# ---- vector_sum_pipe_flat ----
==> vector_sum_pipe_flat/gates.png <==
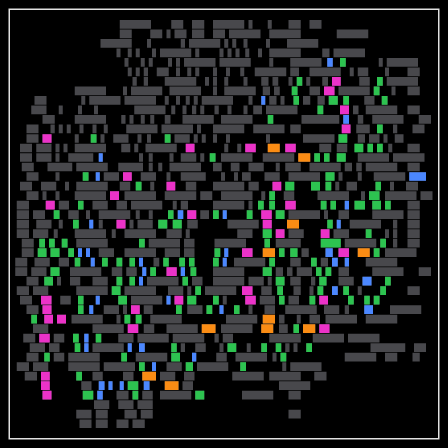

--- src/rtl/vector_sum_pipe_pkg.sv ---
// Shared types and elaboration-time helpers for the vector sum pipeline.
// Latency: n/a (types and constant functions only).
// Backpressure: n/a.
package vector_sum_pipe_pkg;

    // Sideband that travels with every beat through the adder tree.
    typedef struct packed {
        logic acc;   // beat belongs to an accumulating group
        logic last;  // final beat of an accumulating group
    } beat_meta_t;

    // Ceiling log2, used for tree depth L = clog2(DIM).
    function automatic int clog2(input int value);
        int r;
        r = 0;
        while ((1 << r) < value) begin
            r = r + 1;
        end
        return r;
    endfunction

endpackage

--- src/rtl/vector_sum_pipe_if.sv ---
// Input vector / output sum handshake bundle for vector_sum_pipe.
// Latency: n/a (wires only).
// Backpressure: valid/ready on both sides; in_ready driven by the pipe.
interface vector_sum_pipe_if
    import vector_sum_pipe_pkg::*;
#(
    parameter int DIM   = 5,
    parameter int W_u   = 8,
    parameter int ACC_W = 8
);
    localparam int OUT_W = W_u + clog2(DIM) + ACC_W;

    logic                 in_valid;
    logic                 in_ready;
    logic [DIM*W_u-1:0]   in_vec;
    logic                 in_acc;
    logic                 in_last;
    logic                 out_valid;
    logic                 out_ready;
    logic [OUT_W-1:0]     out_sum;
    logic                 out_ovf;

    // Producer of vectors / consumer of sums.
    modport master (
        output in_valid, in_vec, in_acc, in_last, out_ready,
        input  in_ready, out_valid, out_sum, out_ovf
    );

    // The reduction pipe itself.
    modport slave (
        input  in_valid, in_vec, in_acc, in_last, out_ready,
        output in_ready, out_valid, out_sum, out_ovf
    );
endinterface

--- src/rtl/vector_sum_pipe_adder_tree_level.sv ---
// One registered level of the adder tree: N values in, N/2 pairwise sums out.
// Latency: 1 cycle.
// Backpressure: holds data, valid and sideband while en_i is low.
module vector_sum_pipe_adder_tree_level
    import vector_sum_pipe_pkg::*;
#(
    parameter int N = 2,
    parameter int W = 8
) (
    input  logic                 clk_i,
    input  logic                 rst_i,
    input  logic                 en_i,
    input  logic                 vld_i,
    input  beat_meta_t           meta_i,
    input  logic [N*W-1:0]       dat_i,
    output logic                 vld_o,
    output beat_meta_t           meta_o,
    output logic [(N/2)*W-1:0]   dat_o
);
    localparam int M = N / 2;

    // Width is fixed at W on every level (W already covers the full tree
    // growth), so wrap-around adds are identical for signed and unsigned data
    // and the level needs no signedness knowledge.
    logic [M*W-1:0] dat_d;
    logic [M*W-1:0] dat_q;
    logic           vld_q;
    beat_meta_t     meta_q;

    // Pairwise sums of adjacent inputs.
    always_comb begin
        dat_d = '0;
        for (int i = 0; i < M; i++) begin
            dat_d[i*W +: W] = dat_i[(2*i)*W +: W] + dat_i[(2*i+1)*W +: W];
        end
    end

    // Level register; frozen as a whole during a global stall.
    always_ff @(posedge clk_i or posedge rst_i) begin
        if (rst_i) begin
            vld_q  <= 1'b0;
            meta_q <= '0;
            dat_q  <= '0;
        end else if (en_i) begin
            vld_q  <= vld_i;
            meta_q <= meta_i;
            dat_q  <= dat_d;
        end
    end

    assign vld_o  = vld_q;
    assign meta_o = meta_q;
    assign dat_o  = dat_q;
endmodule

--- src/rtl/vector_sum_pipe.sv ---
// Reduces a DIM-element vector to one sum via a registered adder tree, with optional multi-beat accumulation.
// Latency: L+1 cycles (L tree levels + accumulate stage), 1 beat/cycle.
// Backpressure: global stall when out_valid & !out_ready; in_ready is combinational from out_ready.
module vector_sum_pipe
    import vector_sum_pipe_pkg::*;
#(
    parameter int DIM    = 5,
    parameter int W_u    = 8,
    parameter int SIGNED = 0,
    parameter int ACC_W  = 8
) (
    input  logic               clk_i,
    input  logic               rst_i,
    vector_sum_pipe_if.slave   vs_if
);
    localparam int L     = clog2(DIM);
    localparam int N0    = 1 << L;          // leaves after zero padding
    localparam int SW    = W_u + L;         // tree width, no overflow inside a beat
    localparam int OUT_W = SW + ACC_W;
    localparam int NODES = 2 * N0 - 1;      // leaves plus every level output

    // Node storage, level by level: leaves at 0, then N0/2 sums, ..., root last.
    logic [NODES*SW-1:0] node_dat;
    logic [L:0]          lvl_vld;
    beat_meta_t          lvl_meta [L+1];

    logic                en;

    logic [OUT_W-1:0]    acc_q, acc_d;
    logic                acc_ovf_q, acc_ovf_d;
    logic                out_valid_q, out_valid_d;
    logic [OUT_W-1:0]    out_sum_q, out_sum_d;
    logic                out_ovf_q, out_ovf_d;

    logic [SW-1:0]       tree_sum;
    logic [OUT_W-1:0]    tree_ext;
    logic [OUT_W:0]      add_full;
    logic [OUT_W-1:0]    add_sum;
    logic                add_ovf;

    // A full output register that the consumer refuses freezes the whole pipe.
    assign en             = !(out_valid_q && !vs_if.out_ready);
    assign vs_if.in_ready = en;

    // Leaves: extend each element to SW bits; pad up to a power of two with zeros.
    for (genvar i = 0; i < N0; i++) begin : g_leaf
        if (i < DIM) begin : g_elem
            if (SIGNED != 0) begin : g_sext
                assign node_dat[i*SW +: SW] =
                    {{L{vs_if.in_vec[i*W_u + W_u - 1]}}, vs_if.in_vec[i*W_u +: W_u]};
            end else begin : g_zext
                assign node_dat[i*SW +: SW] = {{L{1'b0}}, vs_if.in_vec[i*W_u +: W_u]};
            end
        end else begin : g_pad
            assign node_dat[i*SW +: SW] = '0;
        end
    end

    assign lvl_vld[0]       = vs_if.in_valid;
    assign lvl_meta[0].acc  = vs_if.in_acc;
    assign lvl_meta[0].last = vs_if.in_last;

    // L registered levels, each halving the number of values.
    for (genvar k = 0; k < L; k++) begin : g_lvl
        localparam int N_IN     = N0 >> k;
        localparam int BASE_IN  = 2 * N0 - 2 * N_IN;
        localparam int BASE_OUT = BASE_IN + N_IN;

        vector_sum_pipe_adder_tree_level #(
            .N (N_IN),
            .W (SW)
        ) u_level (
            .clk_i  (clk_i),
            .rst_i  (rst_i),
            .en_i   (en),
            .vld_i  (lvl_vld[k]),
            .meta_i (lvl_meta[k]),
            .dat_i  (node_dat[BASE_IN*SW +: N_IN*SW]),
            .vld_o  (lvl_vld[k+1]),
            .meta_o (lvl_meta[k+1]),
            .dat_o  (node_dat[BASE_OUT*SW +: (N_IN/2)*SW])
        );
    end

    assign tree_sum = node_dat[(NODES-1)*SW +: SW];

    // Extend the root to output width and form the accumulate add with its overflow flag.
    always_comb begin
        tree_ext = (SIGNED != 0) ? {{ACC_W{tree_sum[SW-1]}}, tree_sum}
                                 : {{ACC_W{1'b0}}, tree_sum};
        add_full = {1'b0, acc_q} + {1'b0, tree_ext};
        add_sum  = add_full[OUT_W-1:0];
        if (SIGNED != 0) begin
            add_ovf = (acc_q[OUT_W-1] == tree_ext[OUT_W-1]) &&
                      (add_sum[OUT_W-1] != acc_q[OUT_W-1]);
        end else begin
            add_ovf = add_full[OUT_W];
        end
    end

    // Accumulate stage: pass-through sums, or fold beats into acc and emit on last.
    always_comb begin
        acc_d       = acc_q;
        acc_ovf_d   = acc_ovf_q;
        out_valid_d = out_valid_q;
        out_sum_d   = out_sum_q;
        out_ovf_d   = out_ovf_q;
        if (en) begin
            out_valid_d = 1'b0;
            if (lvl_vld[L]) begin
                if (!lvl_meta[L].acc) begin
                    out_valid_d = 1'b1;
                    out_sum_d   = tree_ext;
                    out_ovf_d   = 1'b0;
                end else if (lvl_meta[L].last) begin
                    // Emit and clear together so the next group starts from zero.
                    out_valid_d = 1'b1;
                    out_sum_d   = add_sum;
                    out_ovf_d   = acc_ovf_q | add_ovf;
                    acc_d       = '0;
                    acc_ovf_d   = 1'b0;
                end else begin
                    acc_d       = add_sum;
                    acc_ovf_d   = acc_ovf_q | add_ovf;
                end
            end
        end
    end

    // Accumulator and output registers; reset drops any partial group.
    always_ff @(posedge clk_i or posedge rst_i) begin
        if (rst_i) begin
            acc_q       <= '0;
            acc_ovf_q   <= 1'b0;
            out_valid_q <= 1'b0;
            out_sum_q   <= '0;
            out_ovf_q   <= 1'b0;
        end else begin
            acc_q       <= acc_d;
            acc_ovf_q   <= acc_ovf_d;
            out_valid_q <= out_valid_d;
            out_sum_q   <= out_sum_d;
            out_ovf_q   <= out_ovf_d;
        end
    end

    assign vs_if.out_valid = out_valid_q;
    assign vs_if.out_sum   = out_sum_q;
    assign vs_if.out_ovf   = out_ovf_q;
endmodule

--- src/flat_wrapper.sv ---
// flat-port wrapper written by rule: the top's interface ports become plain ports
module vector_sum_pipe_flat import vector_sum_pipe_pkg::*;
#(
    parameter int DIM    = 5,
    parameter int W_u    = 8,
    parameter int SIGNED = 0,
    parameter int ACC_W  = 8
)
  (clk_i, rst_i, vs_if_in_valid, vs_if_in_vec, vs_if_in_acc, vs_if_in_last, vs_if_out_ready, vs_if_in_ready, vs_if_out_valid, vs_if_out_sum, vs_if_out_ovf);
  vector_sum_pipe_if #(.DIM(DIM), .W_u(W_u), .ACC_W(ACC_W)) vs_if_i ();
  input  logic clk_i;
  input  logic rst_i;
  input wire logic [$bits(vs_if_i.in_valid)-1:0] vs_if_in_valid;
  input wire logic [$bits(vs_if_i.in_vec)-1:0] vs_if_in_vec;
  input wire logic [$bits(vs_if_i.in_acc)-1:0] vs_if_in_acc;
  input wire logic [$bits(vs_if_i.in_last)-1:0] vs_if_in_last;
  input wire logic [$bits(vs_if_i.out_ready)-1:0] vs_if_out_ready;
  output wire logic [$bits(vs_if_i.in_ready)-1:0] vs_if_in_ready;
  output wire logic [$bits(vs_if_i.out_valid)-1:0] vs_if_out_valid;
  output wire logic [$bits(vs_if_i.out_sum)-1:0] vs_if_out_sum;
  output wire logic [$bits(vs_if_i.out_ovf)-1:0] vs_if_out_ovf;
  assign vs_if_i.in_valid = vs_if_in_valid;
  assign vs_if_i.in_vec = vs_if_in_vec;
  assign vs_if_i.in_acc = vs_if_in_acc;
  assign vs_if_i.in_last = vs_if_in_last;
  assign vs_if_i.out_ready = vs_if_out_ready;
  assign vs_if_in_ready = vs_if_i.in_ready;
  assign vs_if_out_valid = vs_if_i.out_valid;
  assign vs_if_out_sum = vs_if_i.out_sum;
  assign vs_if_out_ovf = vs_if_i.out_ovf;
  vector_sum_pipe #(.DIM(DIM), .W_u(W_u), .SIGNED(SIGNED), .ACC_W(ACC_W)) u_core (.clk_i(clk_i), .rst_i(rst_i), .vs_if(vs_if_i));
endmodule
--- config.mk ---
export PLATFORM = sky130hd
export DESIGN_NAME = vector_sum_pipe_flat
export DESIGN_NICKNAME = d
export VERILOG_FILES = /design/src/rtl/vector_sum_pipe_pkg.sv /design/src/rtl/vector_sum_pipe_if.sv /design/src/rtl/vector_sum_pipe_adder_tree_level.sv /design/src/rtl/vector_sum_pipe.sv /design/src/flat_wrapper.sv
export SDC_FILE = /design/constraint.sdc
export NUM_CORES = 1
export LEC_CHECK = 0
export CAP_MARGIN = 30
export CELL_PAD_IN_SITES_DETAIL_PLACEMENT = 1
export CELL_PAD_IN_SITES_GLOBAL_PLACEMENT = 1
export CORE_UTILIZATION = 40
export DETAILED_ROUTE_END_ITERATION = 12
export PLACE_DENSITY = 0.82
export SLEW_MARGIN = 0
export SYNTH_ARGS = -nofsm -noshare
export SYNTH_HDL_FRONTEND = slang
export SYNTH_SLANG_ARGS = --single-unit
--- constraint.sdc ---
create_clock -name clk_i -period 4.4 [get_ports clk_i]
set_clock_uncertainty 0.2 [all_clocks]
set_input_delay 0.88 -clock clk_i [delete_from_list [all_inputs] [get_ports clk_i]]
set_output_delay 0.88 -clock clk_i [all_outputs]
set_load 0.03 [all_outputs]
# ---- hazard_ctrl_flat ----
`config.mk`:
```
export PLATFORM = sky130hd
export DESIGN_NAME = hazard_ctrl_flat
export DESIGN_NICKNAME = d
export VERILOG_FILES = /design/src/rtl/hazard_ctrl_if.sv /design/src/rtl/hazard_ctrl.sv /design/src/flat_wrapper.sv
export SDC_FILE = /design/constraint.sdc
export NUM_CORES = 1
export LEC_CHECK = 0
export ABC_AREA = 1
export CORE_MARGIN = 2
export CORE_UTILIZATION = 33
export DETAILED_ROUTE_END_ITERATION = 10
export PLACE_DENSITY = 0.71
export REMOVE_ABC_BUFFERS = 1
export SLEW_MARGIN = 5
export SYNTH_ARGS = -nofsm -noshare
export SYNTH_HDL_FRONTEND = slang
export SYNTH_SLANG_ARGS = --single-unit
```
`constraint.sdc`:
```
create_clock -name CLK -period 1.3 [get_ports CLK]
set_input_delay 0.325 -clock CLK [delete_from_list [all_inputs] [get_ports CLK]]
set_output_delay 0.325 -clock CLK [all_outputs]
set_load 0.02 [all_outputs]
```
`src/rtl/hazard_ctrl_if.sv`:
```
// hazard_ctrl_if: pipeline hazard-control bundle between the CPU datapath (master) and hazard_ctrl (slave).
//   master drives the ID/EX/MEM status inputs and observes the control outputs;
//   slave (hazard_ctrl) reads the status and drives PC/pipeline-register enables, flushes, mem_err and state.
interface hazard_ctrl_if;
    logic       id_valid;
    logic [4:0] id_rs1;
    logic [4:0] id_rs2;
    logic       id_use_rs1;
    logic       id_use_rs2;
    logic       ex_Mwk;
    logic       ex_RegWr;
    logic [1:0] ex_RegDst;
    logic [4:0] ex_rd;
    logic       ex_branch_taken;
    logic       mem_req;
    logic       mem_ready;
    logic       PCWre;
    logic       IFIDWre;
    logic       IFIDFlush;
    logic       IDEXFlush;
    logic       EXMEMWre;
    logic       MEMWBFlush;
    logic       mem_err;
    logic [1:0] state;

    modport master (
        output id_valid, id_rs1, id_rs2, id_use_rs1, id_use_rs2,
        output ex_Mwk, ex_RegWr, ex_RegDst, ex_rd, ex_branch_taken,
        output mem_req, mem_ready,
        input  PCWre, IFIDWre, IFIDFlush, IDEXFlush, EXMEMWre, MEMWBFlush, mem_err, state
    );

    modport slave (
        input  id_valid, id_rs1, id_rs2, id_use_rs1, id_use_rs2,
        input  ex_Mwk, ex_RegWr, ex_RegDst, ex_rd, ex_branch_taken,
        input  mem_req, mem_ready,
        output PCWre, IFIDWre, IFIDFlush, IDEXFlush, EXMEMWre, MEMWBFlush, mem_err, state
    );
endinterface

```
`src/rtl/hazard_ctrl.sv`:
```
// hazard_ctrl: five-stage pipeline sequencer handling load-use stalls, taken-branch squashes and memory-wait freezes.
//   CLK          pipeline clock, rising edge
//   Reset        asynchronous active-low reset; forces PC/IFID/EXMEM disabled and all flushes while low
//   hz           hazard_ctrl_if.slave: ID/EX/MEM status in; PCWre, IFIDWre, IFIDFlush, IDEXFlush,
//                EXMEMWre, MEMWBFlush, mem_err (sticky timeout) and state (debug) out
//   stall_cycles / flush_events  performance counters, present only when HAZARD_PERF_EN is defined
//   MEM_TIMEOUT  consecutive mem_ready-low cycles tolerated before locking in ERR (1..255)
module hazard_ctrl #(
    parameter int MEM_TIMEOUT = 15
) (
    input  logic        CLK,
    input  logic        Reset,
`ifdef HAZARD_PERF_EN
    output logic [31:0] stall_cycles,
    output logic [31:0] flush_events,
`endif
    hazard_ctrl_if.slave hz
);
    localparam int CW = $clog2(MEM_TIMEOUT + 1);

    typedef enum logic [1:0] {RUN = 2'b00, STALL = 2'b01, MWAIT = 2'b10, ERR = 2'b11} state_t;

    state_t        cur, nxt;
    logic [CW-1:0] cnt, cnt_nxt;
    logic          lu_hazard, frozen;
    logic          pc_wre, ifid_wre, ifid_flush, idex_flush, exmem_wre, memwb_flush;

    // Only a load in EX whose result the ID instruction needs forces a bubble; x0 is never a dependency.
    assign lu_hazard = hz.ex_Mwk && hz.ex_RegWr && hz.ex_RegDst == 2'b01 && hz.ex_rd != 5'd0 && hz.id_valid &&
                       ((hz.id_use_rs1 && hz.id_rs1 == hz.ex_rd) || (hz.id_use_rs2 && hz.id_rs2 == hz.ex_rd));

    always_ff @(posedge CLK or negedge Reset) begin
        if (!Reset) begin
            cur <= RUN;
            cnt <= '0;
        end else begin
            cur <= nxt;
            cnt <= cnt_nxt;
        end
    end

    always_comb begin
        nxt         = cur;
        cnt_nxt     = cnt;
        frozen      = 1'b0;
        pc_wre      = 1'b1;
        ifid_wre    = 1'b1;
        ifid_flush  = 1'b0;
        idex_flush  = 1'b0;
        exmem_wre   = 1'b1;
        memwb_flush = 1'b0;
        if (cur == ERR) begin
            frozen = 1'b1;
        end else if (cur == MWAIT && !hz.mem_ready) begin
            // cnt already counts the cycle that entered MWAIT, so this cycle is wait number cnt+1
            frozen  = 1'b1;
            nxt     = (int'(cnt) >= MEM_TIMEOUT - 1) ? ERR : MWAIT;
            cnt_nxt = cnt + 1'b1;
        end else if (hz.mem_req && !hz.mem_ready) begin
            frozen  = 1'b1;
            nxt     = MWAIT;
            cnt_nxt = CW'(1);
        end else if (hz.ex_branch_taken) begin
            // ID holds a wrong-path instruction, so any load-use match there is irrelevant
            ifid_flush = 1'b1;
            idex_flush = 1'b1;
            nxt        = RUN;
            cnt_nxt    = '0;
        end else if (lu_hazard) begin
            pc_wre     = 1'b0;
            ifid_wre   = 1'b0;
            idex_flush = 1'b1;
            nxt        = STALL;
            cnt_nxt    = '0;
        end else begin
            nxt     = RUN;
            cnt_nxt = '0;
        end
        if (frozen) begin
            pc_wre      = 1'b0;
            ifid_wre    = 1'b0;
            exmem_wre   = 1'b0;
            memwb_flush = 1'b1;
        end
        if (!Reset) begin
            pc_wre      = 1'b0;
            ifid_wre    = 1'b0;
            exmem_wre   = 1'b0;
            ifid_flush  = 1'b1;
            idex_flush  = 1'b1;
            memwb_flush = 1'b1;
        end
    end

    assign hz.PCWre      = pc_wre;
    assign hz.IFIDWre    = ifid_wre;
    assign hz.IFIDFlush  = ifid_flush;
    assign hz.IDEXFlush  = idex_flush;
    assign hz.EXMEMWre   = exmem_wre;
    assign hz.MEMWBFlush = memwb_flush;
    assign hz.mem_err    = cur == ERR;
    assign hz.state      = cur;

`ifdef HAZARD_PERF_EN
    logic br_flush;

    assign br_flush = !frozen && hz.ex_branch_taken;

    always_ff @(posedge CLK or negedge Reset) begin
        if (!Reset) begin
            stall_cycles <= '0;
            flush_events <= '0;
        end else begin
            if (!pc_wre && stall_cycles != '1) stall_cycles <= stall_cycles + 1'b1;
            if (br_flush && flush_events != '1) flush_events <= flush_events + 1'b1;
        end
    end
`endif
endmodule

```
`src/flat_wrapper.sv`:
```
// flat-port wrapper written by rule: the top's interface ports become plain ports
module hazard_ctrl_flat 
#(
    parameter int MEM_TIMEOUT = 15
)
  (CLK, Reset, hz_id_valid, hz_id_rs1, hz_id_rs2, hz_id_use_rs1, hz_id_use_rs2, hz_ex_Mwk, hz_ex_RegWr, hz_ex_RegDst, hz_ex_rd, hz_ex_branch_taken, hz_mem_req, hz_mem_ready, hz_PCWre, hz_IFIDWre, hz_IFIDFlush, hz_IDEXFlush, hz_EXMEMWre, hz_MEMWBFlush, hz_mem_err, hz_state);
  hazard_ctrl_if hz_i ();
  input  logic CLK;
  input  logic Reset;
  input wire logic [$bits(hz_i.id_valid)-1:0] hz_id_valid;
  input wire logic [$bits(hz_i.id_rs1)-1:0] hz_id_rs1;
  input wire logic [$bits(hz_i.id_rs2)-1:0] hz_id_rs2;
  input wire logic [$bits(hz_i.id_use_rs1)-1:0] hz_id_use_rs1;
  input wire logic [$bits(hz_i.id_use_rs2)-1:0] hz_id_use_rs2;
  input wire logic [$bits(hz_i.ex_Mwk)-1:0] hz_ex_Mwk;
  input wire logic [$bits(hz_i.ex_RegWr)-1:0] hz_ex_RegWr;
  input wire logic [$bits(hz_i.ex_RegDst)-1:0] hz_ex_RegDst;
  input wire logic [$bits(hz_i.ex_rd)-1:0] hz_ex_rd;
  input wire logic [$bits(hz_i.ex_branch_taken)-1:0] hz_ex_branch_taken;
  input wire logic [$bits(hz_i.mem_req)-1:0] hz_mem_req;
  input wire logic [$bits(hz_i.mem_ready)-1:0] hz_mem_ready;
  output wire logic [$bits(hz_i.PCWre)-1:0] hz_PCWre;
  output wire logic [$bits(hz_i.IFIDWre)-1:0] hz_IFIDWre;
  output wire logic [$bits(hz_i.IFIDFlush)-1:0] hz_IFIDFlush;
  output wire logic [$bits(hz_i.IDEXFlush)-1:0] hz_IDEXFlush;
  output wire logic [$bits(hz_i.EXMEMWre)-1:0] hz_EXMEMWre;
  output wire logic [$bits(hz_i.MEMWBFlush)-1:0] hz_MEMWBFlush;
  output wire logic [$bits(hz_i.mem_err)-1:0] hz_mem_err;
  output wire logic [$bits(hz_i.state)-1:0] hz_state;
  assign hz_i.id_valid = hz_id_valid;
  assign hz_i.id_rs1 = hz_id_rs1;
  assign hz_i.id_rs2 = hz_id_rs2;
  assign hz_i.id_use_rs1 = hz_id_use_rs1;
  assign hz_i.id_use_rs2 = hz_id_use_rs2;
  assign hz_i.ex_Mwk = hz_ex_Mwk;
  assign hz_i.ex_RegWr = hz_ex_RegWr;
  assign hz_i.ex_RegDst = hz_ex_RegDst;
  assign hz_i.ex_rd = hz_ex_rd;
  assign hz_i.ex_branch_taken = hz_ex_branch_taken;
  assign hz_i.mem_req = hz_mem_req;
  assign hz_i.mem_ready = hz_mem_ready;
  assign hz_PCWre = hz_i.PCWre;
  assign hz_IFIDWre = hz_i.IFIDWre;
  assign hz_IFIDFlush = hz_i.IFIDFlush;
  assign hz_IDEXFlush = hz_i.IDEXFlush;
  assign hz_EXMEMWre = hz_i.EXMEMWre;
  assign hz_MEMWBFlush = hz_i.MEMWBFlush;
  assign hz_mem_err = hz_i.mem_err;
  assign hz_state = hz_i.state;
  hazard_ctrl #(.MEM_TIMEOUT(MEM_TIMEOUT)) u_core (.CLK(CLK), .Reset(Reset), .hz(hz_i));
endmodule
```
# ---- fir_decim ----
<file path="src/rtl/fir_decim.sv">
// fir_decim: drops FIR warm-up samples, integrates-and-dumps DEC samples, then rounds/shifts/saturates
// each dump into a first-word-fall-through FIFO. Define FIR_DECIM_PEAK_EN to build the peak |result| tracker.
module fir_decim #(
   parameter int IWIDTH = 26,
   parameter int DEC    = 16,
   parameter int SHIFT  = 4,
   parameter int OWIDTH = 24,
   parameter int SKIP   = 10,
   parameter int FDEPTH = 8
) (
   input  logic                          CLK,
   input  logic                          RST,
   input  logic                          EN,
   input  logic signed [IWIDTH-1:0]      firsum,
   input  logic                          clr,
   output logic signed [OWIDTH-1:0]      dout,
   output logic                          dvalid,
   input  logic                          dready,
   output logic [$clog2(FDEPTH):0]       level,
   output logic                          ovf,
   output logic                          busy,
   output logic [OWIDTH-1:0]             peak
);

   localparam int AWIDTH = IWIDTH + $clog2(DEC);
   localparam int CW     = (DEC > 1) ? $clog2(DEC) : 1;
   localparam int SKW    = (SKIP > 1) ? $clog2(SKIP + 1) : 1;
   localparam int SKLAST = (SKIP > 1) ? SKIP - 1 : 0;
   localparam int PW     = (FDEPTH > 1) ? $clog2(FDEPTH) : 1;
   localparam int LW     = $clog2(FDEPTH) + 1;
   localparam int RW     = (AWIDTH >= OWIDTH) ? AWIDTH + 1 : OWIDTH + 1;
   localparam int RSH    = (SHIFT > 0) ? SHIFT - 1 : 0;

   localparam logic signed [RW-1:0] ONE   = 1;
   localparam logic signed [RW-1:0] RHALF = (SHIFT > 0) ? (ONE << RSH) : '0;
   localparam logic signed [RW-1:0] OMAX  = {{(RW-OWIDTH+1){1'b0}}, {(OWIDTH-1){1'b1}}};
   localparam logic signed [RW-1:0] OMIN  = {{(RW-OWIDTH+1){1'b1}}, {(OWIDTH-1){1'b0}}};

   typedef enum logic [1:0] {S_IDLE, S_SKIP, S_ACC} state_t;

   state_t                    state;
   logic [CW-1:0]             cnt;
   logic [SKW-1:0]            skcnt;
   logic signed [AWIDTH-1:0]  acc;
   logic signed [OWIDTH-1:0]  mem [FDEPTH];
   logic [PW-1:0]             wptr, rptr;

   logic                      accept, do_acc, last, push, pop, full, wr;
   logic signed [AWIDTH-1:0]  fs_ext;
   logic signed [RW-1:0]      acc_w, fs_w, sum_w, rnd, r;
   logic signed [OWIDTH-1:0]  rsat;

   // dout/dvalid is a valid/ready source: a word transfers on every edge where dvalid&dready;
   // dvalid never depends on dready, and dout stays stable while dvalid is high and unaccepted.
   assign dvalid = (level != '0);

   always_comb begin
      accept = EN && !clr;
      do_acc = accept && ((state == S_ACC) || ((state == S_IDLE) && (SKIP == 0)));
      last   = (cnt == CW'(DEC - 1));
      push   = do_acc && last;
      pop    = dvalid && dready;
      full   = (level == LW'(FDEPTH));
      wr     = push && (!full || pop);
      fs_ext = firsum;
      acc_w  = acc;
      fs_w   = firsum;
      sum_w  = acc_w + fs_w;
      rnd    = sum_w + RHALF;
      r      = rnd >>> SHIFT;
      if (r > OMAX)      rsat = OMAX[OWIDTH-1:0];
      else if (r < OMIN) rsat = OMIN[OWIDTH-1:0];
      else               rsat = r[OWIDTH-1:0];
   end

   always_ff @(posedge CLK) begin
      if (!RST || clr) begin
         state <= S_IDLE;
         busy  <= 1'b0;
         cnt   <= '0;
         skcnt <= '0;
         acc   <= '0;
         wptr  <= '0;
         rptr  <= '0;
         level <= '0;
         dout  <= '0;
         ovf   <= 1'b0;
      end else begin
         if (accept) begin
            case (state)
               S_IDLE: begin
                  busy <= 1'b1;
                  if (SKIP > 1) begin
                     state <= S_SKIP;
                     skcnt <= SKW'(1);
                  end else begin
                     state <= S_ACC;
                  end
               end
               S_SKIP: begin
                  if (skcnt == SKW'(SKLAST)) begin
                     state <= S_ACC;
                     cnt   <= '0;
                  end else begin
                     skcnt <= skcnt + 1'b1;
                  end
               end
               default: ;
            endcase
         end
         // Dump clears acc/cnt in the same edge so the next sample starts a fresh frame.
         if (do_acc) begin
            if (last) begin
               acc <= '0;
               cnt <= '0;
            end else begin
               acc <= acc + fs_ext;
               cnt <= cnt + 1'b1;
            end
         end
         if (wr) wptr <= wptr + 1'b1;
         if (push && full && !pop) ovf <= 1'b1;
         if (wr && !pop)      level <= level + 1'b1;
         else if (pop && !wr) level <= level - 1'b1;
         // dout is a registered copy of the head; it holds its last value once empty.
         if (pop) begin
            rptr <= rptr + 1'b1;
            if (level > LW'(1)) dout <= mem[rptr + 1'b1];
            else if (wr)        dout <= rsat;
         end else if (wr && (level == '0)) begin
            dout <= rsat;
         end
      end
   end

   always_ff @(posedge CLK) begin
      if (RST && !clr && wr) mem[wptr] <= rsat;
   end

`ifdef FIR_DECIM_PEAK_EN
   logic [OWIDTH-1:0] mag;

   always_comb begin
      if (!rsat[OWIDTH-1])                           mag = rsat;
      else if (rsat == {1'b1, {(OWIDTH-1){1'b0}}})   mag = {1'b0, {(OWIDTH-1){1'b1}}};
      else                                           mag = -rsat;
   end

   // Dropped results still count toward the peak.
   always_ff @(posedge CLK) begin
      if (!RST || clr)           peak <= '0;
      else if (push && mag > peak) peak <= mag;
   end
`else
   assign peak = '0;
`endif

endmodule

</file>
<file path="config.mk">
export PLATFORM = sky130hd
export DESIGN_NAME = fir_decim
export DESIGN_NICKNAME = d
export VERILOG_FILES = /design/src/rtl/fir_decim.sv
export SDC_FILE = /design/constraint.sdc
export NUM_CORES = 1
export LEC_CHECK = 0
export CAP_MARGIN = 20
export CORE_ASPECT_RATIO = 2
export CORE_MARGIN = 4
export CORE_UTILIZATION = 54
export CTS_CLUSTER_SIZE = 12
export DETAILED_ROUTE_END_ITERATION = 10
export PLACE_DENSITY_LB_ADDON = 0.25
export SLEW_MARGIN = 20
export SYNTH_ARGS = -nofsm -noshare
export SYNTH_HDL_FRONTEND = slang
export SYNTH_SLANG_ARGS = --single-unit
</file>
<file path="constraint.sdc">
create_clock -name CLK -period 5.7 [get_ports CLK]
set_input_delay 1.71 -clock CLK [delete_from_list [all_inputs] [get_ports CLK]]
set_output_delay 1.71 -clock CLK [all_outputs]
set_load 0.03 [all_outputs]
</file>
==> fir_decim/ff_map.png <==
Other sequential cells in the stronger grey, the rest of the logic in the fainter grey.
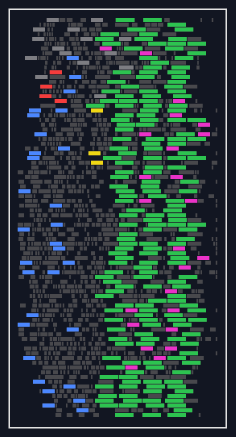
red -> `cnt`  # sequential cells 4, where north-west
blue -> `acc`  # sequential cells 30, where a vertical strip on the left
green -> `mem`  # sequential cells 192
yellow -> `wptr`  # sequential cells 3
magenta -> `dout`  # sequential cells 24
not coloured = 15
Flop+latch power: 2100 µW
sequential portion of the cell area: 44.26%
FF/Latch Area: 7291 µm²
utilization after layout: 62.95%

==> flow_summary.html, fir_decim <==
<h3>Run summary</h3>
<table>
<tr><th>Metric</th><th>Value</th></tr>
<tr><th colspan="2">Status</th></tr>
<tr><td>Run status</td><td>finished clean</td></tr>
<tr><th colspan="2">Floorplan</th></tr>
<tr><td>Chip Footprint</td><td>29340 µm²</td></tr>
<tr><th colspan="2">STA</th></tr>
<tr><td>Final setup violation count</td><td>0</td></tr>
<tr><td>Top achievable clock speed</td><td>0.1834 GHz</td></tr>
<tr><th colspan="2">Global routing</th></tr>
<tr><td>Total GRT Usage</td><td>24.28%</td></tr>
<tr><td>Busiest layer in global routing</td><td>met2</td></tr>
<tr><th colspan="2">Flow run</th></tr>
<tr><td>Number of warning messages in the logs</td><td>60</td></tr>
<tr><th colspan="2">Detailed routing</th></tr>
<tr><td>Detailed-route DRC error count</td><td>0</td></tr>
<tr><td>Met1 layer wirelength in the final routing</td><td>12330 µm</td></tr>
<tr><td>Detailed-route wire length</td><td>34780 µm</td></tr>
<tr><th colspan="2">Clocking</th></tr>
<tr><td>TritonCTS clock tree</td><td>built</td></tr>
<tr><th colspan="2">Final layout</th></tr>
<tr><td>Register containing the most flip-flops in the final layout</td><td>mem</td></tr>
<tr><td>Signed area change from the synthesized netlist to the final layout</td><td>15.08%</td></tr>
<tr><td>Commonest non-fill, non-tap cells in the layout</td><td>sky130_fd_sc_hd__edfxtp_1, sky130_fd_sc_hd__nand2_1, sky130_fd_sc_hd__inv_1</td></tr>
<tr><th colspan="2">Pwr</th></tr>
<tr><td>Leading power group</td><td>sequential cells</td></tr>
<tr><th colspan="2">Synth</th></tr>
<tr><td>Cell type with the highest aggregate area in the netlist</td><td>sky130_fd_sc_hd__edfxtp_1</td></tr>
</table>
-- fir_decim: stage by stage --
step / instance area [µm²] / hold slack (ns)
after floorplan: 14400 / 0.4214
after global placement: 15680 / 0.4353
after detailed placement: 15680 / 0.4553
after CTS: 16450 / 0.4666
after global routing: 16470 / 0.4946
final: 16470 / 0.4641
-- fir_decim: final cells by class --
| type | instances | area, µm² |
|---|---|---|
| Multi-Input combinational cell | 784 | 6397 |
| Sequential cell | 268 | 7291 |
| Tap cell | 344 | 430.4 |
| Fill cell | 2040 | 9697 |
| Inverter | 88 | 330.3 |
| Clock inverter | 2 | 35.03 |
| Timing Repair Buffer | 140 | 1254 |
| Clock buffer | 43 | 735.7 |
-- fir_decim: path summary, 6_finish.rpt --
path,startpoint,endpoint,slack [ns],cells past startpoint
setup reg to reg,acc[6],mem[1][0],1.54,15
setup / recovery,firsum[6],mem[1][0],0.25,16
hold / removal,cnt[3],cnt[3],0.46,1
hold reg to reg,cnt[3],cnt[3],0.46,1
==> vector_sum_pipe_flat/closeup.png <==
Window x 6 to 56, y 67 to 117 µm. Cells in grey, sequential cells in the stronger grey; small squares are vias.
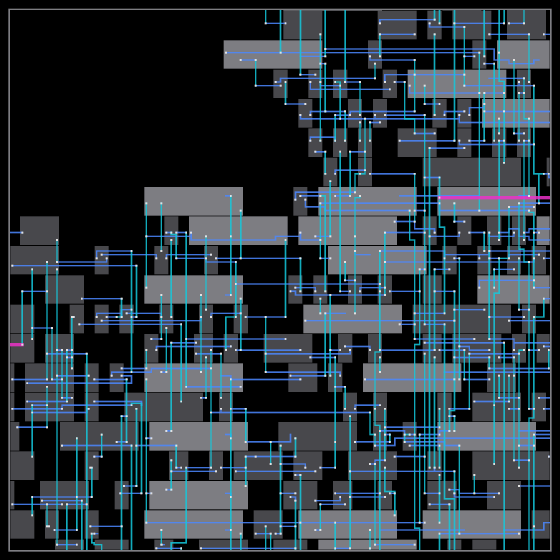
cyan -> M2
blue -> M1
magenta -> M3
most frequent = nand2_1 (60), dfrtp_1 (21), clkdlybuf4s50_1 (11)
netlist names of flops here include = `u_core.g_lvl.u_level.dat_o` (20), `u_core.g_lvl.u_level.meta_o` (1)
cells with their middle in the window = 129
sequential cells in the window = 21

==> vector_sum_pipe_flat/ff_map.png <==
Other sequential cells in the stronger grey, the rest of the logic in the fainter grey.
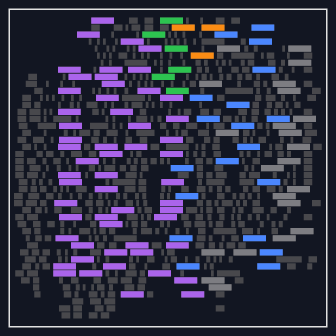
green -> `u_core.g_lvl.u_level.meta_o`  # sequential cells 6, where north
blue -> `u_core.acc_q`  # sequential cells 19
purple -> `u_core.g_lvl.u_level.dat_o`  # sequential cells 55
orange -> `u_core.g_lvl.u_level.vld_o`  # sequential cells 3
not coloured = 22
sequential portion of the cell area: 37.57%
utilization after layout: 50.00%
Flop+latch power: 1620 µW

Notes on vector_sum_pipe_flat/gates.png above:
green -> aoi and oai cells  # cells 130, most used a21oi_1
orange -> mux cells  # cells 11, most used mux2i_1
magenta -> non-inverting ao/oa cells  # cells 38, most used a21o_1
blue -> nor cells  # cells 41, most used nor2_1
most frequent logic cell in the layout: sky130_fd_sc_hd__nand2_1
logic gate fraction of the total cell area: 43.17%
Non-Filler Instances: 864

==> flow_summary.html, vector_sum_pipe_flat <==
<h3>Run summary</h3>
<table>
<tr><th>Metric</th><th>Value</th></tr>
<tr><th colspan="2">Status</th></tr>
<tr><td>Run status</td><td>finished clean</td></tr>
<tr><th colspan="2">Clocking</th></tr>
<tr><td>TritonCTS clock tree</td><td>built</td></tr>
<tr><td>Count of hold-fix buffers inserted at cts</td><td>0</td></tr>
<tr><th colspan="2">Synth</th></tr>
<tr><td>Area of the synthesized netlist per yosys stat</td><td>5802 µm²</td></tr>
<tr><td>Post-synth net total</td><td>712</td></tr>
<tr><th colspan="2">Detailed routing</th></tr>
<tr><td>Detailed-router iteration count before antenna repair</td><td>4</td></tr>
<tr><td>Detailed-route wire length</td><td>13450 µm</td></tr>
<tr><td>Avg WL per Cell</td><td>15.56 µm</td></tr>
<tr><th colspan="2">Pwr</th></tr>
<tr><td>Power share of the sequential group</td><td>33.2%</td></tr>
<tr><th colspan="2">Critical path</th></tr>
<tr><td>Critical path arrival</td><td>2.24 ns</td></tr>
<tr><th colspan="2">STA</th></tr>
<tr><td>Max-slew headroom</td><td>35.46%</td></tr>
<tr><td>Worst-Margin Slew</td><td>0.9654 ns</td></tr>
<tr><td>Number of pins exceeding their max-slew limit in the final report</td><td>0</td></tr>
<tr><th colspan="2">Global routing</th></tr>
<tr><td>Via count of the first global-routing pass</td><td>5011</td></tr>
</table>
-- vector_sum_pipe_flat: cell families after synthesis --
group | share of synthesized area, %
simple gates | 14.41
compound gates | 17.99
flops | 45.29
fa+ha+maj | 11.21
buf+inv | 2.803
xor+xnor | 6.340
mux | 1.962
-- vector_sum_pipe_flat: how the worst max path moves through the flow --
stage                                   end  cells after the start       startpoint
finish                       vs_if_in_ready                      4  vs_if_out_ready
global route                 vs_if_in_ready                      4  vs_if_out_ready
CTS                          vs_if_in_ready                      4  vs_if_out_ready
detailed placement  u_core.vs_if.out_sum[4]                      8  vs_if_out_ready
global placement    u_core.vs_if.out_sum[4]                      8  vs_if_out_ready
floorplan                  u_core.acc_ovf_q                      1            rst_i
-- vector_sum_pipe_flat: routing by layer --
layer,part of all wire (%),vias up
met5,0,-
met4,1.7,0
met3,3.5,20
met2,52,74
met1,42,2248
li1,-,2248
-- vector_sum_pipe_flat: layout make-up --
class                   instances  area (µm²)  share of cell area (%)
repair buffers                 76       758.2                   10.84
inverters                      18       70.07                   1.002
multi-input cells             469        3019                   43.17
flip-flops and latches        105        2628                   37.57
clock inverters                 7       68.82                  0.9839
well taps                     180       225.2                   3.220
clock buffers                   9       225.2                   3.220
==> hazard_ctrl_flat/floorplan.png <==
Pins as bars on the die edge.
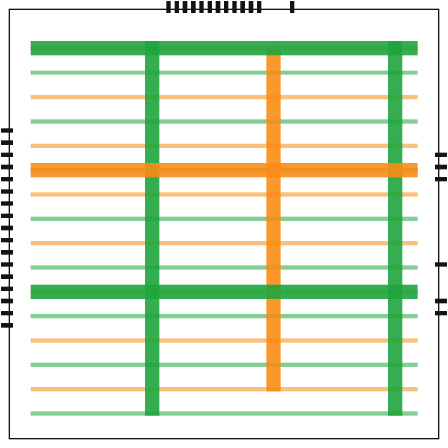
green -> VSS
orange -> VDD
met5 straps = 3
rows = 15
met4 straps = 3
Die Height: 47.80 µm
floorplan die width: 47.80 µm
Core Area: 1764 µm²
peak supply drop: 0.3545 mV

==> hazard_ctrl_flat/ff_map.png <==
Other cells in grey.
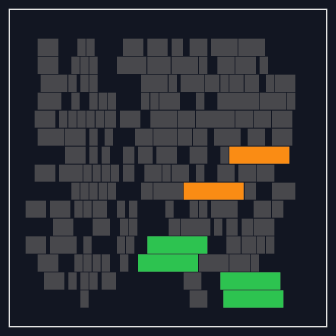
green -> `u_core.cnt`  # sequential cells 4
orange -> `u_core.hz.state`  # sequential cells 2
FF/Latch Area: 150.1 µm²
utilization after layout: 64.75%

==> flow_summary.html, hazard_ctrl_flat <==
<h3>Run summary</h3>
<table>
<tr><th>Metric</th><th>Value</th></tr>
<tr><th colspan="2">Clocking</th></tr>
<tr><td>Clock H-tree levels</td><td>1</td></tr>
<tr><th colspan="2">Placement</th></tr>
<tr><td># placed instances</td><td>173</td></tr>
<tr><th colspan="2">Global routing</th></tr>
<tr><td>Wire length of the first global-routing pass</td><td>2718 µm</td></tr>
<tr><th colspan="2">STA</th></tr>
<tr><td>PnR worst setup slack</td><td>-0.3806 ns</td></tr>
<tr><td>Max Clock Skew</td><td>0.002874 ns</td></tr>
<tr><td>Final setup violation count</td><td>8</td></tr>
<tr><th colspan="2">Synth</th></tr>
<tr><td>And-or/or-and share of the synthesized area</td><td>8.300%</td></tr>
<tr><td>Mean area per synthesized cell</td><td>6.030 µm²</td></tr>
<tr><td>Fraction of synthesis flops using an asynchronous set or reset pin</td><td>100.0%</td></tr>
<tr><th colspan="2">Status</th></tr>
<tr><td>Run status</td><td>finished with violations</td></tr>
<tr><td>Violations in the final reports</td><td>negative setup slack</td></tr>
<tr><th colspan="2">Flow run</th></tr>
<tr><td>Number of warning messages in the logs</td><td>28</td></tr>
<tr><th colspan="2">Detailed routing</th></tr>
<tr><td>Detailed-route wire length</td><td>1832 µm</td></tr>
<tr><th colspan="2">Critical path</th></tr>
<tr><td>Count of buffer and inverter cells on the critical path</td><td>5</td></tr>
<tr><th colspan="2">Final layout</th></tr>
<tr><td>Number of flip-flops under the largest register name</td><td>4</td></tr>
</table>
-- hazard_ctrl_flat: what timing repair did --
item / CTS / global route
setup buffers: 3 / 2
setup endpoints to repair: 10 / 10
cloned: 0 / 0
pin swaps: 21 / 5
resized: 77 / 5
-- hazard_ctrl_flat: per-stage QoR --
| step | setup WS (ns) | instance area (µm²) | total power (µW) | hold WS, ns |
|---|---|---|---|---|
| finish | -0.3806 | 1142 | 663.3 | 0.5615 |
| floorplan | -0.4070 | 625.6 | 322.3 | 0.02941 |
| detailed placement | -1.115 | 1075 | 486.3 | 0.5650 |
| CTS | -0.3777 | 1107 | 659.9 | 0.5043 |
| global placement | -1.081 | 1075 | 481.1 | 0.5506 |
| global route | -0.4645 | 1142 | 711.6 | 0.5641 |
-- hazard_ctrl_flat: per-layer routing --
metal	vias to the layer above	share of wire [%]
li1	418	-
met2	25	58
met4	0	1.1
met1	354	36
met3	2	5.2
met5	-	0
-- hazard_ctrl_flat: where the power goes --
group          switching (µW)  leakage (µW)  total [µW]  internal, µW
Clock                    67.8     0.0000138         172           104
Sequential               7.89     0.0000800         204           196
Combinational             142      0.000568         287           145

# ---- fb_pixel_writer ----
==> fb_pixel_writer/closeup.png <==
Window x 42 to 92, y 118 to 168 µm. Cells in grey, sequential cells in the stronger grey; small squares are vias.
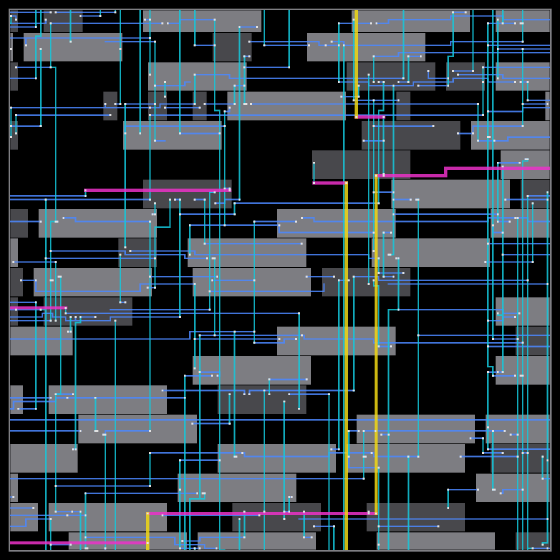

`config.mk`:
```
export PLATFORM = sky130hd
export DESIGN_NAME = fb_pixel_writer
export DESIGN_NICKNAME = d
export VERILOG_FILES = /design/src/rtl/fb_pkg.sv /design/src/rtl/fb_sync_fifo.sv /design/src/rtl/fb_pixel_writer.sv
export SDC_FILE = /design/constraint.sdc
export NUM_CORES = 1
export LEC_CHECK = 0
export CELL_PAD_IN_SITES_DETAIL_PLACEMENT = 1
export CELL_PAD_IN_SITES_GLOBAL_PLACEMENT = 1
export CORE_ASPECT_RATIO = 0.7
export CORE_MARGIN = 2
export CORE_UTILIZATION = 35
export CTS_CLUSTER_SIZE = 14
export DETAILED_ROUTE_END_ITERATION = 8
export MAX_ROUTING_LAYER = met4
export PLACE_DENSITY_LB_ADDON = 0.1
export REMOVE_ABC_BUFFERS = 1
export SLEW_MARGIN = 5
export SYNTH_ARGS = -nofsm -noshare
export SYNTH_HDL_FRONTEND = slang
export SYNTH_SLANG_ARGS = --single-unit
```
`constraint.sdc`:
```
create_clock -name BOARD_CLK -period 7.61 [get_ports BOARD_CLK]
set_clock_uncertainty 0.1 [all_clocks]
set_input_delay 2.283 -clock BOARD_CLK [delete_from_list [all_inputs] [get_ports BOARD_CLK]]
set_output_delay 2.283 -clock BOARD_CLK [all_outputs]
set_load 0.03 [all_outputs]
```
`src/rtl/fb_pkg.sv`:
```
// fb_pkg: shared framebuffer types, write FSM states, default geometry and the shift-add stride multiplier
package fb_pkg;
  localparam int unsigned LINE_STRIDE_DEF = 800;
  localparam logic [19:0] DBUF_OFFSET_DEF = 20'h5DC00;
  localparam int unsigned XRES_DEF = 640;
  localparam int unsigned YRES_DEF = 480;
  typedef struct packed {
    logic [4:0] b;
    logic [5:0] g;
    logic [4:0] r;
  } rgb565_t;
  typedef struct packed {
    logic [9:0] x;
    logic [9:0] y;
    rgb565_t    color;
  } px_entry_t;
  typedef enum logic [1:0] {ST_IDLE, ST_REQ, ST_PULSE, ST_HOLD} wr_state_e;
  function automatic logic [19:0] mul_stride(input logic [9:0] y, input int unsigned k);
    logic [19:0] acc;
    acc = '0;
    for (int i = 0; i < 20; i++)
      if (k[i]) acc = acc + (20'(y) << i);
    return acc;
  endfunction
endpackage

```
`src/rtl/fb_sync_fifo.sv`:
```
// fb_sync_fifo: synchronous FIFO with registered read data (wr/rd enables in, head data, full/empty out)
module fb_sync_fifo #(
  parameter int unsigned WIDTH = 36,
  parameter int unsigned DEPTH = 8
) (
  input  logic             clk_i,
  input  logic             rst_ni,
  input  logic             wr_en_i,
  input  logic [WIDTH-1:0] wr_data_i,
  input  logic             rd_en_i,
  output logic [WIDTH-1:0] rd_data_o,
  output logic             full_o,
  output logic             empty_o
);
  localparam int unsigned AW = $clog2(DEPTH);
  logic [WIDTH-1:0] mem_q [DEPTH];
  logic [AW:0] wr_ptr_q, rd_ptr_q;
  logic [WIDTH-1:0] rd_data_q;
  logic do_wr, do_rd;
  assign full_o = (wr_ptr_q[AW] != rd_ptr_q[AW]) & (wr_ptr_q[AW-1:0] == rd_ptr_q[AW-1:0]);
  assign empty_o = wr_ptr_q == rd_ptr_q;
  assign do_wr = wr_en_i & ~full_o;
  assign do_rd = rd_en_i & ~empty_o;
  assign rd_data_o = rd_data_q;
  always_ff @(posedge clk_i)
    if (do_wr) mem_q[wr_ptr_q[AW-1:0]] <= wr_data_i;
  always_ff @(posedge clk_i or negedge rst_ni)
    if (!rst_ni) begin
      wr_ptr_q <= '0;
      rd_ptr_q <= '0;
      rd_data_q <= '0;
    end else begin
      wr_ptr_q <= wr_ptr_q + (AW+1)'(do_wr);
      rd_ptr_q <= rd_ptr_q + (AW+1)'(do_rd);
      if (do_rd) rd_data_q <= mem_q[rd_ptr_q[AW-1:0]];
    end
endmodule

```
`src/rtl/fb_pixel_writer.sv`:
```
// fb_pixel_writer: queued RGB565 back-buffer writer with hardware clear and vblank swap (pixel/clear/swap in; SRAM write port and arbiter request out)
module fb_pixel_writer
  import fb_pkg::*;
#(
  parameter int unsigned FIFO_DEPTH  = 8,
  parameter int unsigned LINE_STRIDE = LINE_STRIDE_DEF,
  parameter logic [19:0] DBUF_OFFSET = DBUF_OFFSET_DEF,
  parameter int unsigned XRES        = XRES_DEF,
  parameter int unsigned YRES        = YRES_DEF
) (
  input  logic        BOARD_CLK,
  input  logic        RESET_N,
  input  logic        px_valid,
  output logic        px_ready,
  input  logic [9:0]  px_x,
  input  logic [9:0]  px_y,
  input  logic [15:0] px_color,
  input  logic        clear_req,
  input  logic [15:0] clear_color,
  input  logic        swap_req,
  input  logic        vblank,
  output logic        front_buffer,
  output logic        busy,
  output logic        mem_req,
  input  logic        mem_grant,
  output logic [19:0] SRAM_ADDR,
  output logic [15:0] SRAM_WDATA,
  output logic        SRAM_WE_N
);
  localparam int unsigned CW = $clog2(FIFO_DEPTH) + 1;
  localparam logic [10:0] XRES_W = 11'(XRES);
  localparam logic [10:0] YRES_W = 11'(YRES);
  localparam logic [9:0] XLAST = 10'(XRES - 1);
  localparam logic [9:0] YLAST = 10'(YRES - 1);
  wr_state_e state_q, state_d;
  logic [CW-1:0] pend_q, pend_d;
  logic ready_q, ready_d, staged_q, staged_d, src_q, src_d;
  logic clr_q, clr_d, swap_q, swap_d, front_q, front_d;
  logic [9:0] cx_q, cx_d, cy_q, cy_d;
  logic [15:0] clr_color_q, clr_color_d, data_q, data_d;
  logic [19:0] addr_q, addr_d;
  px_entry_t head;
  logic fifo_full, fifo_empty;
  logic idle, accept, start_clr, consume, drop, start_px, pop, retire, do_swap, clr_new, clr_last;
  logic [9:0] sel_x, sel_y;
  logic [19:0] base;
  // pend_q counts every accepted pixel until its write retires (or it is dropped),
  // so the in-flight and prefetched entries occupy queue capacity too
  assign accept = px_valid & ready_q & ~fifo_full;
  fb_sync_fifo #(.WIDTH($bits(px_entry_t)), .DEPTH(FIFO_DEPTH)) u_fifo (
    .clk_i    (BOARD_CLK),
    .rst_ni   (RESET_N),
    .wr_en_i  (accept),
    .wr_data_i({px_x, px_y, px_color}),
    .rd_en_i  (pop),
    .rd_data_o(head),
    .full_o   (fifo_full),
    .empty_o  (fifo_empty)
  );
  assign idle = state_q == ST_IDLE;
  assign start_clr = idle & clr_q;
  // staged_q marks a popped head waiting in the FIFO read register
  assign consume = idle & ~clr_q & staged_q;
  assign drop = consume & (({1'b0, head.x} >= XRES_W) | ({1'b0, head.y} >= YRES_W));
  assign start_px = consume & ~drop;
  assign pop = ~fifo_empty & (~staged_q | consume);
  assign retire = (state_q == ST_HOLD) & src_q;
  assign do_swap = vblank & swap_q & idle & (pend_q == '0) & ~clr_q;
  assign clr_new = clear_req & ~clr_q;
  assign clr_last = (cx_q == XLAST) & (cy_q == YLAST);
  assign sel_x = clr_q ? cx_q : head.x;
  assign sel_y = clr_q ? cy_q : head.y;
  assign base = front_q ? 20'd0 : DBUF_OFFSET;
  always_comb begin
    state_d = state_q;
    case (state_q)
      ST_IDLE:  state_d = (start_clr | start_px) ? ST_REQ : ST_IDLE;
      ST_REQ:   state_d = mem_grant ? ST_PULSE : ST_REQ;
      ST_PULSE: state_d = ST_HOLD;
      default:  state_d = ST_IDLE;
    endcase
    pend_d = pend_q + CW'(accept) - CW'(retire | drop);
    ready_d = pend_d < CW'(FIFO_DEPTH);
    staged_d = pop | (staged_q & ~consume);
    src_d = start_clr ? 1'b0 : (start_px ? 1'b1 : src_q);
    clr_d = clr_q ? ~(start_clr & clr_last) : clear_req;
    cx_d = clr_new ? 10'd0 : (start_clr ? ((cx_q == XLAST) ? 10'd0 : cx_q + 10'd1) : cx_q);
    cy_d = clr_new ? 10'd0 : ((start_clr & (cx_q == XLAST)) ? cy_q + 10'd1 : cy_q);
    clr_color_d = clr_new ? clear_color : clr_color_q;
    addr_d = (start_clr | start_px) ? base + 20'(sel_x) + mul_stride(sel_y, LINE_STRIDE) : addr_q;
    data_d = start_clr ? clr_color_q : (start_px ? head.color : data_q);
    swap_d = ~do_swap & (swap_q | swap_req);
    front_d = front_q ^ do_swap;
  end
  always_ff @(posedge BOARD_CLK or negedge RESET_N)
    if (!RESET_N) begin
      state_q <= ST_IDLE;
      pend_q <= '0;
      ready_q <= 1'b0;
      staged_q <= 1'b0;
      src_q <= 1'b0;
      clr_q <= 1'b0;
      swap_q <= 1'b0;
      front_q <= 1'b0;
      cx_q <= '0;
      cy_q <= '0;
      clr_color_q <= '0;
      data_q <= '0;
      addr_q <= '0;
    end else begin
      state_q <= state_d;
      pend_q <= pend_d;
      ready_q <= ready_d;
      staged_q <= staged_d;
      src_q <= src_d;
      clr_q <= clr_d;
      swap_q <= swap_d;
      front_q <= front_d;
      cx_q <= cx_d;
      cy_q <= cy_d;
      clr_color_q <= clr_color_d;
      data_q <= data_d;
      addr_q <= addr_d;
    end
  assign px_ready = ready_q;
  assign front_buffer = front_q;
  assign busy = (pend_q != '0) | clr_q | ~idle | swap_q;
  assign mem_req = ~idle;
  assign SRAM_WE_N = state_q != ST_PULSE;
  assign SRAM_ADDR = addr_q;
  assign SRAM_WDATA = data_q;
endmodule

```
# ---- frame_switch_flat ----
`src/rtl/frame_switch_if.sv`:
```
// frame_switch_if: per-port FIFO handshake bundle for frame_switch.
// Port i occupies bit [i] of the 1-bit-per-port vectors and bits [9*i+8:9*i]
// of the 9-bit-per-port word vectors. Word format: [8]=1 byte, [8]=0 delimiter.
//   master (switch side): drives rd_en, wr_en, wr_data; samples rd_data, rd_empty, wr_full
//   slave  (FIFO side)  : the reverse
interface frame_switch_if #(
  parameter int unsigned NPORT = 2
);
  logic [NPORT-1:0]   rd_en;     // ingress FIFO pop
  logic [9*NPORT-1:0] rd_data;   // ingress head word (show-ahead)
  logic [NPORT-1:0]   rd_empty;  // ingress FIFO empty
  logic [NPORT-1:0]   wr_en;     // egress FIFO push
  logic [9*NPORT-1:0] wr_data;   // egress word
  logic [NPORT-1:0]   wr_full;   // egress almost-full (>=2 entries still free)

  modport master (
    output rd_en,
    input  rd_data,
    input  rd_empty,
    output wr_en,
    output wr_data,
    input  wr_full
  );

  modport slave (
    input  rd_en,
    output rd_data,
    output rd_empty,
    input  wr_en,
    input  wr_data,
    output wr_full
  );
endinterface

```
`src/rtl/frame_switch.sv`:
```
// frame_switch: N-port flooding frame forwarder between per-PHY rx read FIFOs
// and tx write FIFOs. A round-robin arbiter picks one ingress port with a
// pending frame and copies it word by word to every other port. Frames longer
// than MAX_FRAME bytes are cut with a synthesised delimiter and the remainder
// is drained; stray delimiters seen while idle are dropped.
//
// Ports:
//   sys_clk      system clock
//   sys_rstn     synchronous active-low reset
//   bus          frame_switch_if.master (rd_en/rd_data/rd_empty, wr_en/wr_data/wr_full)
//   truncated    one-cycle pulse, aligned with the synthesised delimiter push
//   stat_sel     statistics port select
//   stat_frames  frames forwarded from port stat_sel (registered)
//
// Build option: define FRAME_SWITCH_STATS_EN to build the per-port 32-bit
// frame counters; otherwise stat_frames is constant 0.
module frame_switch #(
  parameter int unsigned NPORT     = 2,
  parameter int unsigned MAX_FRAME = 1518
) (
  input  logic                     sys_clk,
  input  logic                     sys_rstn,
  frame_switch_if.master           bus,
  output logic                     truncated,
  input  logic [$clog2(NPORT)-1:0] stat_sel,
  output logic [31:0]              stat_frames
);

  localparam int unsigned PW = $clog2(NPORT);

  typedef enum logic [1:0] {
    IDLE,
    FWD,
    DRAIN
  } state_e;

  state_e             state_q, state_d;
  logic [PW-1:0]      last_q, last_d;        // last granted port, also the FWD/DRAIN source
  logic [11:0]        len_q, len_d;
  logic               trunc_pend_q, trunc_pend_d;
  logic [NPORT-1:0]   wr_en_q, wr_en_d;
  logic [8:0]         wr_word_q, wr_word_d;
  logic               truncated_q, truncated_d;

  logic [NPORT-1:0]   rd_en_c;
  logic               count_frame;
  logic               drop;
  logic               grant;
  logic [PW:0]        cand;
  logic [8:0]         head [NPORT];
  logic [NPORT-1:0]   src_mask;
  logic [8:0]         src_head;
  logic               src_empty;
  logic               out_stall;

  always_comb begin
    for (int unsigned i = 0; i < NPORT; i++) begin
      head[i] = bus.rd_data[9*i +: 9];
    end
  end

  assign src_mask  = NPORT'(1) << last_q;
  assign src_head  = head[last_q];
  assign src_empty = bus.rd_empty[last_q];
  // The source's own egress FIFO never receives, so its almost-full is ignored.
  assign out_stall = |(bus.wr_full & ~src_mask);

  always_comb begin
    state_d      = state_q;
    last_d       = last_q;
    len_d        = len_q;
    trunc_pend_d = trunc_pend_q;
    wr_en_d      = '0;
    wr_word_d    = wr_word_q;
    truncated_d  = 1'b0;
    rd_en_c      = '0;
    count_frame  = 1'b0;
    drop         = 1'b0;
    grant        = 1'b0;
    cand         = '0;

    unique case (state_q)
      IDLE: begin
        // Stray delimiters take precedence over granting; lowest port first.
        for (int unsigned i = 0; i < NPORT; i++) begin
          if (!drop && !bus.rd_empty[i] && !head[i][8]) begin
            drop       = 1'b1;
            rd_en_c[i] = 1'b1;
          end
        end
        if (!drop) begin
          // Round-robin scan last+1, last+2, ... wrapping modulo NPORT.
          for (int unsigned k = 1; k <= NPORT; k++) begin
            cand = {1'b0, last_q} + (PW+1)'(k);
            if (cand >= (PW+1)'(NPORT)) begin
              cand = cand - (PW+1)'(NPORT);
            end
            if (!grant && !bus.rd_empty[cand[PW-1:0]]) begin
              grant  = 1'b1;
              last_d = cand[PW-1:0];
            end
          end
          if (grant) begin
            len_d        = '0;
            trunc_pend_d = 1'b0;
            state_d      = FWD;
          end
        end
      end

      FWD: begin
        if (trunc_pend_q) begin
          // Frame hit MAX_FRAME: emit a delimiter without popping the source.
          if (!out_stall) begin
            wr_en_d      = ~src_mask;
            wr_word_d    = '0;
            truncated_d  = 1'b1;
            count_frame  = 1'b1;
            trunc_pend_d = 1'b0;
            state_d      = DRAIN;
          end
        end else if (!src_empty && !out_stall) begin
          rd_en_c   = src_mask;
          wr_en_d   = ~src_mask;
          wr_word_d = src_head;
          if (src_head[8]) begin
            len_d = len_q + 12'd1;
            if (len_q + 12'd1 == 12'(MAX_FRAME)) begin
              trunc_pend_d = 1'b1;
            end
          end else begin
            count_frame = 1'b1;
            state_d     = IDLE;
          end
        end
      end

      DRAIN: begin
        if (!src_empty) begin
          rd_en_c = src_mask;
          if (!src_head[8]) begin
            state_d = IDLE;
          end
        end
      end

      default: state_d = IDLE;
    endcase
  end

  always_ff @(posedge sys_clk) begin
    if (!sys_rstn) begin
      state_q      <= IDLE;
      last_q       <= PW'(NPORT - 1);
      len_q        <= '0;
      trunc_pend_q <= 1'b0;
      wr_en_q      <= '0;
      wr_word_q    <= '0;
      truncated_q  <= 1'b0;
    end else begin
      state_q      <= state_d;
      last_q       <= last_d;
      len_q        <= len_d;
      trunc_pend_q <= trunc_pend_d;
      wr_en_q      <= wr_en_d;
      wr_word_q    <= wr_word_d;
      truncated_q  <= truncated_d;
    end
  end

  // Pops are combinational; hold them off while reset is asserted.
  assign bus.rd_en   = sys_rstn ? rd_en_c : '0;
  assign bus.wr_en   = wr_en_q;
  // Every egress sees the same word; only wr_en differs per port.
  assign bus.wr_data = {NPORT{wr_word_q}};
  assign truncated   = truncated_q;

`ifdef FRAME_SWITCH_STATS_EN
  logic [31:0] cnt_q [NPORT];
  logic [31:0] stat_q;

  always_ff @(posedge sys_clk) begin
    if (!sys_rstn) begin
      for (int unsigned i = 0; i < NPORT; i++) begin
        cnt_q[i] <= '0;
      end
      stat_q <= '0;
    end else begin
      if (count_frame) begin
        cnt_q[last_q] <= cnt_q[last_q] + 32'd1;
      end
      stat_q <= cnt_q[stat_sel];
    end
  end

  assign stat_frames = stat_q;
`else
  logic stat_unused;
  assign stat_unused = ^{stat_sel, count_frame};
  assign stat_frames = '0;
`endif

endmodule

```
`src/flat_wrapper.sv`:
```
// flat-port wrapper written by rule: the top's interface ports become plain ports
module frame_switch_flat 
#(
  parameter int unsigned NPORT     = 2,
  parameter int unsigned MAX_FRAME = 1518
)
  (sys_clk, sys_rstn, truncated, stat_sel, stat_frames, bus_rd_en, bus_rd_data, bus_rd_empty, bus_wr_en, bus_wr_data, bus_wr_full);
  frame_switch_if #(.NPORT(NPORT)) bus_i ();
  input  logic sys_clk;
  input  logic sys_rstn;
  output logic truncated;
  input  logic [$clog2(NPORT)-1:0] stat_sel;
  output logic [31:0] stat_frames;
  output wire logic [$bits(bus_i.rd_en)-1:0] bus_rd_en;
  input wire logic [$bits(bus_i.rd_data)-1:0] bus_rd_data;
  input wire logic [$bits(bus_i.rd_empty)-1:0] bus_rd_empty;
  output wire logic [$bits(bus_i.wr_en)-1:0] bus_wr_en;
  output wire logic [$bits(bus_i.wr_data)-1:0] bus_wr_data;
  input wire logic [$bits(bus_i.wr_full)-1:0] bus_wr_full;
  assign bus_rd_en = bus_i.rd_en;
  assign bus_i.rd_data = bus_rd_data;
  assign bus_i.rd_empty = bus_rd_empty;
  assign bus_wr_en = bus_i.wr_en;
  assign bus_wr_data = bus_i.wr_data;
  assign bus_i.wr_full = bus_wr_full;
  frame_switch #(.NPORT(NPORT), .MAX_FRAME(MAX_FRAME)) u_core (.sys_clk(sys_clk), .sys_rstn(sys_rstn), .bus(bus_i), .truncated(truncated), .stat_sel(stat_sel), .stat_frames(stat_frames));
endmodule
```
`config.mk`:
```
export PLATFORM = sky130hd
export DESIGN_NAME = frame_switch_flat
export DESIGN_NICKNAME = d
export VERILOG_FILES = /design/src/rtl/frame_switch_if.sv /design/src/rtl/frame_switch.sv /design/src/flat_wrapper.sv
export SDC_FILE = /design/constraint.sdc
export NUM_CORES = 1
export LEC_CHECK = 0
export CORE_MARGIN = 2
export CORE_UTILIZATION = 57
export DETAILED_ROUTE_END_ITERATION = 6
export DONT_BUFFER_PORTS = 1
export PLACE_DENSITY = 0.75
export SLEW_MARGIN = 20
export SYNTH_ARGS = -nofsm -noshare
export SYNTH_HDL_FRONTEND = slang
export SYNTH_SLANG_ARGS = --single-unit
```
`constraint.sdc`:
```
create_clock -name sys_clk -period 1.7 [get_ports sys_clk]
set_clock_uncertainty 0.1 [all_clocks]
set_input_delay 0.255 -clock sys_clk [delete_from_list [all_inputs] [get_ports sys_clk]]
set_output_delay 0.255 -clock sys_clk [all_outputs]
set_load 0.01 [all_outputs]
```
# ---- r8_pp_select_flat ----
<file path="src/rtl/r8_pp_select_if.sv">
// Operand/partial-product stream bundle for the radix-8 Booth selector.
// master = upstream/downstream environment, slave = the selector itself.
interface r8_pp_select_if #(parameter int N = 24);
  logic           in_valid;
  logic           in_ready;
  logic [N+2:0]   x_1;
  logic [N+2:0]   x_2;
  logic [N+2:0]   x_3;
  logic [N+2:0]   x_4;
  logic [N-1:0]   y_in;
  logic           out_valid;
  logic           out_ready;
  logic [N+3:0]   pp_out;
  logic           pp_neg;
  logic [3:0]     pp_idx;
  logic           pp_last;

  modport master (
    output in_valid, x_1, x_2, x_3, x_4, y_in, out_ready,
    input  in_ready, out_valid, pp_out, pp_neg, pp_idx, pp_last
  );

  modport slave (
    input  in_valid, x_1, x_2, x_3, x_4, y_in, out_ready,
    output in_ready, out_valid, pp_out, pp_neg, pp_idx, pp_last
  );
endinterface

</file>
<file path="src/rtl/r8_pp_select.sv">
// Radix-8 modified-Booth partial-product selector: latches one operand set and
// streams the G recoded partial products, one per accepted beat.
module r8_pp_select #(
  parameter int N = 24
) (
  input  logic           clk,
  input  logic           rst,
  r8_pp_select_if.slave  bus
);
  localparam int         G    = N / 3 + 1;
  localparam int         W    = N + 4;
  localparam logic [3:0] LAST = 4'(G - 1);

  typedef enum logic {IDLE, RUN} state_t;

  state_t       state, nxt;
  logic [3:0]   idx;
  logic [N+2:0] x1r, x2r, x3r, x4r;
  logic [N-1:0] yr;
  logic         in_rdy, out_vld;

  always_ff @(posedge clk or posedge rst) begin
    if (rst) begin
      state <= IDLE;
      idx   <= '0;
      x1r   <= '0;
      x2r   <= '0;
      x3r   <= '0;
      x4r   <= '0;
      yr    <= '0;
    end else begin
      state <= nxt;
      if (bus.in_valid && in_rdy) begin
        x1r <= bus.x_1;
        x2r <= bus.x_2;
        x3r <= bus.x_3;
        x4r <= bus.x_4;
        yr  <= bus.y_in;
        idx <= '0;
      end else if (out_vld && bus.out_ready) begin
        idx <= (idx == LAST) ? 4'd0 : idx + 4'd1;
      end
    end
  end

  always_comb begin
    nxt     = state;
    in_rdy  = 1'b0;
    out_vld = 1'b0;
    unique case (state)
      IDLE: begin
        in_rdy = !rst;
        if (bus.in_valid && !rst) nxt = RUN;
      end
      RUN: begin
        out_vld = !rst;
        if (bus.out_ready && idx == LAST) nxt = IDLE;
      end
      default: nxt = IDLE;
    endcase
  end

  // y extended with y[-1]=0 below and zeros above, so digit i is yx[3i+3:3i].
  logic [W-1:0] yx;
  logic [3:0]   dig;
  logic [2:0]   sel;
  logic         neg;
  logic [W-1:0] mag, pp;

  assign yx  = {3'b000, yr, 1'b0};
  assign dig = 4'(yx >> (3 * idx));

  always_comb begin
    sel = 3'd0;
    neg = 1'b0;
    unique case (dig)
      4'b0000, 4'b1111: begin sel = 3'd0; neg = 1'b0; end
      4'b0001, 4'b0010: begin sel = 3'd1; neg = 1'b0; end
      4'b0011, 4'b0100: begin sel = 3'd2; neg = 1'b0; end
      4'b0101, 4'b0110: begin sel = 3'd3; neg = 1'b0; end
      4'b0111:          begin sel = 3'd4; neg = 1'b0; end
      4'b1000:          begin sel = 3'd4; neg = 1'b1; end
      4'b1001, 4'b1010: begin sel = 3'd3; neg = 1'b1; end
      4'b1011, 4'b1100: begin sel = 3'd2; neg = 1'b1; end
      4'b1101, 4'b1110: begin sel = 3'd1; neg = 1'b1; end
      default:          begin sel = 3'd0; neg = 1'b0; end
    endcase
  end

  always_comb begin
    mag = '0;
    unique case (sel)
      3'd1:    mag = {1'b0, x1r};
      3'd2:    mag = {1'b0, x2r};
      3'd3:    mag = {1'b0, x3r};
      3'd4:    mag = {1'b0, x4r};
      default: mag = '0;
    endcase
  end

  assign pp = neg ? ~mag : mag;

  assign bus.in_ready  = in_rdy;
  assign bus.out_valid = out_vld;
  assign bus.pp_out    = out_vld ? pp  : '0;
  assign bus.pp_neg    = out_vld & neg;
  assign bus.pp_idx    = out_vld ? idx : 4'd0;
  assign bus.pp_last   = out_vld && (idx == LAST);
endmodule

</file>
<file path="src/flat_wrapper.sv">
// flat-port wrapper written by rule: the top's interface ports become plain ports
module r8_pp_select_flat 
#(
  parameter int N = 24
)
  (clk, rst, bus_in_valid, bus_x_1, bus_x_2, bus_x_3, bus_x_4, bus_y_in, bus_out_ready, bus_in_ready, bus_out_valid, bus_pp_out, bus_pp_neg, bus_pp_idx, bus_pp_last);
  r8_pp_select_if #(.N(N)) bus_i ();
  input  logic clk;
  input  logic rst;
  input wire logic [$bits(bus_i.in_valid)-1:0] bus_in_valid;
  input wire logic [$bits(bus_i.x_1)-1:0] bus_x_1;
  input wire logic [$bits(bus_i.x_2)-1:0] bus_x_2;
  input wire logic [$bits(bus_i.x_3)-1:0] bus_x_3;
  input wire logic [$bits(bus_i.x_4)-1:0] bus_x_4;
  input wire logic [$bits(bus_i.y_in)-1:0] bus_y_in;
  input wire logic [$bits(bus_i.out_ready)-1:0] bus_out_ready;
  output wire logic [$bits(bus_i.in_ready)-1:0] bus_in_ready;
  output wire logic [$bits(bus_i.out_valid)-1:0] bus_out_valid;
  output wire logic [$bits(bus_i.pp_out)-1:0] bus_pp_out;
  output wire logic [$bits(bus_i.pp_neg)-1:0] bus_pp_neg;
  output wire logic [$bits(bus_i.pp_idx)-1:0] bus_pp_idx;
  output wire logic [$bits(bus_i.pp_last)-1:0] bus_pp_last;
  assign bus_i.in_valid = bus_in_valid;
  assign bus_i.x_1 = bus_x_1;
  assign bus_i.x_2 = bus_x_2;
  assign bus_i.x_3 = bus_x_3;
  assign bus_i.x_4 = bus_x_4;
  assign bus_i.y_in = bus_y_in;
  assign bus_i.out_ready = bus_out_ready;
  assign bus_in_ready = bus_i.in_ready;
  assign bus_out_valid = bus_i.out_valid;
  assign bus_pp_out = bus_i.pp_out;
  assign bus_pp_neg = bus_i.pp_neg;
  assign bus_pp_idx = bus_i.pp_idx;
  assign bus_pp_last = bus_i.pp_last;
  r8_pp_select #(.N(N)) u_core (.clk(clk), .rst(rst), .bus(bus_i));
endmodule
</file>
<file path="config.mk">
export PLATFORM = sky130hd
export DESIGN_NAME = r8_pp_select_flat
export DESIGN_NICKNAME = d
export VERILOG_FILES = /design/src/rtl/r8_pp_select_if.sv /design/src/rtl/r8_pp_select.sv /design/src/flat_wrapper.sv
export SDC_FILE = /design/constraint.sdc
export NUM_CORES = 1
export LEC_CHECK = 0
export CAP_MARGIN = 20
export CELL_PAD_IN_SITES_DETAIL_PLACEMENT = 1
export CELL_PAD_IN_SITES_GLOBAL_PLACEMENT = 1
export CORE_MARGIN = 2
export CORE_UTILIZATION = 40
export CTS_CLUSTER_DIAMETER = 80
export CTS_CLUSTER_SIZE = 12
export DETAILED_ROUTE_END_ITERATION = 10
export PLACE_DENSITY = 0.79
export SETUP_SLACK_MARGIN = 0.1
export SKIP_LAST_GASP = 1
export SYNTH_ARGS = -nofsm -noshare
export SYNTH_HDL_FRONTEND = slang
export SYNTH_SLANG_ARGS = --single-unit
</file>
<file path="constraint.sdc">
create_clock -name clk -period 7.7 [get_ports clk]
set_input_delay 1.54 -clock clk [delete_from_list [all_inputs] [get_ports clk]]
set_output_delay 1.54 -clock clk [all_outputs]
set_load 0.05 [all_outputs]
</file>
# ---- bundle_accumulator ----
### src/rtl/bundle_pkg.sv
// Shared types and helpers for the HDC bundling accumulator.
// Lane encoding: a 0 bit votes +1, a 1 bit votes -1.
package bundle_pkg;

    typedef enum logic {
        ACC  = 1'b0,
        EMIT = 1'b1
    } state_t;

    localparam logic BIT_INC = 1'b0;
    localparam logic BIT_DEC = 1'b1;

    function automatic int sat_max(input int cnt_w);
        return (1 << (cnt_w - 1)) - 1;
    endfunction

endpackage

### src/rtl/bundle_lane.sv
// One signed saturating lane counter, symmetric limits +/-sat_max(CNT_W).
// Flags describe the value being loaded this cycle so the top can register the majority bit alongside it.
module bundle_lane
    import bundle_pkg::*;
#(
    parameter int CNT_W = 8
) (
    input  logic clk,
    input  logic rst,
    input  logic en,
    input  logic hv_bit,
    input  logic clr,
    output logic neg,
    output logic zero,
    output logic would_sat
);

    localparam logic signed [CNT_W-1:0] MAX = CNT_W'(sat_max(CNT_W));
    localparam logic signed [CNT_W-1:0] MIN = -MAX;

    logic signed [CNT_W-1:0] count;
    logic signed [CNT_W-1:0] next_count;

    always_comb begin
        next_count = count;
        would_sat  = 1'b0;
        if (en) begin
            if (hv_bit == BIT_DEC) begin
                if (count == MIN) would_sat = 1'b1;
                else              next_count = count - CNT_W'(1);
            end else begin
                if (count == MAX) would_sat = 1'b1;
                else              next_count = count + CNT_W'(1);
            end
        end
    end

    always_ff @(posedge clk) begin
        if (rst || clr) count <= '0;
        else            count <= next_count;
    end

    assign neg  = next_count[CNT_W-1];
    assign zero = (next_count == '0);

endmodule

### src/rtl/bundle_accumulator.sv
// HDC bundling unit: accumulates hypervectors into saturating lane counters and
// emits the per-lane majority vector through a valid/ready port.
module bundle_accumulator
    import bundle_pkg::*;
#(
    parameter int DIM    = 32,
    parameter int CNT_W  = 8,
    parameter int VCNT_W = 16
) (
    input  logic              clk,
    input  logic              rst,
    input  logic              in_valid,
    output logic              in_ready,
    input  logic [DIM-1:0]    in_hv,
    input  logic              in_last,
    input  logic              clear,
    input  logic [DIM-1:0]    tie_hv,
    output logic              out_valid,
    input  logic              out_ready,
    output logic [DIM-1:0]    out_hv,
    output logic [VCNT_W-1:0] vec_count,
    output logic              sat
);

    localparam logic [VCNT_W-1:0] VCNT_MAX = '1;

    state_t         state;
    state_t         next_state;
    logic           accept;
    logic           done;
    logic           handshake;
    logic           lane_clr;
    logic [DIM-1:0] neg;
    logic [DIM-1:0] zero;
    logic [DIM-1:0] lane_sat;
    logic [DIM-1:0] result;

    assign in_ready  = (state == ACC) && !clear && !rst;
    assign accept    = in_valid && in_ready;
    assign done      = accept && in_last;
    assign out_valid = (state == EMIT);
    assign handshake = out_valid && out_ready;
    assign lane_clr  = clear || handshake;

    for (genvar g = 0; g < DIM; g++) begin : g_lane
        bundle_lane #(.CNT_W(CNT_W)) u_lane (
            .clk      (clk),
            .rst      (rst),
            .en       (accept),
            .hv_bit   (in_hv[g]),
            .clr      (lane_clr),
            .neg      (neg[g]),
            .zero     (zero[g]),
            .would_sat(lane_sat[g])
        );
    end

    always_comb begin
        result = '0;
        for (int unsigned i = 0; i < DIM; i++) begin
            if (neg[i])       result[i] = 1'b1;
            else if (zero[i]) result[i] = tie_hv[i];
        end
    end

    always_comb begin
        next_state = state;
        if (clear) begin
            next_state = ACC;
        end else begin
            case (state)
                ACC:     if (done)      next_state = EMIT;
                EMIT:    if (out_ready) next_state = ACC;
                default: next_state = ACC;
            endcase
        end
    end

    always_ff @(posedge clk) begin
        if (rst) state <= ACC;
        else     state <= next_state;
    end

    always_ff @(posedge clk) begin
        if (rst || lane_clr) begin
            vec_count <= '0;
            sat       <= 1'b0;
        end else if (accept) begin
            if (vec_count != VCNT_MAX) vec_count <= vec_count + VCNT_W'(1);
            if (|lane_sat)             sat       <= 1'b1;
        end
    end

    // out_hv survives clear and handshake; only reset or a new result changes it.
    always_ff @(posedge clk) begin
        if (rst)       out_hv <= '0;
        else if (done) out_hv <= result;
    end

endmodule

### config.mk
export PLATFORM = sky130hd
export DESIGN_NAME = bundle_accumulator
export DESIGN_NICKNAME = d
export VERILOG_FILES = /design/src/rtl/bundle_pkg.sv /design/src/rtl/bundle_lane.sv /design/src/rtl/bundle_accumulator.sv
export SDC_FILE = /design/constraint.sdc
export NUM_CORES = 1
export LEC_CHECK = 0
export CAP_MARGIN = 20
export CORE_ASPECT_RATIO = 0.6
export CORE_UTILIZATION = 30
export DETAILED_ROUTE_END_ITERATION = 6
export GPL_TIMING_DRIVEN = 0
export PLACE_DENSITY = 0.54
export REMOVE_ABC_BUFFERS = 1
export SLEW_MARGIN = 5
export SYNTH_ARGS = -nofsm -noshare
export SYNTH_HDL_FRONTEND = slang
export SYNTH_SLANG_ARGS = --single-unit
### constraint.sdc
create_clock -name clk -period 5.4 [get_ports clk]
set_input_delay 1.62 -clock clk [delete_from_list [all_inputs] [get_ports clk]]
set_output_delay 1.62 -clock clk [all_outputs]
set_load 0.05 [all_outputs]
==> frame_switch_flat/ff_map.png <==
Other sequential cells in the stronger grey, the rest of the logic in the fainter grey.
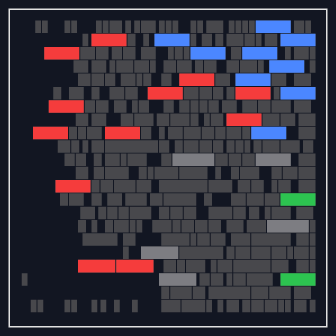
red -> `u_core.len_q`  # sequential cells 12
blue -> `u_core.wr_word_q`  # sequential cells 9, where north-east
green -> `u_core.bus.wr_en`  # sequential cells 2
FF/Latch Area: 573.1 µm²
utilization after layout: 73.00%
sequential portion of the cell area: 21.77%

==> flow_summary.html, frame_switch_flat <==
<h3>Run summary</h3>
<table>
<tr><th>Metric</th><th>Value</th></tr>
<tr><th colspan="2">Clocking</th></tr>
<tr><td>Root cell of the clock tree</td><td>sky130_fd_sc_hd__clkbuf_8</td></tr>
<tr><th colspan="2">Synth</th></tr>
<tr><td>Number of distinct library cell variants in the gate-level netlist after synthesis</td><td>56</td></tr>
<tr><td>Top cells, area</td><td>sky130_fd_sc_hd__dfxtp_1, sky130_fd_sc_hd__buf_4, sky130_fd_sc_hd__a21oi_1, sky130_fd_sc_hd__mux2i_1, sky130_fd_sc_hd__nand2_1</td></tr>
<tr><td>Proportion of synthesized chip area in sequential cells</td><td>26.78%</td></tr>
<tr><td>Count leader, synth</td><td>sky130_fd_sc_hd__buf_4</td></tr>
<tr><td>Yosys Warn Count</td><td>0</td></tr>
<tr><th colspan="2">Detailed routing</th></tr>
<tr><td>Met3 wire len</td><td>371 µm</td></tr>
<tr><td>Antenna viol nets, final</td><td>0</td></tr>
<tr><th colspan="2">Status</th></tr>
<tr><td>Violations in the final reports</td><td>negative setup slack</td></tr>
<tr><td>Run status</td><td>finished with violations</td></tr>
<tr><th colspan="2">Critical path</th></tr>
<tr><td>Cell family with the largest share of critical-path delay</td><td>AND-OR/OR-AND gates</td></tr>
<tr><th colspan="2">Final layout</th></tr>
<tr><td>Number of filler instances in the final layout</td><td>235</td></tr>
<tr><th colspan="2">Global routing</th></tr>
<tr><td>Overflow left after global routing</td><td>0</td></tr>
<tr><th colspan="2">STA</th></tr>
<tr><td>PnR worst setup slack</td><td>-0.2266 ns</td></tr>
<tr><td>Setup repair after global routing missed its margin</td><td>yes</td></tr>
<tr><td>Top achievable clock speed</td><td>0.5190 GHz</td></tr>
<tr><td>Final setup violation count</td><td>12</td></tr>
</table>
==> frame_switch_flat: flip-flops by register name, summed over array words and instances, names as in the netlist <==
register             count
u_core.last_q            1
u_core.wr_word_q         9
u_core.bus.wr_en         2
u_core.len_q            12
u_core.truncated         1
u_core.trunc_pend_q      1
u_core.state_q           2
==> frame_switch_flat: cell families after synthesis <==
group,synth area share (%)
AND/OR/NAND/NOR,22.77
AND-OR/OR-AND,20.20
buffers and inverters,19.90
flip-flops,26.78
multiplexers,6.276
XOR/XNOR,2.092
adder cells (fa/ha/maj),1.793
other,0.1791
==> frame_switch_flat: metrics by stage <==
stage	instance area, µm²	setup TNS (ns)	utilization, %	cells	hold slack, ns
2_1_floorplan	2268	-0.3429	-	295	0.2381
3_3_place_gp	2232	-0.6895	61.90	328	0.2434
3_5_place_dp	2232	-1.277	61.90	328	0.2451
4_1_cts	2424	-0.5632	67.21	340	-0.05694
5_1_grt	2633	-1.978	73.00	345	0.001550
6_report	2633	-0.8825	73.00	345	0.005220
==> bundle_accumulator/gates.png <==
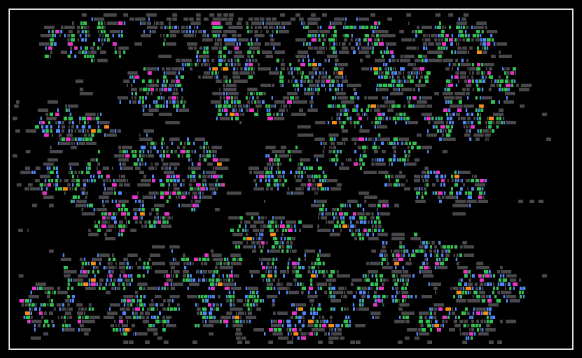
green -> aoi and oai cells  # cells 772, most used o21ai_0, where spread over the die
blue -> nor cells  # cells 797, most used nor2_1, where spread over the die
orange -> mux cells  # cells 40, most used mux2i_1, where spread over the die
magenta -> non-inverting ao/oa cells  # cells 154, most used o21a_1, where spread over the die
most frequent logic cell in the layout: sky130_fd_sc_hd__nor2_1
logic gate fraction of the total cell area: 60.16%
Non-Filler Instances: 4453

==> flow_summary.html, bundle_accumulator <==
<h3>Run summary</h3>
<table>
<tr><th>Metric</th><th>Value</th></tr>
<tr><th colspan="2">Status</th></tr>
<tr><td>Run status</td><td>finished with violations</td></tr>
<tr><td>Violations in the final reports</td><td>design-rule violations</td></tr>
<tr><th colspan="2">Clocking</th></tr>
<tr><td>TritonCTS clock tree</td><td>built</td></tr>
<tr><td>Clock sink total</td><td>306</td></tr>
<tr><th colspan="2">Critical path</th></tr>
<tr><td>Max FO, Critical Path</td><td>73</td></tr>
<tr><th colspan="2">Final layout</th></tr>
<tr><td>Regs by FF count</td><td>g_lane.u_lane.count (256), out_hv (32), vec_count (16)</td></tr>
<tr><th colspan="2">Detailed routing</th></tr>
<tr><td>Detailed-route DRC error count</td><td>16</td></tr>
<tr><th colspan="2">STA</th></tr>
<tr><td>PnR worst setup slack</td><td>0.3511 ns</td></tr>
<tr><td>Final critical delay including setup and external delays</td><td>5.049 ns</td></tr>
<tr><th colspan="2">Floorplan</th></tr>
<tr><td>Floorplan die width</td><td>369.1 µm</td></tr>
<tr><th colspan="2">Global routing</th></tr>
<tr><td>Met2 layer usage reported by global route</td><td>23.37%</td></tr>
<tr><th colspan="2">Synth</th></tr>
<tr><td>Mean area per synthesized cell</td><td>7.099 µm²</td></tr>
</table>
-- bundle_accumulator: layout make-up --
cell class	count	area, µm²
Antenna cell	1	2.502
Sequential cell	306	6126
Clock buffer	54	1145
Tap cell	1066	1334
Clock inverter	17	187.7
Fill cell	8255	52110
Timing Repair Buffer	151	1742
Inverter	129	484.2
Multi-Input combinational cell	2729	16640
-- bundle_accumulator: logic make-up after synthesis --
family | after synthesis
buf+inv | 381
mux | 40
xor+xnor | 68
fa+ha+maj | 97
flops | 306
compound gates | 926
simple gates | 1598
-- bundle_accumulator: path summary, 6_finish.rpt --
kind                  start          to  depth (start not counted)
hold / removal    out_hv[5]   out_hv[5]                          2
hold reg to reg   out_hv[5]   out_hv[5]                          2
setup reg to reg  out_valid  out_hv[18]                         10
setup / recovery      clear  out_hv[18]                         11
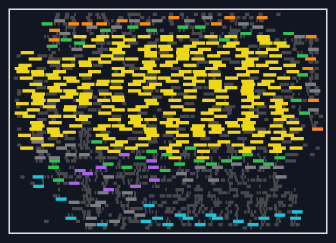
(fb_pixel_writer/ff_map.png)
Other sequential cells in the stronger grey, the rest of the logic in the fainter grey.
green -> `u_fifo.rd_data_o`  # sequential cells 36, where spread over the die
purple -> `cx_q`  # sequential cells 10
yellow -> `u_fifo.mem_q`  # sequential cells 288
orange -> `clr_color_q`  # sequential cells 16
cyan -> `SRAM_ADDR`  # sequential cells 20
not coloured = 46
FF/Latch Area: 11860 µm²
sequential portion of the cell area: 57.59%
utilization after layout: 41.94%

About fb_pixel_writer/closeup.png:
cyan -> M2
blue -> M1
magenta -> M3
yellow -> M4
sequential cells in the window = 31
netlist names of flops here include = `u_fifo.mem_q` (28), `u_fifo.rd_data_o` (2)
most frequent = edfxtp_1 (28), mux4_2 (7)
cells with their middle in the window = 51

==> flow_summary.html, fb_pixel_writer <==
<h3>Run summary</h3>
<table>
<tr><th>Metric</th><th>Value</th></tr>
<tr><th colspan="2">STA</th></tr>
<tr><td>Final critical delay including setup and external delays</td><td>5.321 ns</td></tr>
<tr><td>Setup repair after global routing missed its margin</td><td>no</td></tr>
<tr><td>Final hold violations</td><td>0</td></tr>
<tr><td>Max-slew headroom</td><td>24.68%</td></tr>
<tr><th colspan="2">Synth</th></tr>
<tr><td>Synthesized netlist cell count</td><td>1053</td></tr>
<tr><td>Number of distinct library cell variants in the gate-level netlist after synthesis</td><td>49</td></tr>
<tr><th colspan="2">Detailed routing</th></tr>
<tr><td>Avg WL per Cell</td><td>20.67 µm</td></tr>
<tr><th colspan="2">Clocking</th></tr>
<tr><td>Clock sink total</td><td>416</td></tr>
<tr><th colspan="2">Placement</th></tr>
<tr><td>Quantity of I/O buffers inserted on ports</td><td>99</td></tr>
<tr><td>Global placer's final weighted congestion</td><td>0.7222</td></tr>
<tr><td>Final HPWL DP</td><td>24240 µm</td></tr>
<tr><th colspan="2">Final layout</th></tr>
<tr><td>Number of filler instances in the final layout</td><td>4878</td></tr>
<tr><th colspan="2">Flow run</th></tr>
<tr><td>Maxcap violations</td><td>0</td></tr>
<tr><th colspan="2">Floorplan</th></tr>
<tr><td>Floorplan die width</td><td>269.8 µm</td></tr>
<tr><th colspan="2">Critical path</th></tr>
<tr><td>Worst Setup SP</td><td>clr_q</td></tr>
<tr><th colspan="2">Worst hold path</th></tr>
<tr><td>Worst hold stages</td><td>2</td></tr>
<tr><th colspan="2">Status</th></tr>
<tr><td>Run status</td><td>finished clean</td></tr>
</table>
[fb_pixel_writer: cells by family after synthesis]
logic type                 synth area share [%]
xor gates and xnor gates                  1.366
muxes                                     14.72
and+or+nand+nor                           4.952
AOI/OAI and AO/OA                         4.222
buffers and inverters                     1.843
adders and majority gates                 4.424
DFF                                       68.47
[fb_pixel_writer: through the flow]
| stage | cells | instance area (µm²) | hold slack [ns] | setup slack (ns) |
|---|---|---|---|---|
| 6_report | 1867 | 20590 | 0.3716 | 2.289 |
| 5_1_grt | 1867 | 20590 | 0.4045 | 2.124 |
| 4_1_cts | 1867 | 20590 | 0.3786 | 2.222 |
| 3_5_place_dp | 1788 | 19190 | 0.3603 | 2.342 |
| 3_3_place_gp | 1788 | 19190 | 0.3545 | 2.394 |
| 2_1_floorplan | 1006 | 17120 | 0.3459 | 0.9269 |
==> r8_pp_select_flat/closeup.png <==
Window x 10 to 60, y 80 to 130 µm. Cells in grey, sequential cells in the stronger grey; small squares are vias.
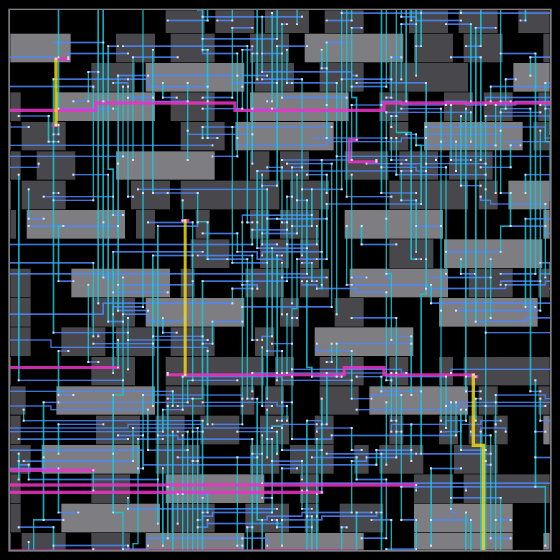
cyan -> M2
yellow -> M4
blue -> M1
magenta -> M3
most frequent = mux2_2 (26), dfrtp_1 (25), nor3_1 (16)
netlist names of flops here include = `u_core.x4r` (8), `u_core.x1r` (6), `u_core.x2r` (6)
sequential cells in the window = 25
cells with their middle in the window = 118

==> flow_summary.html, r8_pp_select_flat <==
<h3>Run summary</h3>
<table>
<tr><th>Metric</th><th>Value</th></tr>
<tr><th colspan="2">Detailed routing</th></tr>
<tr><td>Antenna viol nets, final</td><td>0</td></tr>
<tr><td>Post-detailed-route via-to-cell ratio</td><td>5.543</td></tr>
<tr><th colspan="2">Clocking</th></tr>
<tr><td>Number of CTS-inserted buffers</td><td>17</td></tr>
<tr><th colspan="2">Critical path</th></tr>
<tr><td>CP max-delay cell</td><td>sky130_fd_sc_hd__a311oi_1</td></tr>
<tr><th colspan="2">Global routing</th></tr>
<tr><td>Met3 Use GR</td><td>6.632%</td></tr>
<tr><td>Pin count of the biggest net entering global routing</td><td>85</td></tr>
<tr><td>Busiest layer in global routing</td><td>met2</td></tr>
<tr><th colspan="2">Floorplan</th></tr>
<tr><td>Core Area</td><td>18090 µm²</td></tr>
<tr><th colspan="2">Synth</th></tr>
<tr><td>Proportion of synthesized chip area in sequential cells</td><td>46.06%</td></tr>
<tr><th colspan="2">Placement</th></tr>
<tr><td>Quantity of I/O buffers inserted on ports</td><td>171</td></tr>
<tr><th colspan="2">Final layout</th></tr>
<tr><td>Nets</td><td>911</td></tr>
<tr><td>Commonest non-fill, non-tap cells in the layout</td><td>sky130_fd_sc_hd__clkdlybuf4s50_1, sky130_fd_sc_hd__mux2_2, sky130_fd_sc_hd__dfrtp_1</td></tr>
<tr><th colspan="2">Status</th></tr>
<tr><td>Run status</td><td>finished clean</td></tr>
<tr><th colspan="2">STA</th></tr>
<tr><td>PnR worst setup slack</td><td>0.4335 ns</td></tr>
</table>
==> r8_pp_select_flat: final timing paths <==
check / slack, ns / from / cells after the start / to
max in group asynchronous: 5.12 / rst / 4 / u_core.x4r[3]
max reg2reg: 4.89 / u_core.state / 4 / u_core.x1r[24]
min: 0.50 / u_core.state / 1 / u_core.state
min in group asynchronous: 1.60 / rst / 2 / u_core.state
min reg2reg: 0.50 / u_core.state / 1 / u_core.state
max: 0.43 / u_core.idx[0] / 17 / bus_pp_out[21]
==> r8_pp_select_flat: area by class of cell <==
| class | count | share of cell area (%) |
|---|---|---|
| antenna | 1 | 0.02437 |
| clock buffer | 22 | 4.618 |
| clock inverter | 10 | 1.133 |
| inverter | 9 | 0.3777 |
| multi-input combinational | 417 | 37.18 |
| sequential | 137 | 33.39 |
| tap | 229 | 2.790 |
| timing repair buffer | 183 | 20.49 |

==> screenshots <==
Supply network.
Pins as bars on the die edge.
(a)
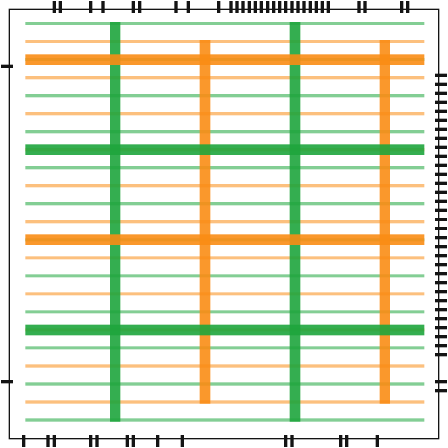
(b)
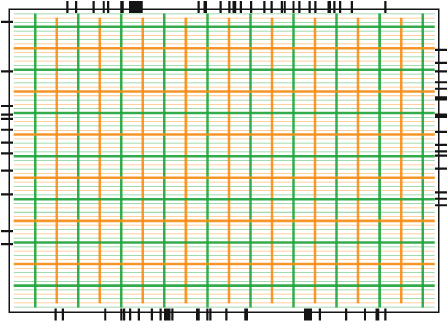
(c)
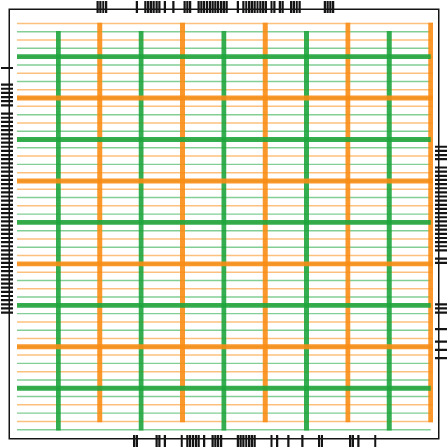
(d)
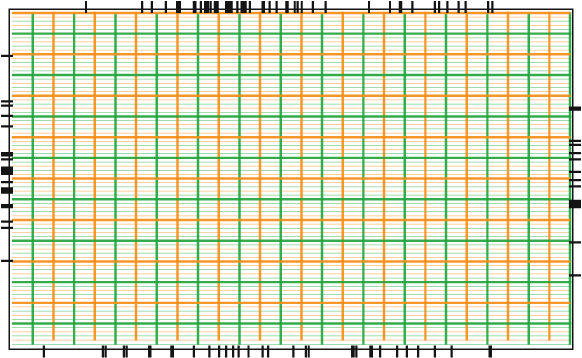
(d): bundle_accumulator
(c): r8_pp_select_flat
(b): fb_pixel_writer
(a): frame_switch_flat
Of these, fewest pins: (a)
Of these, largest die: (d)

Key to (b):
green -> VSS
orange -> VDD
rows = 68
met1 rails = 69



==> screenshots <==
Gate-type map.
panel A
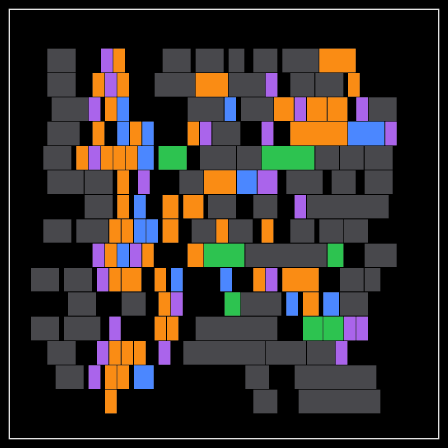
panel B
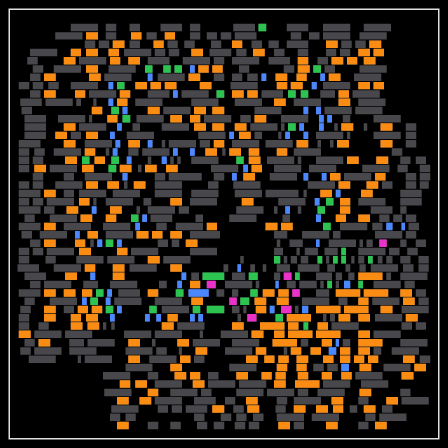
panel C
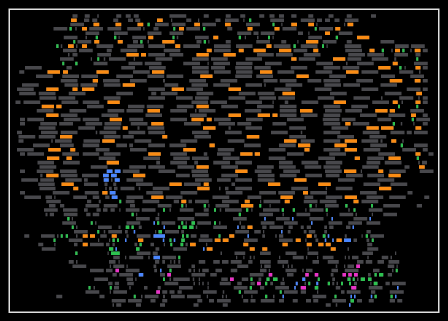
panel D
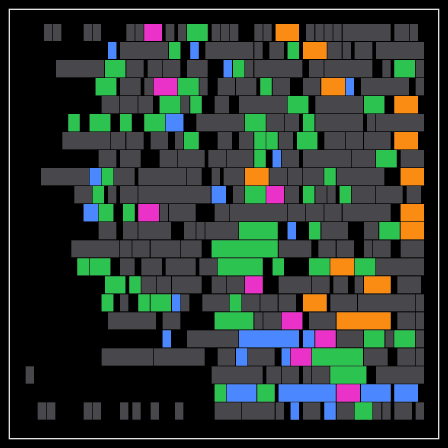
panel E
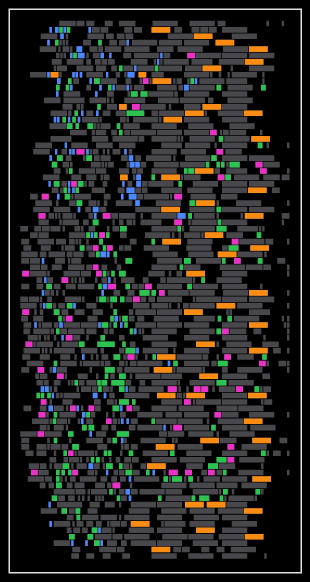
Of these, fewest cells: panel A
Panel B is r8_pp_select_flat.
Panel E is fir_decim.
Panel A is hazard_ctrl_flat.
Panel C is fb_pixel_writer.
Panel D is frame_switch_flat.


==> gallery <==
The clock network.
picture 1
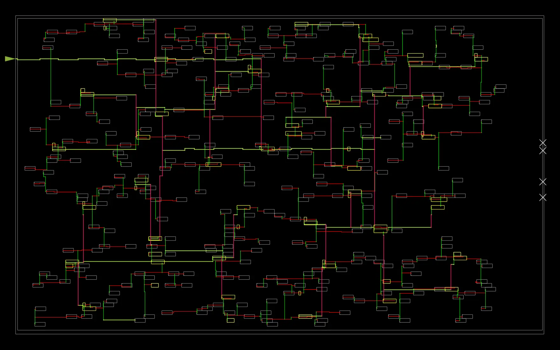
picture 2
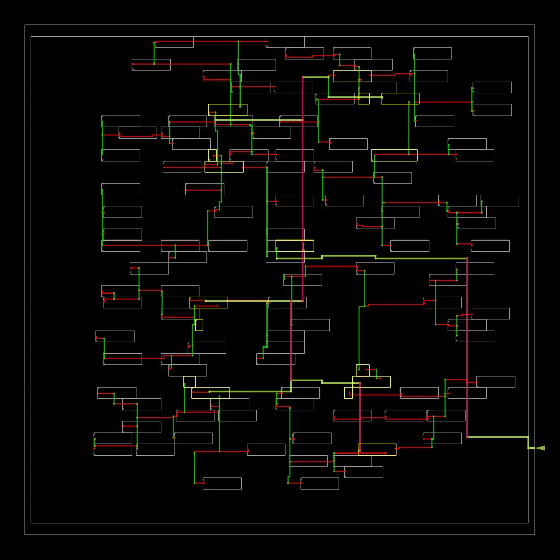
picture 3
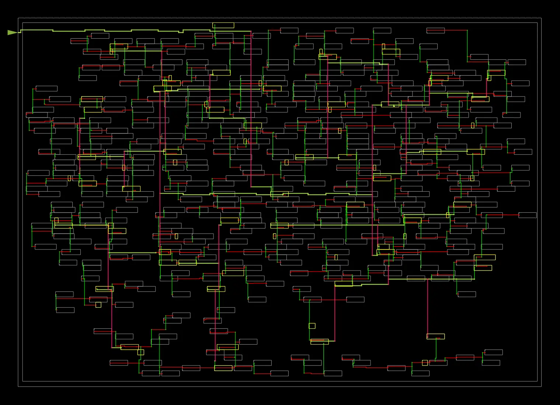
picture 4
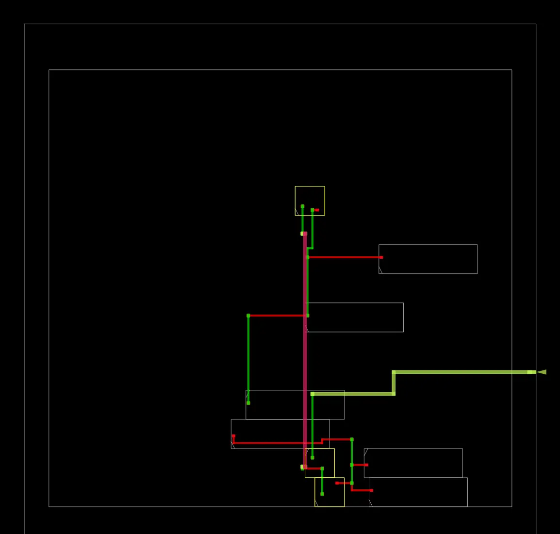
picture 5
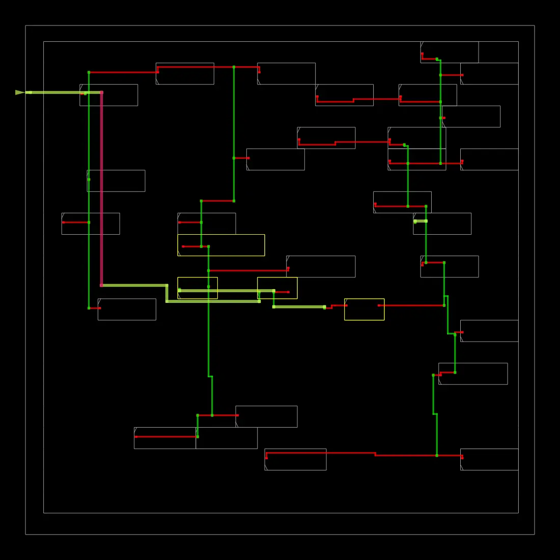
picture 6
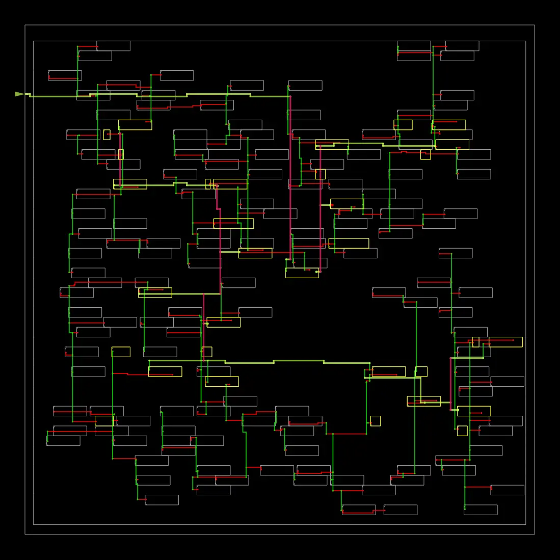
- bundle_accumulator = picture 1
- hazard_ctrl_flat = picture 4
- frame_switch_flat = picture 5
- r8_pp_select_flat = picture 6
- fb_pixel_writer = picture 3
- vector_sum_pipe_flat = picture 2

No activity file was given, so power comes from the tool's default toggle rates.
